=== dut_stage_sequencer_flat ===
### Signal wires on met3, dut_stage_sequencer_flat

(3 px per um) Cells faint in the background.
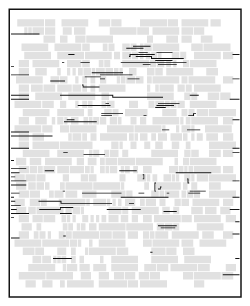

[config.mk]
export PLATFORM = sky130hd
export DESIGN_NAME = dut_stage_sequencer_flat
export DESIGN_NICKNAME = d
export VERILOG_FILES = /design/src/rtl/dut_seq_pkg.sv /design/src/rtl/dut_stage_sequencer_if.sv /design/src/rtl/dut_stage_sequencer_lowest_bit.sv /design/src/rtl/dut_stage_sequencer.sv /design/src/flat_wrapper.sv
export SDC_FILE = /design/constraint.sdc
export NUM_CORES = 1
export LEC_CHECK = 0
export CORE_ASPECT_RATIO = 1.25
export CORE_UTILIZATION = 59
export DETAILED_ROUTE_END_ITERATION = 7
export HOLD_SLACK_MARGIN = 0.1
export PLACE_DENSITY_LB_ADDON = 0.08
export SETUP_SLACK_MARGIN = 0.02
export SLEW_MARGIN = 20
export SYNTH_ARGS = -nofsm -noshare
export SYNTH_HDL_FRONTEND = slang
export SYNTH_SLANG_ARGS = --single-unit
[constraint.sdc]
create_clock -name clock -period 6.1 [get_ports clock]
set_clock_uncertainty 0.15 [all_clocks]
set_input_delay 0.61 -clock clock [delete_from_list [all_inputs] [get_ports clock]]
set_output_delay 0.61 -clock clock [all_outputs]
set_load 0.005 [all_outputs]
[src/rtl/dut_seq_pkg.sv]
// Shared types and helpers for the stage sequencer: FSM state encoding and
// the index-width helper used to size the current-stage field.
package dut_seq_pkg;

  typedef enum logic [1:0] {
    IDLE   = 2'd0,
    SELECT = 2'd1,
    RUN    = 2'd2,
    DONE   = 2'd3
  } seq_state_e;

  // Width of a stage index; never narrower than one bit so a single-stage
  // build still has a legal cur_stage vector.
  function automatic int idx_w(input int n);
    return (n <= 1) ? 1 : $clog2(n);
  endfunction

endpackage

[src/rtl/dut_stage_sequencer_if.sv]
// Host-side ap_ctrl_hs handshake plus the child start/done fan-out of the
// stage sequencer. The master side requests runs and returns child dones;
// the slave side is the sequencer itself.
interface dut_stage_sequencer_if #(
  parameter int N_STAGES = 5,
  parameter int CNT_W    = 32
);
  import dut_seq_pkg::*;

  localparam int IW = idx_w(N_STAGES);

  logic                ap_start;
  logic [N_STAGES-1:0] stage_en;
  logic                ap_ready;
  logic                ap_done;
  logic                ap_idle;
  logic [N_STAGES-1:0] child_start;
  logic [N_STAGES-1:0] child_done;
  logic [IW-1:0]       cur_stage;
  logic [CNT_W-1:0]    stage_cycles;
  logic                stage_cycles_valid;
  logic                timeout_err;

  modport master (
    output ap_start, stage_en, child_done,
    input  ap_ready, ap_done, ap_idle, child_start, cur_stage,
           stage_cycles, stage_cycles_valid, timeout_err
  );

  modport slave (
    input  ap_start, stage_en, child_done,
    output ap_ready, ap_done, ap_idle, child_start, cur_stage,
           stage_cycles, stage_cycles_valid, timeout_err
  );

endinterface

[src/rtl/dut_stage_sequencer_lowest_bit.sv]
// Priority picker: index of the lowest set bit of the remaining-stage mask,
// plus a flag telling whether any stage is still pending.
module seq_lowest_bit #(
  parameter int N  = 5,
  parameter int IW = 3
) (
  input  logic [N-1:0]  mask,
  output logic [IW-1:0] idx,
  output logic          any
);

  logic [IW-1:0] idx_s;

  // Scan from the top down so the last hit, the lowest bit, wins.
  always_comb begin
    idx_s = {IW{1'b0}};
    for (int i = N - 1; i >= 0; i--) begin
      idx_s = mask[i] ? IW'(i) : idx_s;
    end
  end

  assign idx = idx_s;
  assign any = |mask;

endmodule

[src/rtl/dut_stage_sequencer.sv]
// Top-level ap_ctrl_hs sequencer. Runs the enabled child blocks one at a
// time in index order, measures how many cycles each one took, and can
// abort a run when a child exceeds the per-stage watchdog limit.
module dut_stage_sequencer
  import dut_seq_pkg::*;
#(
  parameter int N_STAGES = 5,
  parameter int CNT_W    = 32,
  parameter int TIMEOUT  = 0
) (
  input  logic                 clock,
  input  logic                 reset_n,
  dut_stage_sequencer_if.slave bus
);

  localparam int               IW        = idx_w(N_STAGES);
  localparam logic [CNT_W-1:0] TIMEOUT_C = CNT_W'(TIMEOUT);
  localparam logic [CNT_W-1:0] CNT_ONE   = CNT_W'(1);
  localparam logic [CNT_W-1:0] CNT_MAX   = {CNT_W{1'b1}};
  localparam logic             WDOG_EN   = (TIMEOUT != 0);

  // One-hot start vector for a given stage index.
  function automatic logic [N_STAGES-1:0] onehot(input logic [IW-1:0] idx);
    return N_STAGES'(1) << idx;
  endfunction

  seq_state_e          state_r,        state_s;
  logic [N_STAGES-1:0] remaining_r,    remaining_s;
  logic [CNT_W-1:0]    counter_r,      counter_s;
  logic [IW-1:0]       cur_stage_r,    cur_stage_s;
  logic [N_STAGES-1:0] child_start_r,  child_start_s;
  logic                ap_ready_r,     ap_ready_s;
  logic                ap_done_r,      ap_done_s;
  logic                ap_idle_r,      ap_idle_s;
  logic [CNT_W-1:0]    stage_cycles_r, stage_cycles_s;
  logic                valid_r,        valid_s;
  logic                timeout_err_r,  timeout_err_s;

  logic [IW-1:0]       low_idx_s;
  logic                any_s;
  logic                cur_done_s;
  logic                timeout_hit_s;

  seq_lowest_bit #(
    .N  (N_STAGES),
    .IW (IW)
  ) u_lowest (
    .mask (remaining_r),
    .idx  (low_idx_s),
    .any  (any_s)
  );

  // Only the child currently being started can finish the stage; dones on
  // any other bit are masked off by the one-hot start vector.
  assign cur_done_s    = |(bus.child_done & child_start_r);
  assign timeout_hit_s = WDOG_EN && (counter_r == TIMEOUT_C);

  // Next-state and next-output logic for the sequencing FSM.
  always_comb begin
    state_s        = state_r;
    remaining_s    = remaining_r;
    counter_s      = counter_r;
    cur_stage_s    = cur_stage_r;
    child_start_s  = child_start_r;
    ap_ready_s     = 1'b0;
    ap_done_s      = 1'b0;
    valid_s        = 1'b0;
    stage_cycles_s = stage_cycles_r;
    timeout_err_s  = timeout_err_r;

    case (state_r)
      IDLE: begin
        if (bus.ap_start) begin
          remaining_s   = bus.stage_en;
          timeout_err_s = 1'b0;
          ap_ready_s    = 1'b1;
          state_s       = SELECT;
        end else begin
          state_s = IDLE;
        end
      end

      SELECT: begin
        if (!any_s) begin
          state_s = DONE;
        end else begin
          cur_stage_s   = low_idx_s;
          counter_s     = CNT_ONE;
          child_start_s = onehot(low_idx_s);
          state_s       = RUN;
        end
      end

      RUN: begin
        if (cur_done_s) begin
          // Completion wins over a watchdog hit in the same cycle.
          child_start_s  = {N_STAGES{1'b0}};
          remaining_s    = remaining_r & ~child_start_r;
          stage_cycles_s = counter_r;
          valid_s        = 1'b1;
          state_s        = SELECT;
        end else if (timeout_hit_s) begin
          // Abort: the stuck stage and all later ones are skipped.
          child_start_s  = {N_STAGES{1'b0}};
          remaining_s    = {N_STAGES{1'b0}};
          stage_cycles_s = TIMEOUT_C;
          valid_s        = 1'b1;
          timeout_err_s  = 1'b1;
          state_s        = DONE;
        end else begin
          counter_s = (counter_r == CNT_MAX) ? counter_r : counter_r + CNT_ONE;
          state_s   = RUN;
        end
      end

      DONE: begin
        ap_done_s = 1'b1;
        state_s   = IDLE;
      end

      default: begin
        child_start_s = {N_STAGES{1'b0}};
        remaining_s   = {N_STAGES{1'b0}};
        state_s       = IDLE;
      end
    endcase

    ap_idle_s = (state_s == IDLE) ? 1'b1 : 1'b0;
  end

  // State and registered-output update; reset forces IDLE and drops every
  // child start immediately.
  always_ff @(posedge clock or negedge reset_n) begin
    if (!reset_n) begin
      state_r        <= IDLE;
      remaining_r    <= {N_STAGES{1'b0}};
      counter_r      <= {CNT_W{1'b0}};
      cur_stage_r    <= {IW{1'b0}};
      child_start_r  <= {N_STAGES{1'b0}};
      ap_ready_r     <= 1'b0;
      ap_done_r      <= 1'b0;
      ap_idle_r      <= 1'b1;
      stage_cycles_r <= {CNT_W{1'b0}};
      valid_r        <= 1'b0;
      timeout_err_r  <= 1'b0;
    end else begin
      state_r        <= state_s;
      remaining_r    <= remaining_s;
      counter_r      <= counter_s;
      cur_stage_r    <= cur_stage_s;
      child_start_r  <= child_start_s;
      ap_ready_r     <= ap_ready_s;
      ap_done_r      <= ap_done_s;
      ap_idle_r      <= ap_idle_s;
      stage_cycles_r <= stage_cycles_s;
      valid_r        <= valid_s;
      timeout_err_r  <= timeout_err_s;
    end
  end

  assign bus.ap_ready           = ap_ready_r;
  assign bus.ap_done            = ap_done_r;
  assign bus.ap_idle            = ap_idle_r;
  assign bus.child_start        = child_start_r;
  assign bus.cur_stage          = cur_stage_r;
  assign bus.stage_cycles       = stage_cycles_r;
  assign bus.stage_cycles_valid = valid_r;
  assign bus.timeout_err        = timeout_err_r;

endmodule

[src/flat_wrapper.sv]
// flat-port wrapper written by rule: the top's interface ports become plain ports
module dut_stage_sequencer_flat import dut_seq_pkg::*;
#(
  parameter int N_STAGES = 5,
  parameter int CNT_W    = 32,
  parameter int TIMEOUT  = 0
)
  (clock, reset_n, bus_ap_start, bus_stage_en, bus_child_done, bus_ap_ready, bus_ap_done, bus_ap_idle, bus_child_start, bus_cur_stage, bus_stage_cycles, bus_stage_cycles_valid, bus_timeout_err);
  dut_stage_sequencer_if #(.N_STAGES(N_STAGES), .CNT_W(CNT_W)) bus_i ();
  input  logic clock;
  input  logic reset_n;
  input wire logic [$bits(bus_i.ap_start)-1:0] bus_ap_start;
  input wire logic [$bits(bus_i.stage_en)-1:0] bus_stage_en;
  input wire logic [$bits(bus_i.child_done)-1:0] bus_child_done;
  output wire logic [$bits(bus_i.ap_ready)-1:0] bus_ap_ready;
  output wire logic [$bits(bus_i.ap_done)-1:0] bus_ap_done;
  output wire logic [$bits(bus_i.ap_idle)-1:0] bus_ap_idle;
  output wire logic [$bits(bus_i.child_start)-1:0] bus_child_start;
  output wire logic [$bits(bus_i.cur_stage)-1:0] bus_cur_stage;
  output wire logic [$bits(bus_i.stage_cycles)-1:0] bus_stage_cycles;
  output wire logic [$bits(bus_i.stage_cycles_valid)-1:0] bus_stage_cycles_valid;
  output wire logic [$bits(bus_i.timeout_err)-1:0] bus_timeout_err;
  assign bus_i.ap_start = bus_ap_start;
  assign bus_i.stage_en = bus_stage_en;
  assign bus_i.child_done = bus_child_done;
  assign bus_ap_ready = bus_i.ap_ready;
  assign bus_ap_done = bus_i.ap_done;
  assign bus_ap_idle = bus_i.ap_idle;
  assign bus_child_start = bus_i.child_start;
  assign bus_cur_stage = bus_i.cur_stage;
  assign bus_stage_cycles = bus_i.stage_cycles;
  assign bus_stage_cycles_valid = bus_i.stage_cycles_valid;
  assign bus_timeout_err = bus_i.timeout_err;
  dut_stage_sequencer #(.N_STAGES(N_STAGES), .CNT_W(CNT_W), .TIMEOUT(TIMEOUT)) u_core (.clock(clock), .reset_n(reset_n), .bus(bus_i));
endmodule
=== lsu_unit ===
`config.mk`:
```
export PLATFORM = sky130hd
export DESIGN_NAME = lsu_unit
export DESIGN_NICKNAME = d
export VERILOG_FILES = /design/src/rtl/lsu_unit.sv
export SDC_FILE = /design/constraint.sdc
export NUM_CORES = 1
export LEC_CHECK = 0
export CAP_MARGIN = 20
export CORE_MARGIN = 2
export CORE_UTILIZATION = 45
export CTS_CLUSTER_DIAMETER = 50
export DETAILED_ROUTE_END_ITERATION = 10
export HOLD_SLACK_MARGIN = 0.03
export PLACE_DENSITY = 0.92
export SLEW_MARGIN = 10
export SYNTH_ARGS = -nofsm -noshare
export SYNTH_HDL_FRONTEND = slang
export SYNTH_SLANG_ARGS = --single-unit
```
`constraint.sdc`:
```
create_clock -name clk -period 4.5 [get_ports clk]
set_clock_uncertainty 0.2 [all_clocks]
set_input_delay 0.9 -clock clk [delete_from_list [all_inputs] [get_ports clk]]
set_output_delay 0.9 -clock clk [all_outputs]
set_load 0.02 [all_outputs]
```
`src/rtl/lsu_unit.sv`:
```
// lsu_unit: load/store unit between the execute stage and a simple req/ack bus.
// Accepts one access per start pulse, checks alignment, issues one bus
// transaction, and returns an aligned/extended load result with a one-cycle
// done pulse. Misaligned accesses and bus timeouts complete with err=1.
//
// Ports
//   clk, rst                 clock (rising edge), async active-high reset
//   start, is_store          request pulse and direction, sampled in IDLE
//   mem_ctrl, addr, wdata    funct3 access type, byte address, store data
//   rdata, done, err, busy   load result, completion pulse, error, stall
//   bus_req, bus_we          bus request and write enable
//   bus_addr, bus_be         word address and byte enables
//   bus_wdata                lane-replicated store data
//   bus_ack, bus_rdata       one-cycle acknowledge and read word
module lsu_unit #(
   parameter int unsigned TIMEOUT = 16
) (
   input  logic        clk,
   input  logic        rst,
   input  logic        start,
   input  logic        is_store,
   input  logic [2:0]  mem_ctrl,
   input  logic [31:0] addr,
   input  logic [31:0] wdata,
   output logic [31:0] rdata,
   output logic        done,
   output logic        err,
   output logic        busy,
   output logic        bus_req,
   output logic        bus_we,
   output logic [31:0] bus_addr,
   output logic [3:0]  bus_be,
   output logic [31:0] bus_wdata,
   input  logic        bus_ack,
   input  logic [31:0] bus_rdata
);

   localparam int unsigned CNT_W = 8;

   typedef enum logic [1:0] {ST_IDLE, ST_REQ, ST_RESP} state_t;
   typedef enum logic [1:0] {SZ_B, SZ_H, SZ_W} size_t;

   state_t             state_q, state_d;
   size_t              size_q, size_d;
   logic               uns_q, uns_d;
   logic               store_q, store_d;
   logic [1:0]         off_q, off_d;
   logic [CNT_W-1:0]   cnt_q, cnt_d;
   logic [CNT_W-1:0]   cnt_inc;
   logic [31:0]        rdata_q, rdata_d;
   logic               done_q, done_d;
   logic               err_q, err_d;
   logic               busy_q, busy_d;
   logic               bus_req_q, bus_req_d;
   logic               bus_we_q, bus_we_d;
   logic [31:0]        bus_addr_q, bus_addr_d;
   logic [3:0]         bus_be_q, bus_be_d;
   logic [31:0]        bus_wdata_q, bus_wdata_d;

   size_t              req_size_c;
   logic               req_uns_c;
   logic               misaligned_c;
   logic [3:0]         req_be_c;
   logic [31:0]        req_wdata_c;
   logic [7:0]         ld_byte_c;
   logic [15:0]        ld_half_c;
   logic [31:0]        ld_data_c;

   // Decode the incoming request; BU/HWU are load-only, anything else is a word.
   always_comb begin
      req_size_c = SZ_W;
      req_uns_c  = 1'b0;
      case (mem_ctrl)
         3'd0: req_size_c = SZ_B;
         3'd1: req_size_c = SZ_H;
         3'd4: if (!is_store) begin req_size_c = SZ_B; req_uns_c = 1'b1; end
         3'd5: if (!is_store) begin req_size_c = SZ_H; req_uns_c = 1'b1; end
         default: ;
      endcase
      misaligned_c = ((req_size_c == SZ_H) && addr[0]) ||
                     ((req_size_c == SZ_W) && (addr[1:0] != 2'b00));
      case (req_size_c)
         SZ_B: begin
            req_be_c    = 4'(4'b0001 << addr[1:0]);
            req_wdata_c = {4{wdata[7:0]}};
         end
         SZ_H: begin
            req_be_c    = 4'(4'b0011 << addr[1:0]);
            req_wdata_c = {2{wdata[15:0]}};
         end
         default: begin
            req_be_c    = 4'hF;
            req_wdata_c = wdata;
         end
      endcase
   end

   // Extract and extend the load lane from the returned bus word.
   always_comb begin
      ld_byte_c = bus_rdata[8*off_q +: 8];
      ld_half_c = off_q[1] ? bus_rdata[31:16] : bus_rdata[15:0];
      case (size_q)
         SZ_B:    ld_data_c = {{24{~uns_q & ld_byte_c[7]}}, ld_byte_c};
         SZ_H:    ld_data_c = {{16{~uns_q & ld_half_c[15]}}, ld_half_c};
         default: ld_data_c = bus_rdata;
      endcase
   end

   assign cnt_inc = cnt_q + CNT_W'(1);

   // Next-state and registered-output logic.
   always_comb begin
      state_d     = state_q;
      size_d      = size_q;
      uns_d       = uns_q;
      store_d     = store_q;
      off_d       = off_q;
      cnt_d       = cnt_q;
      rdata_d     = 32'h0;
      done_d      = 1'b0;
      err_d       = 1'b0;
      busy_d      = 1'b0;
      bus_req_d   = 1'b0;
      bus_we_d    = 1'b0;
      bus_addr_d  = bus_addr_q;
      bus_be_d    = bus_be_q;
      bus_wdata_d = bus_wdata_q;
      case (state_q)
         ST_IDLE: begin
            if (start) begin
               size_d  = req_size_c;
               uns_d   = req_uns_c;
               store_d = is_store;
               off_d   = addr[1:0];
               busy_d  = 1'b1;
               if (misaligned_c) begin
                  state_d = ST_RESP;
                  done_d  = 1'b1;
                  err_d   = 1'b1;
               end else begin
                  state_d     = ST_REQ;
                  cnt_d       = '0;
                  bus_req_d   = 1'b1;
                  bus_we_d    = is_store;
                  bus_addr_d  = {addr[31:2], 2'b00};
                  bus_be_d    = req_be_c;
                  bus_wdata_d = req_wdata_c;
               end
            end
         end
         ST_REQ: begin
            busy_d = 1'b1;
            if (bus_ack) begin
               state_d = ST_RESP;
               done_d  = 1'b1;
               rdata_d = store_q ? 32'h0 : ld_data_c;
            end else if (cnt_inc == CNT_W'(TIMEOUT)) begin
               // Give up: bus_req drops together with the error completion.
               state_d = ST_RESP;
               cnt_d   = cnt_inc;
               done_d  = 1'b1;
               err_d   = 1'b1;
            end else begin
               cnt_d     = cnt_inc;
               bus_req_d = 1'b1;
               bus_we_d  = store_q;
            end
         end
         default: begin
            state_d = ST_IDLE;
         end
      endcase
   end

   // State and output registers.
   always_ff @(posedge clk or posedge rst) begin
      if (rst) begin
         state_q     <= ST_IDLE;
         size_q      <= SZ_B;
         uns_q       <= 1'b0;
         store_q     <= 1'b0;
         off_q       <= 2'b00;
         cnt_q       <= '0;
         rdata_q     <= 32'h0;
         done_q      <= 1'b0;
         err_q       <= 1'b0;
         busy_q      <= 1'b0;
         bus_req_q   <= 1'b0;
         bus_we_q    <= 1'b0;
         bus_addr_q  <= 32'h0;
         bus_be_q    <= 4'h0;
         bus_wdata_q <= 32'h0;
      end else begin
         state_q     <= state_d;
         size_q      <= size_d;
         uns_q       <= uns_d;
         store_q     <= store_d;
         off_q       <= off_d;
         cnt_q       <= cnt_d;
         rdata_q     <= rdata_d;
         done_q      <= done_d;
         err_q       <= err_d;
         busy_q      <= busy_d;
         bus_req_q   <= bus_req_d;
         bus_we_q    <= bus_we_d;
         bus_addr_q  <= bus_addr_d;
         bus_be_q    <= bus_be_d;
         bus_wdata_q <= bus_wdata_d;
      end
   end

   assign rdata     = rdata_q;
   assign done      = done_q;
   assign err       = err_q;
   assign busy      = busy_q;
   assign bus_req   = bus_req_q;
   assign bus_we    = bus_we_q;
   assign bus_addr  = bus_addr_q;
   assign bus_be    = bus_be_q;
   assign bus_wdata = bus_wdata_q;

endmodule
```
=== rs_gf256_inv_arb ===
File: src/rtl/rs_gf256_inv_arb.sv
// Round-robin arbiter/sequencer sharing one multi-cycle GF(256) inverter among N_REQ
// requesters; zero operands and inverter timeouts are answered locally with an error flag.
module rs_gf256_inv_arb #(
  parameter int unsigned N_REQ   = 2,
  parameter int unsigned TIMEOUT = 32
) (
  input  logic               i_clk,
  input  logic               i_rst,
  input  logic [N_REQ-1:0]   i_req,
  input  logic [8*N_REQ-1:0] i_operand,
  output logic [N_REQ-1:0]   o_gnt,
  output logic [N_REQ-1:0]   o_done,
  output logic [7:0]         o_result,
  output logic               o_err,
  output logic               o_inv_start,
  output logic [7:0]         o_inv_operand,
  input  logic               i_inv_done,
  input  logic [7:0]         i_inv_result
);

  localparam int unsigned IW = $clog2(N_REQ);
  localparam int unsigned CW = $clog2(TIMEOUT);
  localparam logic [CW-1:0] CntLast = CW'(TIMEOUT - 1);
  localparam logic [IW-1:0] LastRst = IW'(N_REQ - 1);

  typedef enum logic [1:0] {StIdle, StIssue, StWait, StResp} state_e;

  state_e        state_q;
  logic [IW-1:0] last_q;
  logic [IW-1:0] owner_q;
  logic [CW-1:0] cnt_q;

  logic [7:0]       op_arr [N_REQ];
  logic             pick_valid;
  logic [IW-1:0]    pick;
  logic [N_REQ-1:0] pick_oh;
  logic [7:0]       pick_op;

  for (genvar g = 0; g < N_REQ; g++) begin : g_op
    assign op_arr[g] = i_operand[8*g +: 8];
  end

  // Search ascends from last owner + 1 with wrap; the last owner itself is checked last.
  always_comb begin
    int unsigned idx;
    pick_valid = 1'b0;
    pick       = last_q;
    idx        = 0;
    for (int unsigned k = 1; k <= N_REQ; k++) begin
      idx = 32'(last_q) + k;
      if (idx >= N_REQ) idx = idx - N_REQ;
      if (!pick_valid && i_req[IW'(idx)]) begin
        pick_valid = 1'b1;
        pick       = IW'(idx);
      end
    end
  end

  assign pick_oh = N_REQ'(1) << pick;
  assign pick_op = op_arr[pick];

  always_ff @(posedge i_clk) begin
    if (i_rst) begin
      state_q       <= StIdle;
      last_q        <= LastRst;
      owner_q       <= '0;
      cnt_q         <= '0;
      o_gnt         <= '0;
      o_done        <= '0;
      o_result      <= 8'h00;
      o_err         <= 1'b0;
      o_inv_start   <= 1'b0;
      o_inv_operand <= 8'h00;
    end else begin
      o_done      <= '0;
      o_result    <= 8'h00;
      o_err       <= 1'b0;
      o_inv_start <= 1'b0;
      unique case (state_q)
        StIdle: begin
          if (pick_valid) begin
            owner_q       <= pick;
            o_gnt         <= pick_oh;
            o_inv_operand <= pick_op;
            if (pick_op == 8'h00) begin
              o_done  <= pick_oh;
              o_err   <= 1'b1;
              state_q <= StResp;
            end else begin
              o_inv_start <= 1'b1;
              state_q     <= StIssue;
            end
          end
        end
        StIssue: begin
          cnt_q   <= '0;
          state_q <= StWait;
        end
        StWait: begin
          // A done coinciding with the last allowed cycle still counts as success.
          if (i_inv_done) begin
            o_done   <= o_gnt;
            o_result <= i_inv_result;
            state_q  <= StResp;
          end else if (cnt_q == CntLast) begin
            o_done  <= o_gnt;
            o_err   <= 1'b1;
            state_q <= StResp;
          end else if (cnt_q != {CW{1'b1}}) begin
            cnt_q <= cnt_q + 1'b1;
          end
        end
        StResp: begin
          last_q  <= owner_q;
          o_gnt   <= '0;
          state_q <= StIdle;
        end
        default: state_q <= StIdle;
      endcase
    end
  end

endmodule

File: config.mk
export PLATFORM = sky130hd
export DESIGN_NAME = rs_gf256_inv_arb
export DESIGN_NICKNAME = d
export VERILOG_FILES = /design/src/rtl/rs_gf256_inv_arb.sv
export SDC_FILE = /design/constraint.sdc
export NUM_CORES = 1
export LEC_CHECK = 0
export ABC_CLOCK_PERIOD_IN_PS = 5900
export CORE_MARGIN = 5
export CORE_UTILIZATION = 48
export CTS_BUF_LIST = sky130_fd_sc_hd__clkbuf_2 sky130_fd_sc_hd__clkbuf_4 sky130_fd_sc_hd__clkbuf_8
export CTS_CLUSTER_DIAMETER = 50
export DETAILED_ROUTE_END_ITERATION = 10
export PLACE_DENSITY_LB_ADDON = 0.05
export RECOVER_POWER = 50
export SLEW_MARGIN = 20
export SYNTH_ARGS = -nofsm -noshare
export SYNTH_HDL_FRONTEND = slang
export SYNTH_SLANG_ARGS = --single-unit
File: constraint.sdc
create_clock -name i_clk -period 5.9 [get_ports i_clk]
set_clock_uncertainty 0.1 [all_clocks]
set_input_delay 1.18 -clock i_clk [delete_from_list [all_inputs] [get_ports i_clk]]
set_output_delay 1.18 -clock i_clk [all_outputs]
set_load 0.05 [all_outputs]
### Sequential cells grouped by signal name, dut_stage_sequencer_flat

(3 px per um) Other sequential cells in the stronger grey, the rest of the logic in the fainter grey.
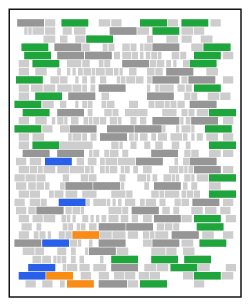
netlist name	colour	flops
`u_core.bus.cur_stage`	orange	3
`u_core.remaining_r`	blue	5
`u_core.bus.stage_cycles`	green	32
Seq power: 735 uW
Reg area: 2080 um^2

About 'Signal wires on met3' of dut_stage_sequencer_flat:
wire length on this layer	491 um
nets with wire on the layer	78
longest straight run	21.6 um
vias after detailed routing: 3393
final wirelength: 9150 um
M3 GR Usage: 0.0421

==> summary.txt, dut_stage_sequencer_flat <==
yosys + openroad results -> TritonCTS clock tree yes, largest net degree at the start of global routing 84, Floorplan Nets 402, Die Height roughly 95 um, met1 GRT Util 0.340, Levels on crit path 9, Post-synth EDFFs 0, antenna cell count 0, DR pass1 iterations 5, synth warn 0, Filler Cells Inserted 496, Place WS 2.35 ns, status finished clean, Wirelength per Cell 17.5 um, GP Congestion 0.804, RSZ-0062 raised after global routing false, Logic area roughly 1900 um^2, number of non-clock buffers 60, sequential cell area share 0.425, CTS Root Cell clkbuf_8, CTS HTree Levels 3, Non-clock inverters 12, met1 WL 3930 um, fp util 0.619, Final Hold Fails 0, clock share of power 0.219, Arr. time, crit path 3.62 ns, met2 routed WL ~4600 um, Max IR drop VDD around 0.00023 V, leading area contributor after synthesis dfrtp_1, CP Launch Point u_core.state_r[0], min cycle time layout 3.53 ns, Std-Cell Rows 33, total die area about 7300 um^2, Main logic family simple AND/OR/NAND/NOR gates
==> dut_stage_sequencer_flat: worst min path at each step <==
stage	start	endpoint	slack, ns	depth (start not counted)
3_3_place_gp	u_core.bus.cur_stage[0]	u_core.bus.cur_stage[0]	0.33	2
5_1_grt	reset_n	u_core.bus.cur_stage[2]	0.20	1
2_1_floorplan	reset_n	u_core.bus.ap_done	0.16	0
4_1_cts	reset_n	u_core.bus.stage_cycles[2]	0.33	1
6_report	reset_n	u_core.bus.stage_cycles[2]	0.12	1
3_5_place_dp	u_core.bus.cur_stage[0]	u_core.bus.cur_stage[0]	0.33	2
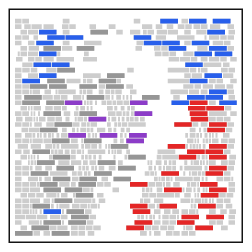
*Sequential cells grouped by signal name, lsu_unit*
(2 px per um) Other sequential cells in the stronger grey, the rest of the logic in the fainter grey.
netlist name	colour	flops
`cnt_q`	purple	8
`bus_addr`	blue	30
`rdata`	red	32
not coloured	49
Reg area: 2980 um^2
sequential cell area share: 0.357
Util after Layout: 0.690
Seq power: 1640 uW

==> summary.txt, lsu_unit <==
yosys + openroad results -> status finished clean, Die Height 116 um, initial drt markers 453, post-CTS sizing 0, Sw Share 0.327, internal power 3150 uW, slack of the critical path 1.14 ns, top-count cell post-synth dfrtp_1, combinational group power 1740 uW, Final Cycle Share 0.747, min cycle time layout 3.36 ns, Main logic family multiplexers, Top Layer Used met4, registers ~120, layout cells sized above 1 0.150, HPWL after DPL ~11000 um, TritonCTS clock tree yes, tally of OpenROAD warnings 28, final instance area 8350 um^2, M3 GR Usage 0.0795, Arr. time, crit path between 3 and 4 ns, worst-margin pin slew 0.860 ns
==> lsu_unit: critical path, delay by kind of cell <==
kind / cells / cell delay, ns
buffers and inverters: 3 / 1.11
and+or+nand+nor: 1 / 0.32
muxes: 1 / 0.34
AOI/OAI and AO/OA: 2 / 0.78
==> lsu_unit: cell families after synthesis <==
group                    Yosys count
AND/OR/NAND/NOR                  112
flip-flops                       119
XOR/XNOR                           1
buffers and inverters             65
multiplexers                      73
other                              1
AND-OR/OR-AND                    116
adder cells (fa/ha/maj)            1
### Signal wires on met3, rs_gf256_inv_arb

(4 px per um) Cells faint in the background.
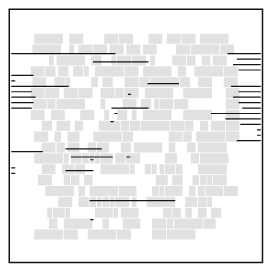
longest straight run	25.8 um
nets with wire on the layer	31
share of all routed wire	7.3%

==> summary.txt, rs_gf256_inv_arb <==
yosys + openroad results -> Register-to-Register Setup Slack 3.37 ns, combinational group power 366 uW, die x size ~63 um, worst-margin pin slew 1.68 ns, Post-CTS Setup Bufs 0, clock share of power 0.157, failing checks capacitance limit, slew limit, dominant class by area multi-input combinational cells, Wirelength per Cell 14.8 um, max incr delay on CP 1.30 ns, area fraction in mux cells 0.0781, min cycle time layout 3.63 ns, status finished with violations, CP Buf/Inv Count 1, Final Max Tran Viols 11, clk tree area frac 0.0276, yosys stat chip area ~1300 um^2, Max-Cap Viols 1
rs_gf256_inv_arb: metrics by stage:
stage / setup WS [ns] / power [uW] / instances
floorplan: 3.66 / 539 / 140
global placement: 2.85 / 638 / 215
detailed placement: 2.78 / 648 / 215
CTS: 3.07 / 767 / 223
global route: 2.13 / 819 / 223
finish: 2.27 / 762 / 223
rs_gf256_inv_arb: per-layer routing:
metal / GRT usage / vias to the layer above / wire length, um
li1: - / 606 / -
met1: 0.188 / 564 / 1360
met2: 0.322 / 41 / 1630
met3: 0.0665 / 12 / 240
met4: 0.0690 / 0 / 76
met5: 0 / - / 0

## Gallery

Clock distribution.
image #1
(4 px per um)
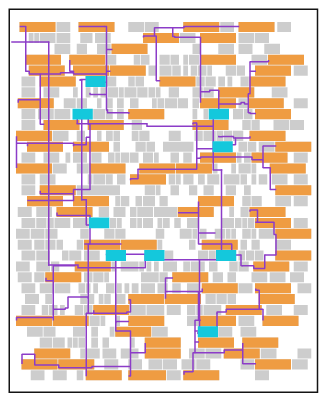
image #2
(3 px per um)
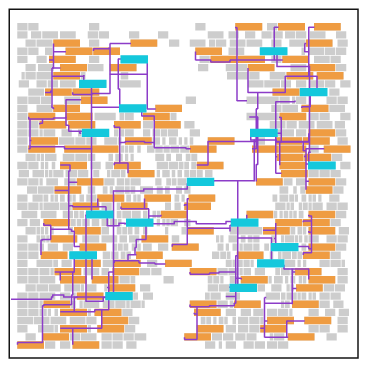
image #3
(6 px per um)
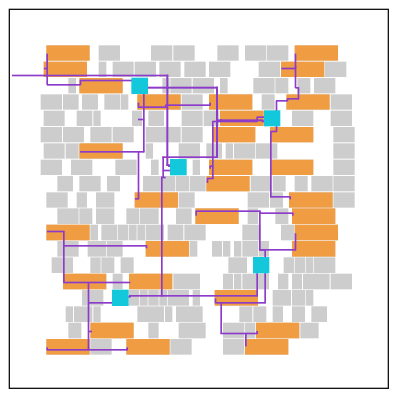
| from | picture |
|---|---|
| dut_stage_sequencer_flat | image #1 |
| lsu_unit | image #2 |
| rs_gf256_inv_arb | image #3 |
The one with the most sequential cells is image #2.
The one with the fewest sequential cells is image #3.

Key to image #3:
[clock drivers] cyan | count: 5
[flip-flops] orange | count: 31
[clock wires] purple | length: 395 um
routed clock nets	6


=== sort_reg_bank ===
--- src/rtl/sort_pkg.sv ---
// Shared types and the compare/swap decision for the bubble-sort register bank.
package sort_pkg;

    typedef enum logic [1:0] {
        IDLE   = 2'd0,
        SCAN   = 2'd1,
        FINISH = 2'd2
    } sort_state_e;

    localparam int SORT_MIN_DEPTH = 2;
    localparam int SORT_MAX_W     = 64;

    // Entries are zero-extended to SORT_MAX_W, so the compare is always unsigned.
    function automatic logic sort_need_swap(input logic [SORT_MAX_W-1:0] a,
                                            input logic [SORT_MAX_W-1:0] b,
                                            input logic                  descend);
        return descend ? (a < b) : (a > b);
    endfunction

endpackage

--- src/rtl/sort_cmp_swap.sv ---
// Combinational compare of one adjacent pair; lo goes to the lower index, hi to the upper.
module sort_cmp_swap
    import sort_pkg::*;
#(
    parameter int WIDTH   = 16,
    parameter int DESCEND = 0
) (
    input  logic [WIDTH-1:0] i_a,
    input  logic [WIDTH-1:0] i_b,
    output logic [WIDTH-1:0] o_lo,
    output logic [WIDTH-1:0] o_hi,
    output logic             o_swap
);

    assign o_swap = sort_need_swap(SORT_MAX_W'(i_a), SORT_MAX_W'(i_b), DESCEND != 0);
    assign o_lo   = o_swap ? i_b : i_a;
    assign o_hi   = o_swap ? i_a : i_b;

endmodule

--- src/rtl/sort_reg_bank.sv ---
// Addressable register bank that bubble-sorts itself in place, one adjacent pair per clock.
module sort_reg_bank
    import sort_pkg::*;
#(
    parameter int WIDTH   = 16,
    parameter int DEPTH   = 8,
    parameter int ADDR_W  = 3,
    parameter int DESCEND = 0
) (
    input  logic              i_clk,
    input  logic              i_rst,
    input  logic              i_ld,
    input  logic [ADDR_W-1:0] i_wr_addr,
    input  logic [WIDTH-1:0]  i_data_in,
    input  logic [ADDR_W-1:0] i_rd_addr,
    output logic [WIDTH-1:0]  o_q,
    input  logic              i_start,
    output logic              o_busy,
    output logic              o_done
);

    localparam logic [ADDR_W:0]   DEPTH_A   = (ADDR_W+1)'(DEPTH);
    localparam logic [ADDR_W-1:0] LIMIT_MAX = ADDR_W'(DEPTH - 1);
    localparam logic [ADDR_W-1:0] ONE       = ADDR_W'(1);

    sort_state_e       r_state, w_state_nx;
    logic [WIDTH-1:0]  r_mem [DEPTH];
    logic [WIDTH-1:0]  r_q;
    logic [ADDR_W-1:0] r_idx, r_limit;
    logic              r_swapped;

    logic [ADDR_W-1:0] w_idx1;
    logic [WIDTH-1:0]  w_lo, w_hi;
    logic              w_swap, w_any_swap, w_pass_end;
    logic              w_wr_ok, w_rd_ok, w_start_ok;

    assign w_idx1     = r_idx + ONE;
    assign w_any_swap = r_swapped | w_swap;
    assign w_pass_end = (r_idx >= r_limit - ONE);
    assign w_wr_ok    = i_ld && (r_state != SCAN) && ({1'b0, i_wr_addr} < DEPTH_A);
    assign w_rd_ok    = ({1'b0, i_rd_addr} < DEPTH_A);
    assign w_start_ok = i_start && (r_state == IDLE);
    assign o_q        = r_q;

    sort_cmp_swap #(.WIDTH(WIDTH), .DESCEND(DESCEND)) u_cmp (
        .i_a    (r_mem[r_idx]),
        .i_b    (r_mem[w_idx1]),
        .o_lo   (w_lo),
        .o_hi   (w_hi),
        .o_swap (w_swap)
    );

    always_ff @(posedge i_clk) begin
        if (i_rst) r_state <= IDLE;
        else       r_state <= w_state_nx;
    end

    always_comb begin
        w_state_nx = r_state;
        o_busy     = 1'b0;
        o_done     = 1'b0;
        case (r_state)
            IDLE:   if (i_start) w_state_nx = SCAN;
            SCAN: begin
                o_busy = 1'b1;
                if (w_pass_end && (!w_any_swap || r_limit == ONE)) w_state_nx = FINISH;
            end
            FINISH: begin
                o_done     = 1'b1;
                w_state_nx = IDLE;
            end
            default: w_state_nx = IDLE;
        endcase
    end

    always_ff @(posedge i_clk) begin
        if (i_rst) begin
            for (int i = 0; i < DEPTH; i++) r_mem[i] <= '0;
            r_q       <= '0;
            r_idx     <= '0;
            r_limit   <= '0;
            r_swapped <= 1'b0;
        end else begin
            r_q <= w_rd_ok ? r_mem[i_rd_addr] : '0;
            // A load in the start cycle lands at the same edge, so the sort sees it.
            if (w_wr_ok) r_mem[i_wr_addr] <= i_data_in;
            if (w_start_ok) begin
                r_idx     <= '0;
                r_limit   <= LIMIT_MAX;
                r_swapped <= 1'b0;
            end
            if (r_state == SCAN) begin
                r_mem[r_idx]  <= w_lo;
                r_mem[w_idx1] <= w_hi;
                if (!w_pass_end) begin
                    r_idx     <= r_idx + ONE;
                    r_swapped <= w_any_swap;
                end else begin
                    r_idx     <= '0;
                    r_limit   <= r_limit - ONE;
                    r_swapped <= 1'b0;
                end
            end
        end
    end

endmodule
--- config.mk ---
export PLATFORM = sky130hd
export DESIGN_NAME = sort_reg_bank
export DESIGN_NICKNAME = d
export VERILOG_FILES = /design/src/rtl/sort_pkg.sv /design/src/rtl/sort_cmp_swap.sv /design/src/rtl/sort_reg_bank.sv
export SDC_FILE = /design/constraint.sdc
export NUM_CORES = 1
export LEC_CHECK = 0
export CORE_MARGIN = 2
export CORE_UTILIZATION = 50
export CTS_CLUSTER_DIAMETER = 80
export DETAILED_ROUTE_END_ITERATION = 10
export GPL_TIMING_DRIVEN = 0
export HOLD_SLACK_MARGIN = 0.08
export PLACE_DENSITY = 0.76
export SLEW_MARGIN = 20
export SYNTH_ARGS = -nofsm -noshare
export SYNTH_HDL_FRONTEND = slang
export SYNTH_HIERARCHICAL = 1
export SYNTH_SLANG_ARGS = --single-unit
export TNS_END_PERCENT = 100
--- constraint.sdc ---
create_clock -name i_clk -period 4.3 [get_ports i_clk]
set_input_delay 0.86 -clock i_clk [delete_from_list [all_inputs] [get_ports i_clk]]
set_output_delay 0.86 -clock i_clk [all_outputs]
set_load 0.01 [all_outputs]
=== tuner_ctrl_arb_mc_phy ===
File: src/rtl/tuner_phy_pkg.sv
// Shared types for the tuner PHY slice: arbiter FSM states and
// round-robin helper used to advance the grant pointer.
package tuner_phy_pkg;

  typedef enum logic [1:0] {
    ARB_MC_IDLE,
    ARB_MC_TUNE,
    ARB_MC_SYNC,
    ARB_MC_COMMIT
  } tuner_phy_ctrl_arb_mc_state_e;

  // Channel after ch, wrapping at n.
  function automatic int rr_next(input int ch, input int n);
    return (ch + 1) % n;
  endfunction

endpackage

File: src/rtl/tuner_rr_picker.sv
// Combinational round-robin search: first set bit of req at or after ptr.
// Ports: req (per-channel request), ptr (start index), idx (winner), found.
module tuner_rr_picker #(
  parameter int NUM_CH = 4,
  localparam int CH_W = $clog2(NUM_CH)
) (
  input  logic [NUM_CH-1:0] req,
  input  logic [CH_W-1:0]   ptr,
  output logic [CH_W-1:0]   idx,
  output logic              found
);

  int c;

  // Walk offsets from farthest to nearest so the nearest hit wins.
  always_comb begin
    idx   = '0;
    found = 1'b0;
    c     = 0;
    for (int i = NUM_CH - 1; i >= 0; i--) begin
      c = (int'(ptr) + i) % NUM_CH;
      if (req[c[CH_W-1:0]]) begin
        idx   = c[CH_W-1:0];
        found = 1'b1;
      end
    end
  end

endmodule

File: src/rtl/tuner_ctrl_arb_mc_phy.sv
// Multi-channel arbiter: NUM_CH ring controllers share one tuner-DAC write
// port and one power detector. Each grant runs TUNE -> SYNC -> COMMIT.
// Ports: i_ctrl_* / o_ctrl_* controller side (per channel, one-hot to grant),
//        o_pwr_detect_* / i_pwr_detect_* detector, o_afe_* / i_afe_* /
//        o_dig_afe_ring_tune tuner AFE, o_grant_ch current grant.
module tuner_ctrl_arb_mc_phy
  import tuner_phy_pkg::*;
#(
  parameter int NUM_CH    = 4,
  parameter int DAC_WIDTH = 8,
  parameter int ADC_WIDTH = 8,
  parameter int MAX_SYNC  = 15,
  localparam int SYNC_W   = $clog2(MAX_SYNC + 1),
  localparam int CH_W     = $clog2(NUM_CH)
) (
  input  logic                        i_clk,
  input  logic                        i_rst,
  input  logic [NUM_CH-1:0]           i_ctrl_active,
  input  logic [NUM_CH-1:0]           i_ctrl_refresh,
  input  logic [NUM_CH-1:0]           i_ctrl_ring_tune_val,
  output logic [NUM_CH-1:0]           o_ctrl_ring_tune_rdy,
  input  logic [NUM_CH*DAC_WIDTH-1:0] i_ctrl_ring_tune,
  output logic [NUM_CH-1:0]           o_ctrl_commit_val,
  input  logic [NUM_CH-1:0]           i_ctrl_commit_rdy,
  output logic [ADC_WIDTH-1:0]        o_ctrl_pwr_commit,
  output logic [DAC_WIDTH-1:0]        o_ctrl_ring_tune_commit,
  input  logic [SYNC_W-1:0]           i_sync_cycle,
  output logic                        o_pwr_detect_active,
  output logic                        o_pwr_detect_refresh,
  input  logic                        i_pwr_detect_update,
  input  logic [ADC_WIDTH-1:0]        i_pwr_detect_data,
  output logic [NUM_CH*DAC_WIDTH-1:0] o_dig_afe_ring_tune,
  output logic                        o_afe_ring_tune_val,
  input  logic                        i_afe_ring_tune_rdy,
  output logic [CH_W-1:0]             o_afe_ch_sel,
  output logic [CH_W-1:0]             o_grant_ch
);

  tuner_phy_ctrl_arb_mc_state_e state, state_nxt;

  logic [CH_W-1:0]      grant, rr_ptr, pick_idx;
  logic                 pick_found;
  logic [SYNC_W-1:0]    cnt, cnt_inc, sync_tgt, tgt_in;
  logic [DAC_WIDTH-1:0] held [NUM_CH];
  logic [DAC_WIDTH-1:0] code_g;
  logic [ADC_WIDTH-1:0] pwr_commit;
  logic [DAC_WIDTH-1:0] tune_commit;
  logic                 det_refresh;
  logic                 abort, fire, upd, commit;

  tuner_rr_picker #(.NUM_CH(NUM_CH)) u_pick (
    .req   (i_ctrl_active),
    .ptr   (rr_ptr),
    .idx   (pick_idx),
    .found (pick_found)
  );

  assign code_g = i_ctrl_ring_tune[grant*DAC_WIDTH +: DAC_WIDTH];

  // Losing the controller ends the grant and masks every handshake.
  assign abort = (state != ARB_MC_IDLE) &&
                 (!i_ctrl_active[grant] || i_ctrl_refresh[grant]);

  assign fire = (state == ARB_MC_TUNE) && !abort &&
                i_ctrl_ring_tune_val[grant] && i_afe_ring_tune_rdy;

  assign upd = (state == ARB_MC_SYNC) && !abort && i_pwr_detect_update;

  assign commit = (state == ARB_MC_COMMIT) && !abort &&
                  i_ctrl_commit_rdy[grant];

  assign cnt_inc = (cnt == SYNC_W'(MAX_SYNC)) ? cnt : cnt + 1'b1;

  // A sync depth of zero still waits for one fresh sample.
  always_comb begin
    tgt_in = i_sync_cycle;
    if (i_sync_cycle == '0)
      tgt_in = SYNC_W'(1);
    else if (i_sync_cycle > SYNC_W'(MAX_SYNC))
      tgt_in = SYNC_W'(MAX_SYNC);
  end

  always_comb begin
    state_nxt            = state;
    o_afe_ring_tune_val  = 1'b0;
    o_ctrl_ring_tune_rdy = '0;
    o_ctrl_commit_val    = '0;
    unique case (state)
      ARB_MC_IDLE: begin
        if (pick_found)
          state_nxt = ARB_MC_TUNE;
      end
      ARB_MC_TUNE: begin
        o_afe_ring_tune_val = !abort && i_ctrl_ring_tune_val[grant];
        o_ctrl_ring_tune_rdy[grant] = !abort && i_afe_ring_tune_rdy;
        if (fire)
          state_nxt = ARB_MC_SYNC;
      end
      ARB_MC_SYNC: begin
        if (upd && (cnt_inc >= sync_tgt))
          state_nxt = ARB_MC_COMMIT;
      end
      ARB_MC_COMMIT: begin
        o_ctrl_commit_val[grant] = !abort;
        if (commit)
          state_nxt = ARB_MC_IDLE;
      end
      default: state_nxt = ARB_MC_IDLE;
    endcase
    if (abort)
      state_nxt = ARB_MC_IDLE;
  end

  always_ff @(posedge i_clk or posedge i_rst) begin
    if (i_rst) begin
      state       <= ARB_MC_IDLE;
      grant       <= '0;
      rr_ptr      <= '0;
      cnt         <= '0;
      sync_tgt    <= '0;
      pwr_commit  <= '0;
      tune_commit <= '0;
      det_refresh <= 1'b0;
    end else begin
      state       <= state_nxt;
      det_refresh <= (state == ARB_MC_IDLE) && pick_found;
      if ((state == ARB_MC_IDLE) && pick_found)
        grant <= pick_idx;
      if (abort || commit)
        rr_ptr <= CH_W'(rr_next(int'(grant), NUM_CH));
      if (fire) begin
        cnt      <= '0;
        sync_tgt <= tgt_in;
      end else if (upd) begin
        cnt <= cnt_inc;
      end
      if (i_ctrl_refresh[grant]) begin
        pwr_commit  <= '0;
        tune_commit <= '0;
      end else if (upd) begin
        pwr_commit  <= i_pwr_detect_data;
        tune_commit <= held[grant];
      end
    end
  end

  always_ff @(posedge i_clk or posedge i_rst) begin
    if (i_rst) begin
      for (int c = 0; c < NUM_CH; c++)
        held[c] <= '0;
    end else begin
      for (int c = 0; c < NUM_CH; c++) begin
        if (i_ctrl_refresh[c])
          held[c] <= '0;
        else if (fire && (grant == CH_W'(c)))
          held[c] <= code_g;
      end
    end
  end

  for (genvar c = 0; c < NUM_CH; c++) begin : g_dig
    assign o_dig_afe_ring_tune[c*DAC_WIDTH +: DAC_WIDTH] = held[c];
  end

  assign o_ctrl_pwr_commit       = pwr_commit;
  assign o_ctrl_ring_tune_commit = tune_commit;
  assign o_pwr_detect_active     = (state != ARB_MC_IDLE);
  assign o_pwr_detect_refresh    = det_refresh;
  assign o_afe_ch_sel            = grant;
  assign o_grant_ch              = grant;

endmodule
File: config.mk
export PLATFORM = sky130hd
export DESIGN_NAME = tuner_ctrl_arb_mc_phy
export DESIGN_NICKNAME = d
export VERILOG_FILES = /design/src/rtl/tuner_phy_pkg.sv /design/src/rtl/tuner_rr_picker.sv /design/src/rtl/tuner_ctrl_arb_mc_phy.sv
export SDC_FILE = /design/constraint.sdc
export NUM_CORES = 1
export LEC_CHECK = 0
export CAP_MARGIN = 25
export CORE_MARGIN = 2
export CORE_UTILIZATION = 41
export CTS_CLUSTER_DIAMETER = 30
export DETAILED_ROUTE_END_ITERATION = 10
export HOLD_SLACK_MARGIN = 0.15
export PLACE_DENSITY = 0.81
export SLEW_MARGIN = 20
export SYNTH_ARGS = -nofsm -noshare
export SYNTH_HDL_FRONTEND = slang
export SYNTH_SLANG_ARGS = --single-unit
File: constraint.sdc
create_clock -name i_clk -period 2.4 [get_ports i_clk]
set_clock_uncertainty 0.1 [all_clocks]
set_input_delay 0.48 -clock i_clk [delete_from_list [all_inputs] [get_ports i_clk]]
set_output_delay 0.48 -clock i_clk [all_outputs]
set_load 0.02 [all_outputs]
=== ysyx_23060184_axi_arbiter ===
$ cat src/rtl/ysyx_23060184_axi_arbiter_pkg.sv
// Shared defines for the two-master AXI-lite arbiter: bus widths, master
// indices and the arbiter FSM encoding.
package ysyx_23060184_axi_arbiter_pkg;

    localparam int NUM_ARB_MASTERS = 2;
    localparam int DATA_WIDTH      = 32;
    localparam int ACERR_WIDTH     = 2;
    localparam int WMASK_LENGTH    = 4;

    localparam int IFU = 0;
    localparam int LSU = 1;

    typedef enum logic [1:0] {
        IDLE = 2'd0,
        RD   = 2'd1,
        WR   = 2'd2
    } arb_state_e;

endpackage

$ cat src/rtl/ysyx_23060184_axi_arbiter_rr_select.sv
// Combinational round-robin picker: scans the request vector starting just
// after the last owner and returns a one-hot pick (all-zero when nobody asks).
module ysyx_23060184_rr_select #(
    parameter int N     = 2,
    parameter int PTR_W = (N > 1) ? $clog2(N) : 1
) (
    input  logic [N-1:0]     req,
    input  logic [PTR_W-1:0] last,
    output logic [N-1:0]     gnt
);

    logic [PTR_W-1:0] idx;
    logic             found;

    always_comb begin
        gnt   = '0;
        idx   = '0;
        found = 1'b0;
        for (int k = 1; k <= N; k++) begin
            idx = PTR_W'((int'(last) + k) % N);
            if (!found && req[idx]) begin
                gnt[idx] = 1'b1;
                found    = 1'b1;
            end
        end
    end

endmodule

$ cat src/rtl/ysyx_23060184_axi_arbiter.sv
// Two-master AXI-lite arbiter (IFU / LSU) onto one shared slave port; one
// outstanding transaction at a time, round-robin between masters.
module ysyx_23060184_axi_arbiter #(
    parameter int NUM_ARB_MASTERS = ysyx_23060184_axi_arbiter_pkg::NUM_ARB_MASTERS,
    parameter int DATA_WIDTH      = ysyx_23060184_axi_arbiter_pkg::DATA_WIDTH,
    parameter int ACERR_WIDTH     = ysyx_23060184_axi_arbiter_pkg::ACERR_WIDTH,
    parameter int WMASK_LENGTH    = ysyx_23060184_axi_arbiter_pkg::WMASK_LENGTH
) (
    input  logic                       clk,
    input  logic                       rstn,
    input  logic [DATA_WIDTH-1:0]      m0_araddr,
    input  logic                       m0_arvalid,
    output logic                       m0_arready,
    output logic [DATA_WIDTH-1:0]      m0_rdata,
    output logic [ACERR_WIDTH-1:0]     m0_rresp,
    output logic                       m0_rvalid,
    input  logic                       m0_rready,
    input  logic [DATA_WIDTH-1:0]      m0_awaddr,
    input  logic                       m0_awvalid,
    output logic                       m0_awready,
    input  logic [DATA_WIDTH-1:0]      m0_wdata,
    input  logic [WMASK_LENGTH-1:0]    m0_wstrb,
    input  logic                       m0_wvalid,
    output logic                       m0_wready,
    output logic [ACERR_WIDTH-1:0]     m0_bresp,
    output logic                       m0_bvalid,
    input  logic                       m0_bready,
    input  logic [DATA_WIDTH-1:0]      m1_araddr,
    input  logic                       m1_arvalid,
    output logic                       m1_arready,
    output logic [DATA_WIDTH-1:0]      m1_rdata,
    output logic [ACERR_WIDTH-1:0]     m1_rresp,
    output logic                       m1_rvalid,
    input  logic                       m1_rready,
    input  logic [DATA_WIDTH-1:0]      m1_awaddr,
    input  logic                       m1_awvalid,
    output logic                       m1_awready,
    input  logic [DATA_WIDTH-1:0]      m1_wdata,
    input  logic [WMASK_LENGTH-1:0]    m1_wstrb,
    input  logic                       m1_wvalid,
    output logic                       m1_wready,
    output logic [ACERR_WIDTH-1:0]     m1_bresp,
    output logic                       m1_bvalid,
    input  logic                       m1_bready,
    output logic [DATA_WIDTH-1:0]      s_araddr,
    output logic                       s_arvalid,
    input  logic                       s_arready,
    input  logic [DATA_WIDTH-1:0]      s_rdata,
    input  logic [ACERR_WIDTH-1:0]     s_rresp,
    input  logic                       s_rvalid,
    output logic                       s_rready,
    output logic [DATA_WIDTH-1:0]      s_awaddr,
    output logic                       s_awvalid,
    input  logic                       s_awready,
    output logic [DATA_WIDTH-1:0]      s_wdata,
    output logic [WMASK_LENGTH-1:0]    s_wstrb,
    output logic                       s_wvalid,
    input  logic                       s_wready,
    input  logic [ACERR_WIDTH-1:0]     s_bresp,
    input  logic                       s_bvalid,
    output logic                       s_bready,
    output logic [NUM_ARB_MASTERS-1:0] grant
);
    import ysyx_23060184_axi_arbiter_pkg::*;

    localparam int PTR_W = (NUM_ARB_MASTERS > 1) ? $clog2(NUM_ARB_MASTERS) : 1;

    arb_state_e                 state_q, state_n;
    logic [NUM_ARB_MASTERS-1:0] grant_n, pick;
    logic [PTR_W-1:0]           ptr_q, ptr_n, pick_idx;

    logic [NUM_ARB_MASTERS-1:0] ar_req, wr_req, req, r_ready, b_ready;
    logic [NUM_ARB_MASTERS-1:0] arready_v, rvalid_v, awready_v, wready_v, bvalid_v;

    assign ar_req[IFU]  = m0_arvalid;
    assign ar_req[LSU]  = m1_arvalid;
    assign wr_req[IFU]  = m0_awvalid & m0_wvalid;
    assign wr_req[LSU]  = m1_awvalid & m1_wvalid;
    assign req          = ar_req | wr_req;
    assign r_ready[IFU] = m0_rready;
    assign r_ready[LSU] = m1_rready;
    assign b_ready[IFU] = m0_bready;
    assign b_ready[LSU] = m1_bready;

    ysyx_23060184_rr_select #(
        .N     (NUM_ARB_MASTERS),
        .PTR_W (PTR_W)
    ) u_rr_select (
        .req  (req),
        .last (ptr_q),
        .gnt  (pick)
    );

    always_ff @(posedge clk or negedge rstn) begin
        if (!rstn) begin
            state_q <= IDLE;
            grant   <= '0;
            ptr_q   <= PTR_W'(LSU);
        end else begin
            state_q <= state_n;
            grant   <= grant_n;
            ptr_q   <= ptr_n;
        end
    end

    // A master asking for both read and write is granted its read first.
    always_comb begin
        state_n  = state_q;
        grant_n  = grant;
        ptr_n    = ptr_q;
        pick_idx = '0;
        for (int i = 0; i < NUM_ARB_MASTERS; i++) begin
            if (pick[i]) pick_idx = PTR_W'(i);
        end
        case (state_q)
            IDLE: begin
                if (|req) begin
                    grant_n = pick;
                    ptr_n   = pick_idx;
                    state_n = (|(pick & ar_req)) ? RD : WR;
                end
            end
            RD: begin
                if (s_rvalid && |(r_ready & grant)) begin
                    state_n = IDLE;
                    grant_n = '0;
                end
            end
            WR: begin
                if (s_bvalid && |(b_ready & grant)) begin
                    state_n = IDLE;
                    grant_n = '0;
                end
            end
            default: begin
                state_n = IDLE;
                grant_n = '0;
            end
        endcase
    end

    always_comb begin
        arready_v = '0;
        rvalid_v  = '0;
        awready_v = '0;
        wready_v  = '0;
        bvalid_v  = '0;
        s_arvalid = 1'b0;
        s_rready  = 1'b0;
        s_awvalid = 1'b0;
        s_wvalid  = 1'b0;
        s_bready  = 1'b0;
        case (state_q)
            RD: begin
                s_arvalid = |(ar_req & grant);
                s_rready  = |(r_ready & grant);
                arready_v = grant & {NUM_ARB_MASTERS{s_arready}};
                rvalid_v  = grant & {NUM_ARB_MASTERS{s_rvalid}};
            end
            WR: begin
                s_awvalid = grant[IFU] ? m0_awvalid : m1_awvalid;
                s_wvalid  = grant[IFU] ? m0_wvalid  : m1_wvalid;
                s_bready  = |(b_ready & grant);
                awready_v = grant & {NUM_ARB_MASTERS{s_awready}};
                wready_v  = grant & {NUM_ARB_MASTERS{s_wready}};
                bvalid_v  = grant & {NUM_ARB_MASTERS{s_bvalid}};
            end
            default: ;
        endcase
    end

    // Payloads are steered by grant (or broadcast); only the handshakes are gated.
    assign s_araddr   = grant[LSU] ? m1_araddr : m0_araddr;
    assign s_awaddr   = grant[LSU] ? m1_awaddr : m0_awaddr;
    assign s_wdata    = grant[LSU] ? m1_wdata  : m0_wdata;
    assign s_wstrb    = grant[LSU] ? m1_wstrb  : m0_wstrb;

    assign m0_rdata   = s_rdata;
    assign m1_rdata   = s_rdata;
    assign m0_rresp   = s_rresp;
    assign m1_rresp   = s_rresp;
    assign m0_bresp   = s_bresp;
    assign m1_bresp   = s_bresp;

    assign m0_arready = arready_v[IFU];
    assign m1_arready = arready_v[LSU];
    assign m0_rvalid  = rvalid_v[IFU];
    assign m1_rvalid  = rvalid_v[LSU];
    assign m0_awready = awready_v[IFU];
    assign m1_awready = awready_v[LSU];
    assign m0_wready  = wready_v[IFU];
    assign m1_wready  = wready_v[LSU];
    assign m0_bvalid  = bvalid_v[IFU];
    assign m1_bvalid  = bvalid_v[LSU];

endmodule

$ cat config.mk
export PLATFORM = sky130hd
export DESIGN_NAME = ysyx_23060184_axi_arbiter
export DESIGN_NICKNAME = d
export VERILOG_FILES = /design/src/rtl/ysyx_23060184_axi_arbiter_pkg.sv /design/src/rtl/ysyx_23060184_axi_arbiter_rr_select.sv /design/src/rtl/ysyx_23060184_axi_arbiter.sv
export SDC_FILE = /design/constraint.sdc
export NUM_CORES = 1
export LEC_CHECK = 0
export ABC_AREA = 1
export CAP_MARGIN = 15
export CORE_AREA = 3 3 172 174
export DETAILED_ROUTE_END_ITERATION = 10
export DIE_AREA = 0 0 175 177
export GPL_ROUTABILITY_DRIVEN = 0
export PLACE_DENSITY_LB_ADDON = 0.05
export SKIP_CTS_REPAIR_TIMING = 1
export SLEW_MARGIN = 0
export SYNTH_ARGS = -nofsm -noshare
export SYNTH_HDL_FRONTEND = slang
export SYNTH_SLANG_ARGS = --single-unit
$ cat constraint.sdc
create_clock -name clk -period 2.43 [get_ports clk]
set_clock_uncertainty 0.15 [all_clocks]
set_input_delay 0.486 -clock clk [delete_from_list [all_inputs] [get_ports clk]]
set_output_delay 0.486 -clock clk [all_outputs]
set_load 0.005 [all_outputs]
=== ofdm_qam_mapper ===
[config.mk]
export PLATFORM = sky130hd
export DESIGN_NAME = ofdm_qam_mapper
export DESIGN_NICKNAME = d
export VERILOG_FILES = /design/src/rtl/ofdm_qam_mapper.sv
export SDC_FILE = /design/constraint.sdc
export NUM_CORES = 1
export LEC_CHECK = 0
export CORE_MARGIN = 5
export CORE_UTILIZATION = 31
export DETAILED_ROUTE_END_ITERATION = 8
export GPL_ROUTABILITY_DRIVEN = 0
export PLACE_DENSITY_LB_ADDON = 0.05
export SLEW_MARGIN = 20
export SYNTH_ARGS = -nofsm -noshare
export SYNTH_HDL_FRONTEND = slang
export SYNTH_SLANG_ARGS = --single-unit
[constraint.sdc]
create_clock -name CLK_I -period 3.6 [get_ports CLK_I]
set_clock_uncertainty 0.2 [all_clocks]
set_input_delay 0.36 -clock CLK_I [delete_from_list [all_inputs] [get_ports CLK_I]]
set_output_delay 0.36 -clock CLK_I [all_outputs]
set_load 0.02 [all_outputs]
[src/rtl/ofdm_qam_mapper.sv]
// OFDM bit-to-constellation mapper: gearboxes IN_W-bit beats through an 8-bit
// accumulator and emits Gray-mapped BPSK / QPSK / 16-QAM points scaled to unit average power.
module ofdm_qam_mapper #(
    parameter int IN_W = 2,   // 1, 2 or 4
    parameter int IQ_W = 16
) (
    input  logic                CLK_I,
    input  logic                RST_I,
    input  logic [IN_W-1:0]     DAT_I,
    input  logic                CYC_I,
    input  logic                STB_I,
    input  logic                WE_I,
    output logic                ACK_O,
    input  logic [1:0]          MOD,
    output logic [2*IQ_W-1:0]   DAT_O,
    output logic                CYC_O,
    output logic                STB_O,
    output logic                WE_O,
    input  logic                ACK_I,
    output logic [1:0]          fsm_state
);

    // Handshake: a beat transfers on a rising edge where STB and ACK are both high.
    // ACK_O is combinational from registered state; STB_O/DAT_O stay put until ACK_I.
    // fsm_state encoding: 0=IDLE, 1=RUN, 2=FLUSH, 3=CLOSE.

    function automatic longint round_sqrt(longint num, longint den);
        longint r;
        longint t;
        r = 0;
        for (int b = IQ_W - 2; b >= 0; b--) begin
            t = r | (longint'(1) << b);
            if (t * t * den <= num) r = t;
        end
        // round to nearest: sqrt(num/den) >= r + 0.5  <=>  4*num >= den*(2r+1)^2
        if (4 * num >= den * (2 * r + 1) * (2 * r + 1)) r = r + 1;
        return r;
    endfunction

    localparam longint A_L    = longint'(1) << (IQ_W - 2);
    localparam longint QPSK_L = round_sqrt(A_L * A_L, 2);
    localparam longint Q1_L   = round_sqrt(A_L * A_L, 10);
    localparam longint Q3_L   = round_sqrt(9 * A_L * A_L, 10);

    localparam logic signed [IQ_W-1:0] P_A  = IQ_W'(A_L);
    localparam logic signed [IQ_W-1:0] N_A  = -P_A;
    localparam logic signed [IQ_W-1:0] P_QP = IQ_W'(QPSK_L);
    localparam logic signed [IQ_W-1:0] N_QP = -P_QP;
    localparam logic signed [IQ_W-1:0] P_Q1 = IQ_W'(Q1_L);
    localparam logic signed [IQ_W-1:0] N_Q1 = -P_Q1;
    localparam logic signed [IQ_W-1:0] P_Q3 = IQ_W'(Q3_L);
    localparam logic signed [IQ_W-1:0] N_Q3 = -P_Q3;

    localparam logic [3:0] IN_W4 = 4'(IN_W);

    typedef enum logic [1:0] {
        IDLE  = 2'd0,
        RUN   = 2'd1,
        FLUSH = 2'd2,
        CLOSE = 2'd3
    } state_t;

    state_t      state;
    logic [1:0]  mod_q;
    logic [7:0]  acc;
    logic [3:0]  fill;

    logic [3:0]  k;
    logic [3:0]  take;
    logic        has_sym;
    logic        emit;
    logic        accept;
    logic [3:0]  fill_after;
    logic [3:0]  fill_next;
    logic [7:0]  acc_after;
    logic [7:0]  acc_next;
    logic [7:0]  din8;
    logic [3:0]  sym;
    logic signed [IQ_W-1:0] map_i;
    logic signed [IQ_W-1:0] map_q;

    // Gray pair, first bit selects sign, second bit selects inner/outer ring.
    function automatic logic signed [IQ_W-1:0] qam_lvl(input logic first, input logic second);
        logic signed [IQ_W-1:0] v;
        case ({first, second})
            2'b00:   v = N_Q3;
            2'b01:   v = N_Q1;
            2'b11:   v = P_Q1;
            default: v = P_Q3;
        endcase
        return v;
    endfunction

    assign fsm_state = state;
    assign WE_O      = STB_O;
    assign din8      = {{(8 - IN_W){1'b0}}, DAT_I};

    assign ACK_O = !RST_I && CYC_I && STB_I && WE_I
                 && (({1'b0, fill} + {1'b0, IN_W4}) <= 5'd8)
                 && ((state == IDLE) || (state == RUN));

    always_comb begin
        k = 4'd2;
        case (mod_q)
            2'd0:    k = 4'd1;
            2'd2:    k = 4'd4;
            default: k = 4'd2;
        endcase

        has_sym = ((state == RUN) || (state == FLUSH))
                && ((fill >= k) || ((state == FLUSH) && (fill != 4'd0)));
        emit    = has_sym && (!STB_O || ACK_I);
        accept  = ACK_O;
        take    = (fill >= k) ? k : fill;

        fill_after = fill - (emit ? take : 4'd0);
        acc_after  = emit ? (acc >> take) : acc;
        // Bits above the fill level are always zero, so a short flush symbol is zero-padded for free.
        acc_next   = accept ? (acc_after | (din8 << fill_after)) : acc_after;
        fill_next  = fill_after + (accept ? IN_W4 : 4'd0);
    end

    always_comb begin
        sym   = acc[3:0];
        map_i = '0;
        map_q = '0;
        case (mod_q)
            2'd0: begin
                map_i = sym[0] ? P_A : N_A;
            end
            2'd2: begin
                map_i = qam_lvl(sym[0], sym[1]);
                map_q = qam_lvl(sym[2], sym[3]);
            end
            default: begin
                map_i = sym[0] ? P_QP : N_QP;
                map_q = sym[1] ? P_QP : N_QP;
            end
        endcase
    end

    always_ff @(posedge CLK_I) begin
        if (RST_I) begin
            state <= IDLE;
            mod_q <= 2'd0;
            acc   <= '0;
            fill  <= '0;
            DAT_O <= '0;
            STB_O <= 1'b0;
            CYC_O <= 1'b0;
        end else begin
            acc  <= acc_next;
            fill <= fill_next;

            if (emit) begin
                DAT_O <= {map_i, map_q};
                STB_O <= 1'b1;
                CYC_O <= 1'b1;
            end else if (ACK_I) begin
                STB_O <= 1'b0;
            end

            case (state)
                IDLE: begin
                    if (accept) begin
                        mod_q <= MOD;
                        state <= RUN;
                    end
                end
                RUN: begin
                    if (!CYC_I) state <= FLUSH;
                end
                FLUSH: begin
                    // fill==0 here means nothing loads this cycle, so CYC_O can drop.
                    if ((fill == 4'd0) && (!STB_O || ACK_I)) begin
                        state <= CLOSE;
                        CYC_O <= 1'b0;
                    end
                end
                default: begin
                    state <= IDLE;
                end
            endcase
        end
    end

endmodule

### Clock distribution, ysyx_23060184_axi_arbiter

(2 px per um)
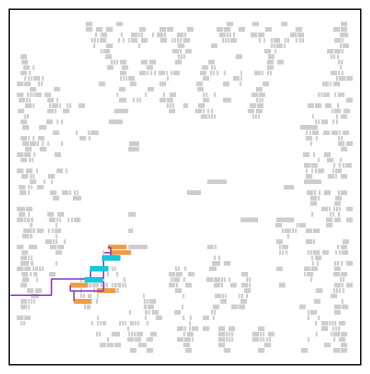
[clock drivers] cyan | count: 3
[flip-flops] orange | count: 5
[clock wires] purple | length: 116 um
routed clock nets	4

==> summary.txt, ysyx_23060184_axi_arbiter <==
yosys + openroad results -> non-clk buf share 0.633, Hold Path End ptr_q, Synth cell types 18, Required @ worst endpoint ~1.8 ns, average size of a mapped cell 4.82 um^2, drt via density 3.27, Wirelength per Cell ~15 um, Max-Cap Viols 0, core box area 27900 um^2, Logic area 1380 um^2, PD cells just over 700 nW/um^2, layout cells sized above 1 0.0397, Arr. time, crit path 1.74 ns, Max Fclk 421 MHz, hold slack final roughly 0.33 ns, biggest registers after layout grant x2, state_q x2, ptr_q x1, post-route ant nets 0, GR Util All Layers 0.0880, Main logic family simple AND/OR/NAND/NOR gates, status finished clean, Adder Area Share 0, #MultiIn Comb roughly 360, Setup Crit Path Kind reg2out, Power Clock 264 uW, clk tree area frac 0.0136, most used cell, CP nand2_1, Filler Cells Inserted 3188, vias after detailed routing 3622, Hold Path Stages 2, net switching power roughly 1700 uW, reg-to-reg startpoint grant[1], Ports between 400 and 500, largest net degree at the start of global routing 52
[ysyx_23060184_axi_arbiter: cells in the mapped netlist, drive strengths merged]
| cell type | instances | area (um^2) |
|---|---|---|
| buf | 95 | 719 |
| dfrtp | 4 | 100 |
| o21ai | 2 | 10.0 |
| nor2 | 8 | 32.5 |
| and2 | 1 | 6.26 |
| nand3 | 3 | 20.0 |
| o22ai | 1 | 6.26 |
| inv | 13 | 51.3 |
| dfstp | 1 | 26.3 |
| nand2 | 334 | 1250 |
| nor3 | 6 | 30.0 |
| a21oi | 3 | 15.0 |
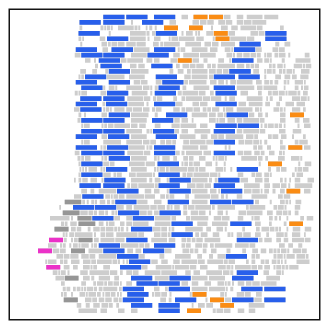
*Sequential cells grouped by signal name, sort_reg_bank*
(2 px per um) Other sequential cells in the stronger grey, the rest of the logic in the fainter grey.
netlist name	colour	flops
`o_q`	orange	16
`r_mem`	blue	128
`r_limit`	magenta	3
Seq power: 1850 uW
Reg area: 4420 um^2

==> summary.txt, sort_reg_bank <==
yosys + openroad results -> setup_tns 0 ns, Sw Share 0.389, internal power 3500 uW, average size of a mapped cell 11.2 um^2, worst-margin pin slew 0.939 ns, Max Buffers Root-to-Sink 2, post-synthesis cell count 1012, commonest cells in the netlist 128 x edfxtp_1, 98 x mux2i_1, 97 x nand2_1, Register-to-Register Setup Slack 0.08 ns, setup violators final 0, Levels on crit path 17, Filler Cells Inserted 1723, Synth cell types 68, Complex Gates by Area 0.177, Ports 44, Nets 1141, Place WS -1.64 ns, drt via density 6.98, Worst Reg-to-Reg Cells 17, Syn-to-layout area delta 20.4%, CP Max Fanout 10, Post-CTS Hold Buffers 0, Non-clock inverters 26, Crit path max-delay family AND-OR/OR-AND gates, Post-synth EDFFs 128, mapped cell area 11300 um^2, Post-synth top flop edfxtp_1, Required @ worst endpoint 4.47 ns, Final Cycle Share 0.981, GP Congestion 0.927, Final Hold Fails 0, gr busiest metal met2, reg-to-reg startpoint r_idx[0], Critical Path, Cell by Cell ha_4 -> xor2_4 -> nand2_4 -> buf_6 -> o22ai_1 -> or2_4 -> inv_1 -> ha_1 -> nand4_1 -> nor4_4 -> buf_4 -> nand2_4 -> a22o_4 -> buf_6 -> a211o_1 -> mux2i_4 -> o21ai_0, yosys stat chip area roughly 11000 um^2, met2 routed WL 17700 um, CTS Root Cell clkbuf_16, crit start category register, n_taps 285, TritonCTS clock tree yes, Worst slew margin 0.374, core box area 22400 um^2, Clock Buffer Count 17, Max-Cap Viols 0, status finished clean
-- sort_reg_bank: per-stage QoR --
step / util / hold WS, ns / instance area, um^2 / cells / power (uW)
global route: 0.607 / 0.514 / 13600 / 1391 / 5920
floorplan: - / 0.446 / 11300 / 1012 / 3240
finish: 0.607 / 0.474 / 13600 / 1391 / 5730
global placement: 0.539 / 0.456 / 12100 / 1337 / 3830
CTS: 0.592 / 0.477 / 13300 / 1385 / 5530
detailed placement: 0.541 / 0.468 / 12100 / 1343 / 3860
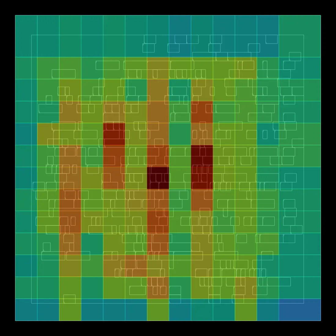
*Track usage over the die, ofdm_qam_mapper*
M2 GR Usage: 0.207
GR Util All Layers: 0.136

==> summary.txt, ofdm_qam_mapper <==
yosys + openroad results -> Sw Share 0.377, Critical Path, Cell by Cell nor2b_4 -> inv_1 -> ha_4 -> nand2_1 -> o21ai_4 -> buf_12 -> mux2i_1 -> nand2b_4 -> ha_1 -> a21o_1 -> a21oi_2 -> xnor2_1 -> nand2_1 -> or4_1 -> a21oi_1, Main logic family simple AND/OR/NAND/NOR gates, Post-CTS Setup Bufs 0, max incr delay on CP ~0.4 ns, sequential cell area share 0.230, worst-margin pin slew 0.529 ns, Reg power frac 0.303, Nets 356, Top pwr grp combinational logic, leading area contributor after synthesis dfxtp_1, Final Cycle Share 0.935, DR pass1 iterations 4, Setup Crit Path Kind reg2reg, non-clk buf share 0.214, TritonCTS clock tree yes, worst skew pair latency 0.29 ns, final wirelength a little over 6000 um, registers 35, Die Height 95.9 um, crit start category register, Crit path max-delay family simple AND/OR/NAND/NOR gates, fraction of registers with async set or reset after synthesis 0, CP Capture Type register, setup violators final 0, min cycle time layout 3.37 ns, post-route ant nets 0, Worst slew margin 0.644, number of non-clock buffers 70, CTS clk-pin slew, worst paths about 0.080 ns, #MultiIn Comb 197, status finished clean, leakage power roughly 0.0012 uW, Max-Cap Viols 0, and+or+nand+nor area frac 0.198, CTS sink count 35, biggest area cells dfxtp_1 31%, ha_1 11%, nor2_1 5.6%, buf_4 5.2%, a311oi_1 4.6%, Comb pwr share 0.497, antenna cell count 0, Logic area roughly 1400 um^2, vias after detailed routing 2010
ofdm_qam_mapper: worst max-delay path by stage:
stage          endpoint  slack [ns]  cells after the start
6_report         acc[7]        0.23                     15
3_3_place_gp     acc[7]        0.15                     16
2_1_floorplan    acc[7]       0.008                     15
4_1_cts          acc[7]        0.03                     15
3_5_place_dp     acc[7]        0.06                     15
5_1_grt          acc[7]       -0.02                     16
ofdm_qam_mapper: layer usage:
layer	up-vias	share of wire	track usage
met1	916	0.50	0.186
met5	-	0	0
li1	1049	-	-
met4	0	0.0091	0.0509
met3	4	0.053	0.0313
met2	41	0.44	0.207
### Signal wires on met3, tuner_ctrl_arb_mc_phy

(3 px per um) Cells faint in the background.
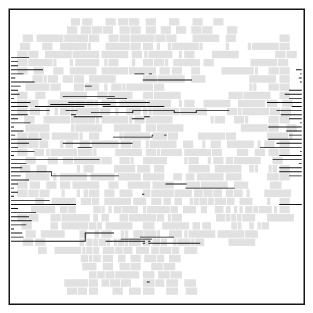
share of all routed wire	7.8%
wire length on this layer	762 um

==> summary.txt, tuner_ctrl_arb_mc_phy <==
yosys + openroad results -> Levels on crit path 5, global-route wire length before repair roughly 16000 um, vias in the first global route 3190, Wirelength per Cell 17.3 um, Max Buffers Root-to-Sink 2, CP Launch Point o_afe_ch_sel[0], met2 routed WL 4780 um, Arr. time, crit path 2.00 ns, n_taps 108, slack of the critical path -0.180 ns, die x size 97.8 um, worst-margin pin slew ~0.34 ns, setup violators final 9, CTS clk-pin slew, worst paths 0.08 ns, failing checks setup timing, Post-synth top flop dfrtp_1, layout cells sized above 1 0.236, final wirelength just under 10000 um, post-CTS sizing a little under 70, combinational group power 2370 uW, Comb pwr share 0.512, Hold Path Stages 2, Critical Path, Cell by Cell mux4_2 -> nor2b_4 -> or2_4 -> and3_4 -> buf_6, DR pass1 iterations 4, Seq share, synth 0.437, clk tree area frac 0.0362, average size of a mapped cell 12.0 um^2, status finished with violations, CTS Buf Count 9, FF-to-FF End o_dig_afe_ring_tune[2], Required @ worst endpoint 1.82 ns, Post-route DRC 0, yosys stat chip area 3610 um^2, Main logic family multiplexers, Layout Cells excl Fill 566, met1 WL 4120 um, Floorplan Nets 377
==> tuner_ctrl_arb_mc_phy: per-stage QoR <==
step	setup WS (ns)	instance area, um^2	power, uW	util	hold WS [ns]
2_1_floorplan	-0.198	3680	2890	-	0.356
3_3_place_gp	-0.883	5220	3560	0.604	0.386
3_5_place_dp	-0.966	5220	3630	0.604	0.408
4_1_cts	-0.192	5460	4630	0.632	0.425
5_1_grt	-0.249	5470	4900	0.633	0.441
6_report	-0.180	5470	4620	0.633	0.413

=== harvard_bus_bridge_flat ===
### Signal wires on met3, harvard_bus_bridge_flat

(2 px per um) Cells faint in the background.
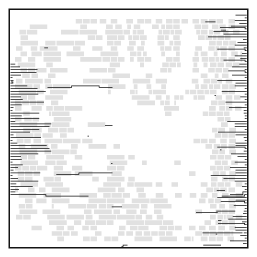

[src/rtl/bridge_pkg.sv]
// Shared types and constants for the Harvard-to-single-bus bridge.
// TIMEOUT_LIMIT_DEFAULT applies only when BRIDGE_TIMEOUT_EN is defined.
package bridge_pkg;

    typedef enum logic [2:0] {
        StIdle,
        StFetch,
        StDecide,
        StData,
        StCommit
    } state_e;

    localparam logic [3:0]  BYTEENABLE_ALL        = 4'b1111;
    localparam int unsigned TIMEOUT_LIMIT_DEFAULT = 255;

endpackage

[src/rtl/harvard_bus_bridge_if.sv]
// Avalon-style memory bus between the bridge (master) and the memory system (slave).
interface harvard_bus_bridge_if;

    logic [31:0] address;
    logic [31:0] writedata;
    logic        read;
    logic        write;
    logic [3:0]  byteenable;
    logic        waitrequest;
    logic [31:0] readdata;

    modport master (
        output address, writedata, read, write, byteenable,
        input  waitrequest, readdata
    );

    modport slave (
        input  address, writedata, read, write, byteenable,
        output waitrequest, readdata
    );

endinterface

[src/rtl/harvard_bus_bridge.sv]
// Serialises CPU instruction fetch and data access onto one bus, then strobes clk_enable.
// Optional wait-cycle timeout with sticky bus_error is built when BRIDGE_TIMEOUT_EN is defined.
module harvard_bus_bridge
    import bridge_pkg::*;
#(
    parameter int unsigned TIMEOUT_LIMIT = TIMEOUT_LIMIT_DEFAULT
) (
    input  logic                        clk,
    input  logic                        reset,
    input  logic [31:0]                 instr_address,
    output logic [31:0]                 instr_readdata,
    input  logic [31:0]                 data_address,
    input  logic [31:0]                 data_writedata,
    input  logic                        data_read,
    input  logic                        data_write,
    output logic [31:0]                 data_readdata,
    output logic                        clk_enable,
    output logic                        bus_error,
    harvard_bus_bridge_if.master        bus
);

    if (TIMEOUT_LIMIT < 1 || TIMEOUT_LIMIT > 65535) begin : g_limit_check
        $error("TIMEOUT_LIMIT out of range 1..65535");
    end

    state_e      state_q, state_d;
    logic [31:0] instr_q, instr_d;
    logic [31:0] data_q, data_d;
    logic        timeout_hit;
    logic        xfer_done;
    logic        data_is_read;

    assign data_is_read = data_read & ~data_write;

`ifdef BRIDGE_TIMEOUT_EN
    logic [15:0] wait_cnt_q, wait_cnt_d;
    logic        berr_q, berr_d;
    logic        in_xfer;

    always_comb begin
        in_xfer     = (state_q == StFetch) || (state_q == StData);
        // Abort on the cycle that would be the TIMEOUT_LIMIT-th wait cycle.
        timeout_hit = in_xfer && bus.waitrequest &&
                      (({16'd0, wait_cnt_q} + 32'd1) >= TIMEOUT_LIMIT);
        wait_cnt_d  = (in_xfer && bus.waitrequest && !timeout_hit) ? wait_cnt_q + 16'd1 : 16'd0;
        berr_d      = berr_q | timeout_hit;
    end

    always_ff @(posedge clk or negedge reset) begin
        if (!reset) begin
            wait_cnt_q <= 16'd0;
            berr_q     <= 1'b0;
        end else begin
            wait_cnt_q <= wait_cnt_d;
            berr_q     <= berr_d;
        end
    end

    assign bus_error = berr_q;
`else
    assign timeout_hit = 1'b0;
    assign bus_error   = 1'b0;
`endif

    assign xfer_done = ~bus.waitrequest | timeout_hit;

    always_comb begin
        state_d        = state_q;
        instr_d        = instr_q;
        data_d         = data_q;
        bus.read       = 1'b0;
        bus.write      = 1'b0;
        bus.address    = 32'd0;
        bus.writedata  = 32'd0;
        bus.byteenable = BYTEENABLE_ALL;
        clk_enable     = 1'b0;

        unique case (state_q)
            StIdle: state_d = StFetch;
            StFetch: begin
                bus.read    = 1'b1;
                bus.address = instr_address;
                if (xfer_done) begin
                    instr_d = timeout_hit ? 32'd0 : bus.readdata;
                    state_d = StDecide;
                end
            end
            StDecide: state_d = (data_read | data_write) ? StData : StCommit;
            StData: begin
                bus.address   = data_address;
                bus.writedata = data_writedata;
                bus.write     = data_write;
                bus.read      = data_is_read;
                if (xfer_done) begin
                    if (data_is_read) begin
                        data_d = timeout_hit ? 32'd0 : bus.readdata;
                    end
                    state_d = StCommit;
                end
            end
            StCommit: begin
                clk_enable = 1'b1;
                state_d    = StFetch;
            end
            default: state_d = StIdle;
        endcase
    end

    always_ff @(posedge clk or negedge reset) begin
        if (!reset) begin
            state_q <= StIdle;
            instr_q <= 32'd0;
            data_q  <= 32'd0;
        end else begin
            state_q <= state_d;
            instr_q <= instr_d;
            data_q  <= data_d;
        end
    end

    assign instr_readdata = instr_q;
    assign data_readdata  = data_q;

endmodule

[src/flat_wrapper.sv]
// flat-port wrapper written by rule: the top's interface ports become plain ports
module harvard_bus_bridge_flat import bridge_pkg::*;
#(
    parameter int unsigned TIMEOUT_LIMIT = TIMEOUT_LIMIT_DEFAULT
)
  (clk, reset, instr_address, instr_readdata, data_address, data_writedata, data_read, data_write, data_readdata, clk_enable, bus_error, bus_address, bus_writedata, bus_read, bus_write, bus_byteenable, bus_waitrequest, bus_readdata);
  harvard_bus_bridge_if bus_i ();
  input  logic clk;
  input  logic reset;
  input  logic [31:0] instr_address;
  output logic [31:0] instr_readdata;
  input  logic [31:0] data_address;
  input  logic [31:0] data_writedata;
  input  logic data_read;
  input  logic data_write;
  output logic [31:0] data_readdata;
  output logic clk_enable;
  output logic bus_error;
  output wire logic [$bits(bus_i.address)-1:0] bus_address;
  output wire logic [$bits(bus_i.writedata)-1:0] bus_writedata;
  output wire logic [$bits(bus_i.read)-1:0] bus_read;
  output wire logic [$bits(bus_i.write)-1:0] bus_write;
  output wire logic [$bits(bus_i.byteenable)-1:0] bus_byteenable;
  input wire logic [$bits(bus_i.waitrequest)-1:0] bus_waitrequest;
  input wire logic [$bits(bus_i.readdata)-1:0] bus_readdata;
  assign bus_address = bus_i.address;
  assign bus_writedata = bus_i.writedata;
  assign bus_read = bus_i.read;
  assign bus_write = bus_i.write;
  assign bus_byteenable = bus_i.byteenable;
  assign bus_i.waitrequest = bus_waitrequest;
  assign bus_i.readdata = bus_readdata;
  harvard_bus_bridge #(.TIMEOUT_LIMIT(TIMEOUT_LIMIT)) u_core (.clk(clk), .reset(reset), .instr_address(instr_address), .instr_readdata(instr_readdata), .data_address(data_address), .data_writedata(data_writedata), .data_read(data_read), .data_write(data_write), .data_readdata(data_readdata), .clk_enable(clk_enable), .bus_error(bus_error), .bus(bus_i));
endmodule
[config.mk]
export PLATFORM = sky130hd
export DESIGN_NAME = harvard_bus_bridge_flat
export DESIGN_NICKNAME = d
export VERILOG_FILES = /design/src/rtl/bridge_pkg.sv /design/src/rtl/harvard_bus_bridge_if.sv /design/src/rtl/harvard_bus_bridge.sv /design/src/flat_wrapper.sv
export SDC_FILE = /design/constraint.sdc
export NUM_CORES = 1
export LEC_CHECK = 0
export CELL_PAD_IN_SITES_DETAIL_PLACEMENT = 0
export CELL_PAD_IN_SITES_GLOBAL_PLACEMENT = 1
export CORE_MARGIN = 2
export CORE_UTILIZATION = 25
export DETAILED_ROUTE_END_ITERATION = 8
export PLACE_DENSITY = 0.81
export SYNTH_ARGS = -nofsm -noshare
export SYNTH_HDL_FRONTEND = slang
export SYNTH_SLANG_ARGS = --single-unit
[constraint.sdc]
create_clock -name clk -period 4.48 [get_ports clk]
set_input_delay 0.672 -clock clk [delete_from_list [all_inputs] [get_ports clk]]
set_output_delay 0.672 -clock clk [all_outputs]
set_load 0.01 [all_outputs]
=== pipelined_multiplier ===
## src/rtl/pipelined_multiplier.sv

```systemverilog
// Fully pipelined unsigned multiplier returning the low DATA_LEN bits of a*b.
// Partial products over slices of b accumulate across PIPELINE_STAGE-1 register stages.
module pipelined_multiplier #(
    parameter int DATA_LEN       = 32,
    parameter int PIPELINE_STAGE = 2
) (
    input  logic                clk,
    input  logic                reset,
    input  logic [DATA_LEN-1:0] a,
    input  logic [DATA_LEN-1:0] b,
    output logic [DATA_LEN-1:0] result
);

    localparam int NSTG    = PIPELINE_STAGE - 1;
    localparam int SLICE_W = (NSTG > 0) ? DATA_LEN / NSTG : DATA_LEN;

    // Bits of b handled by stage idx; the last stage absorbs any remainder.
    function automatic logic [DATA_LEN-1:0] slice_mask(input int idx);
        logic [DATA_LEN-1:0] m;
        m = '0;
        for (int k = 0; k < DATA_LEN; k++) begin
            if (k >= idx * SLICE_W && (idx == NSTG - 1 || k < (idx + 1) * SLICE_W)) begin
                m[k] = 1'b1;
            end
        end
        return m;
    endfunction

    if (PIPELINE_STAGE < 1 || PIPELINE_STAGE > 8) begin : g_bad_param
        $error("PIPELINE_STAGE must be in 1..8");
    end

    if (NSTG == 0) begin : g_comb
        assign result = a * b;
    end else begin : g_pipe
        for (genvar i = 0; i < NSTG; i++) begin : g_stage
            localparam logic [DATA_LEN-1:0] MASK = slice_mask(i);

            logic [DATA_LEN-1:0] a_in;
            logic [DATA_LEN-1:0] b_in;
            logic [DATA_LEN-1:0] sum_in;
            logic [DATA_LEN-1:0] sum_out;

            if (i == 0) begin : g_first
                assign a_in   = a;
                assign b_in   = b;
                assign sum_in = '0;
            end else begin : g_reg
                always_ff @(posedge clk or negedge reset) begin
                    if (!reset) begin
                        a_in   <= '0;
                        b_in   <= '0;
                        sum_in <= '0;
                    end else begin
                        a_in   <= g_stage[i-1].a_in;
                        b_in   <= g_stage[i-1].b_in;
                        sum_in <= g_stage[i-1].sum_out;
                    end
                end
            end

            // Masking b in place equals a*slice shifted by the slice offset.
            assign sum_out = sum_in + a_in * (b_in & MASK);
        end

        always_ff @(posedge clk or negedge reset) begin
            if (!reset) begin
                result <= '0;
            end else begin
                result <= g_stage[NSTG-1].sum_out;
            end
        end
    end

endmodule

```

## config.mk

```make
export PLATFORM = sky130hd
export DESIGN_NAME = pipelined_multiplier
export DESIGN_NICKNAME = d
export VERILOG_FILES = /design/src/rtl/pipelined_multiplier.sv
export SDC_FILE = /design/constraint.sdc
export NUM_CORES = 1
export LEC_CHECK = 0
export CAP_MARGIN = 20
export CORE_ASPECT_RATIO = 1.4
export CORE_MARGIN = 5
export CORE_UTILIZATION = 53
export CTS_CLUSTER_SIZE = 25
export DETAILED_ROUTE_END_ITERATION = 10
export GPL_TIMING_DRIVEN = 0
export PLACE_DENSITY = 0.72
export SLEW_MARGIN = 0
export SYNTH_ARGS = -nofsm -noshare
export SYNTH_HDL_FRONTEND = slang
export SYNTH_SLANG_ARGS = --single-unit
```

## constraint.sdc

```tcl
create_clock -name clk -period 0.8 [get_ports clk]
set_clock_uncertainty 0.2 [all_clocks]
set_input_delay 0.08 -clock clk [delete_from_list [all_inputs] [get_ports clk]]
set_output_delay 0.08 -clock clk [all_outputs]
set_load 0.01 [all_outputs]
```

=== dda_out_stage_flat ===
**config.mk**
```make
export PLATFORM = sky130hd
export DESIGN_NAME = dda_out_stage_flat
export DESIGN_NICKNAME = d
export VERILOG_FILES = /design/src/rtl/dda_out_stage_if.sv /design/src/rtl/dda_out_stage.sv /design/src/flat_wrapper.sv
export SDC_FILE = /design/constraint.sdc
export NUM_CORES = 1
export LEC_CHECK = 0
export ABC_CLOCK_PERIOD_IN_PS = 2900
export CORE_AREA = 2 2 55 57
export CTS_CLUSTER_SIZE = 40
export DETAILED_ROUTE_END_ITERATION = 8
export DIE_AREA = 0 0 57 59
export GPL_ROUTABILITY_DRIVEN = 0
export GPL_TIMING_DRIVEN = 0
export PLACE_DENSITY = 0.92
export SYNTH_ARGS = -nofsm -noshare
export SYNTH_HDL_FRONTEND = slang
export SYNTH_SLANG_ARGS = --single-unit
```
**constraint.sdc**
```tcl
create_clock -name clk -period 2.9 [get_ports clk]
set_input_delay 0.58 -clock clk [delete_from_list [all_inputs] [get_ports clk]]
set_output_delay 0.58 -clock clk [all_outputs]
set_load 0.005 [all_outputs]
```
**src/rtl/dda_out_stage_if.sv**
```systemverilog
// Stream handshake, feedback and overflow-reporting signals for the DDA output stage.
// The slave modport is the stage itself; the master modport is the adder/downstream side.
interface dda_out_stage_if #(
    parameter int unsigned WIDTH = 6
);
    logic [WIDTH-1:0] i_data;
    logic             i_ovf;
    logic             i_valid;
    logic             o_ready;
    logic [WIDTH-1:0] o_data;
    logic             o_ovf;
    logic             o_valid;
    logic             i_ready;
    logic [WIDTH-1:0] o_fbk;
    logic             i_ovf_clr;
    logic             o_ovf_sticky;
    logic [7:0]       o_ovf_cnt;

    modport slave (
        input  i_data,
        input  i_ovf,
        input  i_valid,
        input  i_ready,
        input  i_ovf_clr,
        output o_ready,
        output o_data,
        output o_ovf,
        output o_valid,
        output o_fbk,
        output o_ovf_sticky,
        output o_ovf_cnt
    );

    modport master (
        output i_data,
        output i_ovf,
        output i_valid,
        output i_ready,
        output i_ovf_clr,
        input  o_ready,
        input  o_data,
        input  o_ovf,
        input  o_valid,
        input  o_fbk,
        input  o_ovf_sticky,
        input  o_ovf_cnt
    );
endinterface

```
**src/rtl/dda_out_stage.sv**
```systemverilog
// Elastic register chain between the DDA adder and downstream, with optional overflow
// saturation, accumulator feedback of the last delivered word and overflow statistics.
module dda_out_stage #(
    parameter int unsigned WIDTH  = 6,
    parameter int unsigned DEPTH  = 2,
    parameter bit          SAT_EN = 1'b0
) (
    input logic            clk,
    input logic            i_rst,
    dda_out_stage_if.slave bus
);

    logic [DEPTH-1:0] vld_q, vld_d;
    logic [DEPTH-1:0] ovf_q;
    logic [WIDTH-1:0] data_q   [DEPTH];
    logic [WIDTH-1:0] src_data [DEPTH];
    logic [DEPTH-1:0] src_ovf;
    logic [DEPTH-1:0] adv;
    logic [DEPTH-1:0] ld;

    logic             ready;
    logic             in_xfer;
    logic             out_xfer;
    logic [WIDTH-1:0] in_data;

    logic [WIDTH-1:0] fbk_q, fbk_d;
    logic             sticky_q, sticky_d;
    logic [7:0]       cnt_q, cnt_d;

    // A stage stalls only when it and every stage after it are occupied and downstream
    // refuses; otherwise the bubble ahead lets the whole run of full stages move together.
    always_comb begin
        logic full_tail;
        full_tail = 1'b1;
        adv       = '0;
        for (int k = int'(DEPTH) - 1; k >= 0; k--) begin
            full_tail = full_tail & vld_q[k];
            adv[k]    = vld_q[k] & ~(full_tail & ~bus.i_ready);
        end
    end

    assign ready    = ~vld_q[0] | adv[0];
    assign in_xfer  = bus.i_valid & ready;
    assign out_xfer = adv[DEPTH-1];
    assign in_data  = (SAT_EN && bus.i_ovf) ? {WIDTH{1'b1}} : bus.i_data;

    always_comb begin
        ld          = '0;
        src_ovf     = '0;
        ld[0]       = in_xfer;
        src_data[0] = in_data;
        src_ovf[0]  = bus.i_ovf;
        for (int k = 1; k < int'(DEPTH); k++) begin
            ld[k]       = adv[k-1];
            src_data[k] = data_q[k-1];
            src_ovf[k]  = ovf_q[k-1];
        end
        vld_d = (vld_q & ~adv) | ld;
    end

    // Clear is applied first so a same-cycle overflowed transfer still counts as one.
    always_comb begin
        fbk_d    = out_xfer ? data_q[DEPTH-1] : fbk_q;
        sticky_d = sticky_q;
        cnt_d    = cnt_q;
        if (bus.i_ovf_clr) begin
            sticky_d = 1'b0;
            cnt_d    = 8'd0;
        end
        if (out_xfer && ovf_q[DEPTH-1]) begin
            sticky_d = 1'b1;
            if (cnt_d != 8'hFF) begin
                cnt_d = cnt_d + 8'd1;
            end
        end
    end

    always_ff @(posedge clk) begin
        if (i_rst) begin
            vld_q    <= '0;
            ovf_q    <= '0;
            fbk_q    <= '0;
            sticky_q <= 1'b0;
            cnt_q    <= 8'd0;
            for (int k = 0; k < int'(DEPTH); k++) begin
                data_q[k] <= '0;
            end
        end else begin
            vld_q    <= vld_d;
            fbk_q    <= fbk_d;
            sticky_q <= sticky_d;
            cnt_q    <= cnt_d;
            // Empty stages keep their old payload; only a loading stage captures.
            for (int k = 0; k < int'(DEPTH); k++) begin
                if (ld[k]) begin
                    data_q[k] <= src_data[k];
                    ovf_q[k]  <= src_ovf[k];
                end
            end
        end
    end

    assign bus.o_ready      = ready;
    assign bus.o_valid      = vld_q[DEPTH-1];
    assign bus.o_data       = data_q[DEPTH-1];
    assign bus.o_ovf        = ovf_q[DEPTH-1];
    assign bus.o_fbk        = fbk_q;
    assign bus.o_ovf_sticky = sticky_q;
    assign bus.o_ovf_cnt    = cnt_q;

endmodule

```
**src/flat_wrapper.sv**
```systemverilog
// flat-port wrapper written by rule: the top's interface ports become plain ports
module dda_out_stage_flat 
#(
    parameter int unsigned WIDTH  = 6,
    parameter int unsigned DEPTH  = 2,
    parameter bit          SAT_EN = 1'b0
)
  (clk, i_rst, bus_i_data, bus_i_ovf, bus_i_valid, bus_i_ready, bus_i_ovf_clr, bus_o_ready, bus_o_data, bus_o_ovf, bus_o_valid, bus_o_fbk, bus_o_ovf_sticky, bus_o_ovf_cnt);
  dda_out_stage_if #(.WIDTH(WIDTH)) bus_i ();
  input logic clk;
  input logic i_rst;
  input wire logic [$bits(bus_i.i_data)-1:0] bus_i_data;
  input wire logic [$bits(bus_i.i_ovf)-1:0] bus_i_ovf;
  input wire logic [$bits(bus_i.i_valid)-1:0] bus_i_valid;
  input wire logic [$bits(bus_i.i_ready)-1:0] bus_i_ready;
  input wire logic [$bits(bus_i.i_ovf_clr)-1:0] bus_i_ovf_clr;
  output wire logic [$bits(bus_i.o_ready)-1:0] bus_o_ready;
  output wire logic [$bits(bus_i.o_data)-1:0] bus_o_data;
  output wire logic [$bits(bus_i.o_ovf)-1:0] bus_o_ovf;
  output wire logic [$bits(bus_i.o_valid)-1:0] bus_o_valid;
  output wire logic [$bits(bus_i.o_fbk)-1:0] bus_o_fbk;
  output wire logic [$bits(bus_i.o_ovf_sticky)-1:0] bus_o_ovf_sticky;
  output wire logic [$bits(bus_i.o_ovf_cnt)-1:0] bus_o_ovf_cnt;
  assign bus_i.i_data = bus_i_data;
  assign bus_i.i_ovf = bus_i_ovf;
  assign bus_i.i_valid = bus_i_valid;
  assign bus_i.i_ready = bus_i_ready;
  assign bus_i.i_ovf_clr = bus_i_ovf_clr;
  assign bus_o_ready = bus_i.o_ready;
  assign bus_o_data = bus_i.o_data;
  assign bus_o_ovf = bus_i.o_ovf;
  assign bus_o_valid = bus_i.o_valid;
  assign bus_o_fbk = bus_i.o_fbk;
  assign bus_o_ovf_sticky = bus_i.o_ovf_sticky;
  assign bus_o_ovf_cnt = bus_i.o_ovf_cnt;
  dda_out_stage #(.WIDTH(WIDTH), .DEPTH(DEPTH), .SAT_EN(SAT_EN)) u_core (.clk(clk), .i_rst(i_rst), .bus(bus_i));
endmodule
```
=== ldst_request_buffer ===
**src/rtl/ldst_request_buffer.sv**
```systemverilog
// rtl/ldst_request_buffer.sv - in-order load/store request queue with response alignment
//
// Purpose:
//   Holds up to DEPTH load/store requests (queued plus in flight) between the
//   load/store pipe arbiter and the MMU/data-cache port. Requests are forwarded
//   in order; each memory response is matched with the oldest outstanding tag
//   and returned to the arbiter with read data right-aligned by access order.
//
// Ports:
//   iCLOCK, inRESET (async, active-low), iRESET_SYNC (sync flush, active-high)
//   Upstream  : iLDST_REQ / oLDST_BUSY handshake, iLDST_* request fields,
//               oLDST_VALID / oLDST_MMU_FLAGS / oLDST_DATA response
//   Downstream: oMEM_REQ / iMEM_BUSY handshake, oMEM_* head-entry fields,
//               iMEM_VALID / iMEM_MMU_FLAGS / iMEM_DATA response
module ldst_request_buffer #(
  parameter int DEPTH = 4,
  parameter int PTR_W = 2
) (
  input  logic        iCLOCK,
  input  logic        inRESET,
  input  logic        iRESET_SYNC,
  input  logic        iLDST_REQ,
  output logic        oLDST_BUSY,
  input  logic [1:0]  iLDST_ORDER,
  input  logic [3:0]  iLDST_MASK,
  input  logic        iLDST_RW,
  input  logic [13:0] iLDST_ASID,
  input  logic [1:0]  iLDST_MMUMOD,
  input  logic [2:0]  iLDST_MMUPS,
  input  logic [31:0] iLDST_PDT,
  input  logic [31:0] iLDST_ADDR,
  input  logic [31:0] iLDST_DATA,
  output logic        oLDST_VALID,
  output logic [11:0] oLDST_MMU_FLAGS,
  output logic [31:0] oLDST_DATA,
  output logic        oMEM_REQ,
  input  logic        iMEM_BUSY,
  output logic [1:0]  oMEM_ORDER,
  output logic [3:0]  oMEM_MASK,
  output logic        oMEM_RW,
  output logic [13:0] oMEM_ASID,
  output logic [1:0]  oMEM_MMUMOD,
  output logic [2:0]  oMEM_MMUPS,
  output logic [31:0] oMEM_PDT,
  output logic [31:0] oMEM_ADDR,
  output logic [31:0] oMEM_DATA,
  input  logic        iMEM_VALID,
  input  logic [11:0] iMEM_MMU_FLAGS,
  input  logic [31:0] iMEM_DATA
);

  localparam int             CMD_W     = 122;
  localparam int             TAG_W     = 5;
  localparam logic [PTR_W:0] L_FULL    = (PTR_W+1)'(DEPTH);
  localparam logic [PTR_W:0] L_CNT_ONE = (PTR_W+1)'(1);
  localparam logic [PTR_W-1:0] L_PTR_ONE = PTR_W'(1);

  logic [CMD_W-1:0] r_cmd_mem [DEPTH];
  logic [TAG_W-1:0] r_tag_mem [DEPTH];

  // Both FIFOs push on the same accept, so they share one write pointer.
  logic [PTR_W-1:0] r_wptr;
  logic [PTR_W-1:0] r_cmd_rptr;
  logic [PTR_W-1:0] r_tag_rptr;
  logic [PTR_W:0]   r_cmd_cnt;
  logic [PTR_W:0]   r_cnt;

  logic        r_valid;
  logic [11:0] r_flags;
  logic [31:0] r_data;

  logic             w_busy;
  logic             w_accept;
  logic             w_mem_req;
  logic             w_issue;
  logic             w_resp;
  logic [CMD_W-1:0] w_cmd_in;
  logic [CMD_W-1:0] w_head;
  logic [TAG_W-1:0] w_tag;
  logic             w_tag_rw;
  logic [1:0]       w_tag_order;
  logic [1:0]       w_tag_addr;
  logic [31:0]      w_rdata;

  // Busy comes only from the registered count, so an accept never depends on a
  // response arriving in the same cycle.
  assign w_busy    = (r_cnt == L_FULL);
  assign w_accept  = iLDST_REQ && !w_busy;
  assign w_mem_req = (r_cmd_cnt != '0);
  assign w_issue   = w_mem_req && !iMEM_BUSY;
  // A response with nothing outstanding is dropped.
  assign w_resp    = iMEM_VALID && (r_cnt != '0);

  assign w_cmd_in = {iLDST_ORDER, iLDST_MASK, iLDST_RW, iLDST_ASID, iLDST_MMUMOD,
                     iLDST_MMUPS, iLDST_PDT, iLDST_ADDR, iLDST_DATA};

  // Stale storage is masked so the memory-side fields read 0 when empty.
  assign w_head = w_mem_req ? r_cmd_mem[r_cmd_rptr] : '0;

  assign {oMEM_ORDER, oMEM_MASK, oMEM_RW, oMEM_ASID, oMEM_MMUMOD,
          oMEM_MMUPS, oMEM_PDT, oMEM_ADDR, oMEM_DATA} = w_head;

  assign oMEM_REQ        = w_mem_req;
  assign oLDST_BUSY      = w_busy;
  assign oLDST_VALID     = r_valid;
  assign oLDST_MMU_FLAGS = r_flags;
  assign oLDST_DATA      = r_data;

  assign w_tag       = r_tag_mem[r_tag_rptr];
  assign w_tag_rw    = w_tag[4];
  assign w_tag_order = w_tag[3:2];
  assign w_tag_addr  = w_tag[1:0];

  // Big-endian lanes: lane 0 is [31:24].
  always_comb begin
    w_rdata = iMEM_DATA;
    if (w_tag_rw) begin
      w_rdata = 32'h0;
    end else if (w_tag_order == 2'b00) begin
      case (w_tag_addr)
        2'd0:    w_rdata = {24'h0, iMEM_DATA[31:24]};
        2'd1:    w_rdata = {24'h0, iMEM_DATA[23:16]};
        2'd2:    w_rdata = {24'h0, iMEM_DATA[15:8]};
        default: w_rdata = {24'h0, iMEM_DATA[7:0]};
      endcase
    end else if (w_tag_order == 2'b01) begin
      w_rdata = w_tag_addr[1] ? {16'h0, iMEM_DATA[15:0]} : {16'h0, iMEM_DATA[31:16]};
    end
  end

  always_ff @(posedge iCLOCK) begin
    if (w_accept && !iRESET_SYNC) begin
      r_cmd_mem[r_wptr] <= w_cmd_in;
      r_tag_mem[r_wptr] <= {iLDST_RW, iLDST_ORDER, iLDST_ADDR[1:0]};
    end
  end

  always_ff @(posedge iCLOCK or negedge inRESET) begin
    if (!inRESET) begin
      r_wptr     <= '0;
      r_cmd_rptr <= '0;
      r_tag_rptr <= '0;
      r_cmd_cnt  <= '0;
      r_cnt      <= '0;
      r_valid    <= 1'b0;
      r_flags    <= '0;
      r_data     <= '0;
    end else if (iRESET_SYNC) begin
      r_wptr     <= '0;
      r_cmd_rptr <= '0;
      r_tag_rptr <= '0;
      r_cmd_cnt  <= '0;
      r_cnt      <= '0;
      r_valid    <= 1'b0;
      r_flags    <= '0;
      r_data     <= '0;
    end else begin
      if (w_accept) r_wptr     <= r_wptr + L_PTR_ONE;
      if (w_issue)  r_cmd_rptr <= r_cmd_rptr + L_PTR_ONE;
      if (w_resp)   r_tag_rptr <= r_tag_rptr + L_PTR_ONE;

      case ({w_accept, w_issue})
        2'b10:   r_cmd_cnt <= r_cmd_cnt + L_CNT_ONE;
        2'b01:   r_cmd_cnt <= r_cmd_cnt - L_CNT_ONE;
        default: r_cmd_cnt <= r_cmd_cnt;
      endcase

      case ({w_accept, w_resp})
        2'b10:   r_cnt <= r_cnt + L_CNT_ONE;
        2'b01:   r_cnt <= r_cnt - L_CNT_ONE;
        default: r_cnt <= r_cnt;
      endcase

      r_valid <= w_resp;
      if (w_resp) begin
        r_data  <= w_rdata;
        r_flags <= iMEM_MMU_FLAGS;
      end
    end
  end

endmodule
```
**config.mk**
```make
export PLATFORM = sky130hd
export DESIGN_NAME = ldst_request_buffer
export DESIGN_NICKNAME = d
export VERILOG_FILES = /design/src/rtl/ldst_request_buffer.sv
export SDC_FILE = /design/constraint.sdc
export NUM_CORES = 1
export LEC_CHECK = 0
export CAP_MARGIN = 20
export CORE_AREA = 4 4 236 238
export DETAILED_ROUTE_END_ITERATION = 8
export DIE_AREA = 0 0 240 242
export HOLD_SLACK_MARGIN = 0.08
export SLEW_MARGIN = 20
export SYNTH_ARGS = -nofsm -noshare
export SYNTH_HDL_FRONTEND = slang
export SYNTH_SLANG_ARGS = --single-unit
```
**constraint.sdc**
```tcl
create_clock -name iCLOCK -period 5.4 [get_ports iCLOCK]
set_input_delay 1.08 -clock iCLOCK [delete_from_list [all_inputs] [get_ports iCLOCK]]
set_output_delay 1.08 -clock iCLOCK [all_outputs]
set_load 0.05 [all_outputs]
```
### Track usage over the die, harvard_bus_bridge_flat

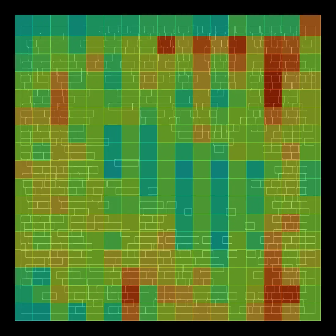
M3 GR Usage: 0.0541
Wirelength per Cell: 17.4 um
GR Util All Layers: 0.161
M2 GR Usage: 0.285

### Clock distribution, harvard_bus_bridge_flat

(3 px per um)
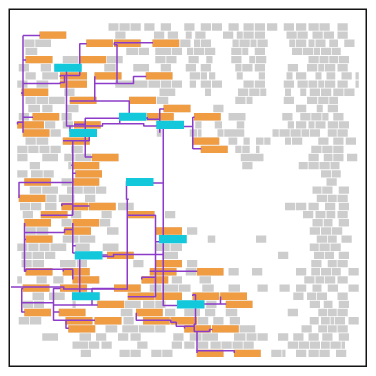
[clock drivers] cyan | count: 9
[flip-flops] orange | count: 67
[clock wires] purple | length: 878 um
routed clock nets	10

About 'Signal wires on met3' of harvard_bus_bridge_flat:
longest straight run	21.2 um
wire length on this layer	1060 um
nets with wire on the layer	143
main direction	horizontal
share of all routed wire	9.1%

==> summary.txt, harvard_bus_bridge_flat <==
yosys + openroad results -> CP Capture Type output pin, yosys stat cell total 239, Place WS 1.10 ns, Arr. time, crit path 3.04 ns, and+or+nand+nor area frac 0.0881, status finished clean, met3 wire len 1060 um, GP Congestion between 0.9 and 1, Final Max Tran Viols 0, hold slack final about 0.39 ns, final instance area around 6300 um^2, Post-CTS Setup Bufs 0, Layout Cells excl Fill about 670, Util after Layout 0.497, Ports between 200 and 300, TritonCTS clock tree yes, synth warn 0, largest net degree at the start of global routing roughly 40, Final Hold Fails 0, FF-to-FF End u_core.data_readdata[27], min cycle time layout 3.71 ns, met2 routed WL 5960 um, non-clk buf share 0.421
==> harvard_bus_bridge_flat: sequential cells by signal, indices dropped and copies added, names as in the netlist <==
signal                 flops
u_core.state_q             3
u_core.data_readdata      32
u_core.instr_readdata     32
==> harvard_bus_bridge_flat: critical path: stages, from the launching register on <==
cell	delay (ns)
dfrtp_1	0.93
and2_1	0.98
a22o_1	0.25
clkdlybuf4s50_1	0.55
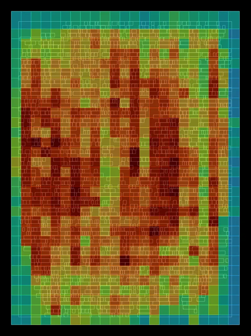
*Track usage over the die, pipelined_multiplier*
GR Util All Layers: 0.327
Wirelength per Cell: 24.3 um
gr busiest metal: met2
met1 GRT Util: 0.359
M3 GR Usage: 0.0460

==> summary.txt, pipelined_multiplier <==
yosys + openroad results -> GP Congestion ~1, Util after Layout 0.668, failing checks hold timing, setup timing, Post-synth top flop dfrtp_1, hold slack final -0.454 ns, fraction of registers with async set or reset after synthesis 1.00, slack of the critical path -5.77 ns, Synth cell types ~45, Placed Cells 2226, setup violators final 62, met2 routed WL a little under 30000 um, status finished with violations, Adder Area Share 0.585, Final Hold Fails 33, die x size 160 um
## pipelined_multiplier: cell type report
class,count,share of cell area
repair buffers,168,0.0666
inverters,363,0.0662
diodes,3,0.000365
multi-input cells,1266,0.738
plain buffers,80,0.0590
flip-flops and latches,32,0.0389
clock buffers,7,0.00742
well taps,390,0.0237
## pipelined_multiplier: per-layer routing
layer  vias up  global-route usage
li1       5412                   -
met2       564               0.579
met3       220              0.0460
met4         0               0.230
met1      6704               0.359
met5         -                   0
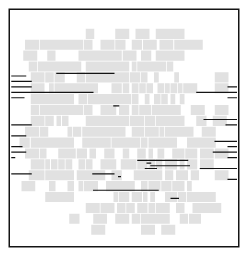
*Signal wires on met3, dda_out_stage_flat*
(4 px per um) Cells faint in the background.
main direction	horizontal
longest straight run	20.2 um
share of all routed wire	6.3%

### Clock distribution, dda_out_stage_flat

(6 px per um)
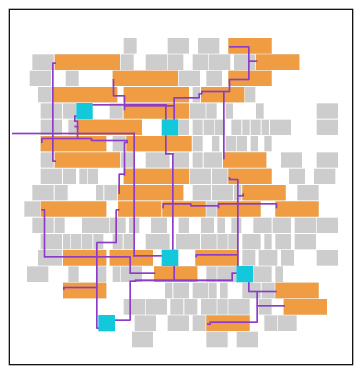
[clock drivers] cyan | count: 5
[clock wires] purple | length: 361 um
[flip-flops] orange | count: 31
routed clock nets	6

==> summary.txt, dda_out_stage_flat <==
yosys + openroad results -> Placed Cells 196, M2 GR Usage 0.312, met2 routed WL 1430 um, post-CTS sizing 0, Post-synth EDFFs 12, Complex Gates by Area 0.150, Max-Cap Viols 0, largest register by flop count u_core.data_q, synth warn 0, post-synthesis cell count 131, die x size 57 um, Required @ worst endpoint 2.32 ns, status finished clean, final wirelength 2740 um, Synth Register Bits 31, vias in the first global route 1069, most instantiated logic cell after routing clkdlybuf4s50_1, fraction of registers with async set or reset after synthesis 0, commonest cells in the netlist 19 x dfxtp_1, 14 x a21oi_1, 14 x and2_1, Hold Path Stages 2, antenna cell count 0, largest net degree at the start of global routing 11, Synth cell types 36
-- dda_out_stage_flat: critical path, stage by stage --
cell and delay (ns):
clkdlybuf4s50_1 0.51, and3b_2 0.25, inv_1 0.16, clkdlybuf4s50_1 0.54
-- dda_out_stage_flat: area by class of cell --
class | instances | area (um^2)
inverter | 5 | 18.8
clock inverter | 1 | 5.00
fill | 226 | 913
tap | 31 | 38.8
multi-input combinational | 84 | 520
clock buffer | 7 | 45.0
sequential | 31 | 741
timing repair buffer | 34 | 340
buffer | 11 | 87.6
### Signal wires on met3, ldst_request_buffer

(1 px per um) Cells faint in the background.
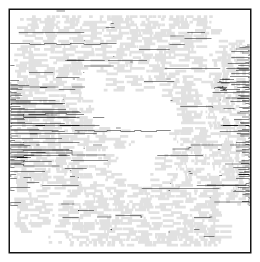
longest straight run	86.2 um
nets with wire on the layer	233
main direction	horizontal
share of all routed wire	8.8%

==> summary.txt, ldst_request_buffer <==
yosys + openroad results -> status finished clean, FF-to-FF End oLDST_DATA[10], CTS clk-pin slew, worst paths 0.06 ns, initial antenna violation count 8, vias after detailed routing 11000, TritonCTS clock tree yes, Top Layer Used met5, crit path to oMEM_DATA[31], Placed Cells 2042, Register-to-Register Setup Slack around 2.6 ns, top-count cell post-synth edfxtp_1, yosys stat chip area roughly 21000 um^2, Main logic family multiplexers, registers roughly 550, dominant class by area registers, Post-CTS Hold Buffers 0, final wirelength slightly below 50000 um, drt via density just over 5, Filler Cells Inserted 4330, layout cells sized above 1 0.168, Post-DP Area 25600 um^2, met2 routed WL about 24000 um, Setup Crit Path Kind reg2out
-- ldst_request_buffer: sequential cells by signal, indices dropped and copies added, names as in the netlist --
register         flops
r_cmd_mem          484
oLDST_DATA          32
oLDST_MMU_FLAGS     12
r_tag_mem            4
r_cmd_cnt            3
r_cnt                3
r_cmd_rptr           2
r_tag_rptr           2
r_wptr               2
oLDST_VALID          1

## Gallery

Sequential cells grouped by signal name.
(a)
(2 px per um) Other sequential cells in the stronger grey, the rest of the logic in the fainter grey.
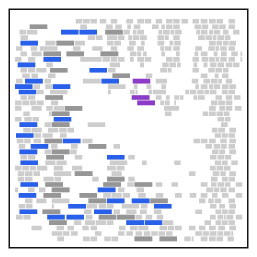
(b)
(4 px per um) Other sequential cells in the stronger grey, the rest of the logic in the fainter grey.
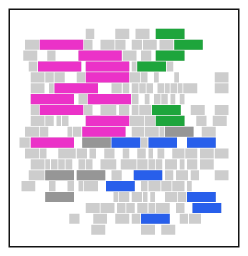
(c)
(1 px per um) Other sequential cells in the stronger grey, the rest of the logic in the fainter grey.
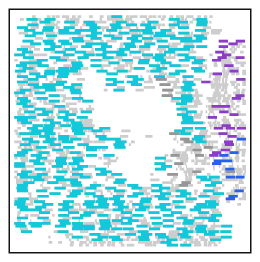
- (b) = dda_out_stage_flat
- (c) = ldst_request_buffer
- (a) = harvard_bus_bridge_flat
- most cells: (c)
- most sequential cells: (c)

Key to (b):
netlist name	colour	flops
`u_core.data_q`	magenta	12
`u_core.bus.o_fbk`	green	6
`u_core.bus.o_ovf_cnt`	blue	8


=== vga_timing_core ===
### Track usage over the die, vga_timing_core

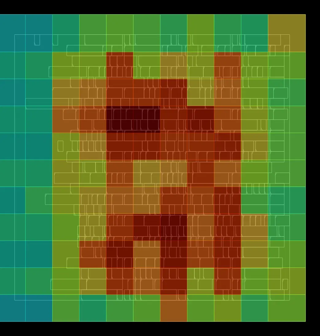
### Signal wires on met3, vga_timing_core

(4 px per um) Cells faint in the background.
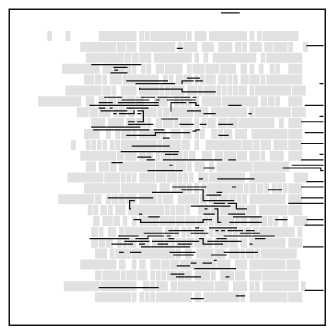
### Clock distribution, vga_timing_core

(4 px per um)
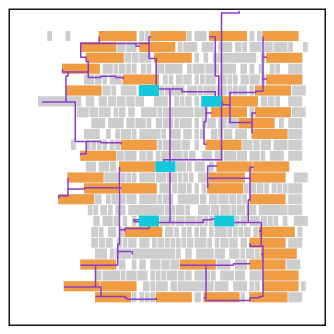
[src/rtl/vga_timing_core.sv]
// vga_timing_core: parametrised single-clock raster timing generator.
//
// Counters h_cnt/v_cnt advance on clock edges where ce_i is high. A line is laid out
// from count 0 as sync, back porch, active, front porch; frames use the same ordering.
// All outputs are registered and describe the counter values consumed on the enabled
// edge that loaded them, so they lag the counters by one clock.
//
// Ports:
//   clk_i          system clock
//   rst_i          asynchronous reset, active-high
//   ce_i           pixel advance enable
//   hsync_o        horizontal sync, level HS_POL during sync
//   vsync_o        vertical sync, level VS_POL during sync
//   active_o       visible pixel
//   hblank_o       outside horizontal active region
//   vblank_o       outside vertical active region
//   x_o            column within active region (0 while horizontally blanked)
//   y_o            row within active region (0 while vertically blanked)
//   line_start_o   one-clock strobe for the first pixel period of every line
//   frame_start_o  one-clock strobe for the first pixel period of every frame
//   last_pixel_o   one-clock strobe for the final visible pixel of the frame
//   frame_count_o  frame counter
//
// Build option: define VGA_TIMING_FRAME_CNT_EN to enable the frame counter. Without it
// frame_count_o is tied to zero and no counter register is built.

module vga_timing_core #(
   parameter int unsigned H_ACTIVE = 640,
   parameter int unsigned H_FP     = 16,
   parameter int unsigned H_SYNC   = 96,
   parameter int unsigned H_BP     = 48,
   parameter int unsigned V_ACTIVE = 480,
   parameter int unsigned V_FP     = 10,
   parameter int unsigned V_SYNC   = 2,
   parameter int unsigned V_BP     = 33,
   parameter bit          HS_POL   = 1'b0,
   parameter bit          VS_POL   = 1'b0,
   parameter int unsigned CW       = 10,
   parameter int unsigned FCW      = 8
) (
   input  logic           clk_i,
   input  logic           rst_i,
   input  logic           ce_i,
   output logic           hsync_o,
   output logic           vsync_o,
   output logic           active_o,
   output logic           hblank_o,
   output logic           vblank_o,
   output logic [CW-1:0]  x_o,
   output logic [CW-1:0]  y_o,
   output logic           line_start_o,
   output logic           frame_start_o,
   output logic           last_pixel_o,
   output logic [FCW-1:0] frame_count_o
);

   localparam int unsigned H_TOTAL = H_SYNC + H_BP + H_ACTIVE + H_FP;
   localparam int unsigned V_TOTAL = V_SYNC + V_BP + V_ACTIVE + V_FP;
   localparam int unsigned HA0     = H_SYNC + H_BP;
   localparam int unsigned VA0     = V_SYNC + V_BP;
   localparam int unsigned HA_END  = HA0 + H_ACTIVE;
   localparam int unsigned VA_END  = VA0 + V_ACTIVE;

   localparam logic [CW-1:0] H_LAST = CW'(H_TOTAL - 1);
   localparam logic [CW-1:0] V_LAST = CW'(V_TOTAL - 1);
   localparam logic [CW-1:0] HA0_CW = CW'(HA0);
   localparam logic [CW-1:0] VA0_CW = CW'(VA0);
   localparam logic [CW-1:0] X_LAST = CW'(H_ACTIVE - 1);
   localparam logic [CW-1:0] Y_LAST = CW'(V_ACTIVE - 1);

   logic [CW-1:0] h_cnt_q, h_cnt_d;
   logic [CW-1:0] v_cnt_q, v_cnt_d;

   // Counter next state
   always_comb begin
      h_cnt_d = h_cnt_q;
      v_cnt_d = v_cnt_q;
      if (ce_i) begin
         if (h_cnt_q == H_LAST) begin
            h_cnt_d = '0;
            v_cnt_d = (v_cnt_q == V_LAST) ? '0 : v_cnt_q + CW'(1);
         end else begin
            h_cnt_d = h_cnt_q + CW'(1);
         end
      end
   end

   always_ff @(posedge clk_i or posedge rst_i) begin
      if (rst_i) begin
         h_cnt_q <= '0;
         v_cnt_q <= '0;
      end else begin
         h_cnt_q <= h_cnt_d;
         v_cnt_q <= v_cnt_d;
      end
   end

   // Decode of the pre-increment counters. Range checks are done at 32 bits so an
   // active region ending exactly at 2^CW cannot overflow.
   logic [31:0]   h_ext, v_ext;
   logic          h_in, v_in;
   logic          hsync_d, vsync_d, active_d;
   logic [CW-1:0] x_d, y_d;
   logic          line_start_d, frame_start_d, last_pixel_d;

   always_comb begin
      h_ext         = 32'(h_cnt_q);
      v_ext         = 32'(v_cnt_q);
      h_in          = (h_ext >= HA0) && (h_ext < HA_END);
      v_in          = (v_ext >= VA0) && (v_ext < VA_END);
      hsync_d       = (h_ext < H_SYNC) ? HS_POL : ~HS_POL;
      vsync_d       = (v_ext < V_SYNC) ? VS_POL : ~VS_POL;
      active_d      = h_in && v_in;
      x_d           = h_in ? (h_cnt_q - HA0_CW) : '0;
      y_d           = v_in ? (v_cnt_q - VA0_CW) : '0;
      line_start_d  = (h_cnt_q == '0);
      frame_start_d = line_start_d && (v_cnt_q == '0);
      last_pixel_d  = active_d && (x_d == X_LAST) && (y_d == Y_LAST);
   end

   // Level outputs hold while ce_i is low; strobes clear so each lasts one clock.
   always_ff @(posedge clk_i or posedge rst_i) begin
      if (rst_i) begin
         hsync_o       <= ~HS_POL;
         vsync_o       <= ~VS_POL;
         active_o      <= 1'b0;
         hblank_o      <= 1'b1;
         vblank_o      <= 1'b1;
         x_o           <= '0;
         y_o           <= '0;
         line_start_o  <= 1'b0;
         frame_start_o <= 1'b0;
         last_pixel_o  <= 1'b0;
      end else if (ce_i) begin
         hsync_o       <= hsync_d;
         vsync_o       <= vsync_d;
         active_o      <= active_d;
         hblank_o      <= ~h_in;
         vblank_o      <= ~v_in;
         x_o           <= x_d;
         y_o           <= y_d;
         line_start_o  <= line_start_d;
         frame_start_o <= frame_start_d;
         last_pixel_o  <= last_pixel_d;
      end else begin
         line_start_o  <= 1'b0;
         frame_start_o <= 1'b0;
         last_pixel_o  <= 1'b0;
      end
   end

`ifdef VGA_TIMING_FRAME_CNT_EN
   logic [FCW-1:0] frame_cnt_q;

   // Advances on the same edge that raises frame_start_o, so frame 1 reads 1.
   always_ff @(posedge clk_i or posedge rst_i) begin
      if (rst_i) begin
         frame_cnt_q <= '0;
      end else if (ce_i && frame_start_d) begin
         frame_cnt_q <= frame_cnt_q + FCW'(1);
      end
   end

   assign frame_count_o = frame_cnt_q;
`else
   assign frame_count_o = '0;
`endif

endmodule
[config.mk]
export PLATFORM = sky130hd
export DESIGN_NAME = vga_timing_core
export DESIGN_NICKNAME = d
export VERILOG_FILES = /design/src/rtl/vga_timing_core.sv
export SDC_FILE = /design/constraint.sdc
export NUM_CORES = 1
export LEC_CHECK = 0
export ABC_AREA = 1
export ABC_CLOCK_PERIOD_IN_PS = 1800
export CAP_MARGIN = 30
export CORE_MARGIN = 4
export CORE_UTILIZATION = 54
export DETAILED_ROUTE_END_ITERATION = 10
export HOLD_SLACK_MARGIN = 0.12
export PLACE_DENSITY = 0.88
export SKIP_LAST_GASP = 1
export SLEW_MARGIN = 20
export SYNTH_ARGS = -nofsm -noshare
export SYNTH_HDL_FRONTEND = slang
export SYNTH_SLANG_ARGS = --single-unit
[constraint.sdc]
create_clock -name clk_i -period 1.8 [get_ports clk_i]
set_clock_uncertainty 0.05 [all_clocks]
set_input_delay 0.45 -clock clk_i [delete_from_list [all_inputs] [get_ports clk_i]]
set_output_delay 0.45 -clock clk_i [all_outputs]
set_load 0.005 [all_outputs]
==> summary.txt <==
yosys + openroad results -> CP Capture Type register, setup_tns -0.0192 ns, failing checks setup timing, Max IR drop VDD 0.000708 V, CTS sink count 48, hold slack final roughly 0.43 ns, yosys stat chip area around 2700 um^2, most frequent cells in the layout 77 x nand2_1, 41 x dfrtp_1, 39 x buf_4, Nets 415, setup violators final 2, status finished with violations, total die area 6180 um^2, non-clk buf share 0.177, Final Max Tran Viols 0, global-route wire length before repair 11500 um, met2 routed WL 3960 um, and+or+nand+nor area frac 0.308, Comb pwr share 0.344, Layout Cells excl Fill 473, Filler Cells Inserted 296, slack of the critical path -0.0127 ns
Notes on 'Track usage over the die' of vga_timing_core above:
M2 GR Usage: 0.392
gr busiest metal: met2
Util after Layout: 0.749
GR Util All Layers: 0.235
met1 GRT Util: 0.296

Notes on 'Signal wires on met3' of vga_timing_core above:
longest straight run	17.0 um
share of all routed wire	9.0%
main direction	horizontal
wire length on this layer	740 um
nets with wire on the layer	99

Notes on 'Clock distribution' of vga_timing_core above:
[clock drivers] cyan | count: 5
[clock wires] purple | length: 543 um
[flip-flops] orange | count: 48
routed clock nets	6

## sequential cells by signal, indices dropped and copies added, names as in the netlist
register,cells
x_o,10
line_start_o,1
y_o,10
v_cnt_q,10
active_o,1
last_pixel_o,1
vblank_o,1
vsync_o,1
hsync_o,1
h_cnt_q,10
frame_start_o,1
hblank_o,1
## critical path: cells and delay by family (launching register included)
kind	cells	cell delay [ns]
AOI/OAI and AO/OA	1	0.06
adders and majority gates	1	0.23
buffers and inverters	2	0.13
and+or+nand+nor	5	0.84
DFF	1	0.44


==> gallery <==
Wiring heat map.
Plate I
(1.5 px per um) 16 x 22 tiles, from dark purple (low) to yellow (high), scaled to the fullest tile. Values are wire area over tile area, all layers added.
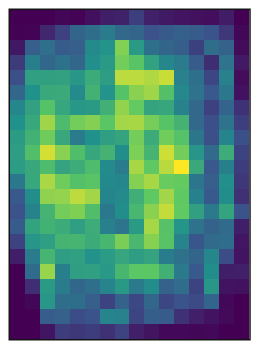
Plate II
(2 px per um) 35 x 35 tiles, from dark purple (low) to yellow (high), scaled to the fullest tile. Values are wire area over tile area, all layers added.
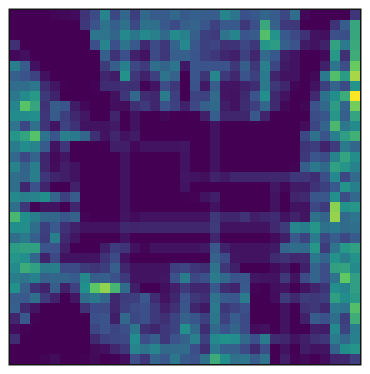
Plate III
(4 px per um) 16 x 16 tiles, from dark purple (low) to yellow (high), scaled to the fullest tile. Values are wire area over tile area, all layers added.
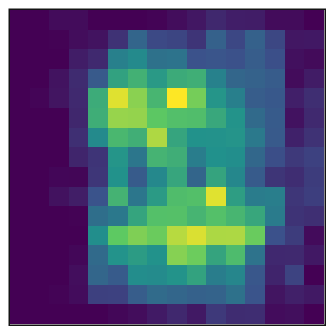
| from | picture |
|---|---|
| pipelined_multiplier | Plate I |
| vga_timing_core | Plate III |
| ysyx_23060184_axi_arbiter | Plate II |
Of these, smallest die: Plate III

Key to Plate I:
tiles over half the peak	42%
emptiest ninth of the die	lower right
fullest tile	0.62
mean over tiles	0.27
nearly empty tiles	6.0%


==> notes/layouts.md <==
Pictures saved along the way, in no particular order.

Clock distribution.
panel A
(1.5 px per um)
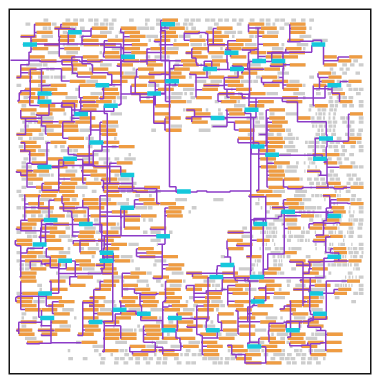
panel B
(4 px per um)
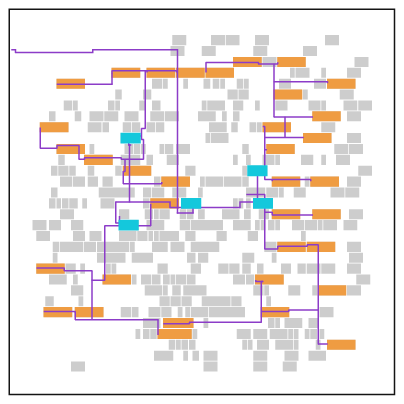
panel C
(2 px per um)
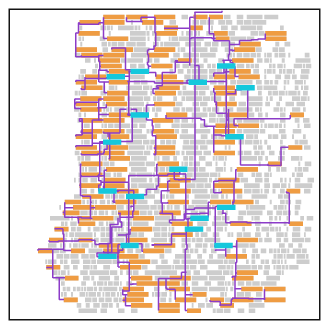
panel D
(1.5 px per um)
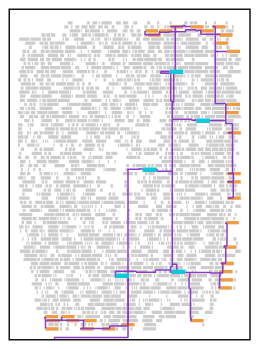
panel E
(4 px per um)
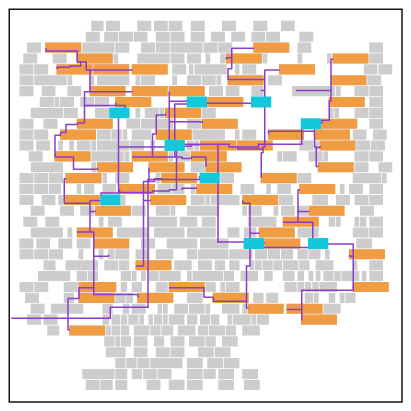
| from | picture |
|---|---|
| ldst_request_buffer | panel A |
| tuner_ctrl_arb_mc_phy | panel E |
| ofdm_qam_mapper | panel B |
| sort_reg_bank | panel C |
| pipelined_multiplier | panel D |
Of these, most sequential cells: panel A

Key to panel C:
[clock drivers] cyan | count: 17
[flip-flops] orange | count: 156
[clock wires] purple | length: 2120 um
routed clock nets	18

No activity file was given, so power comes from the tool's default toggle rates.
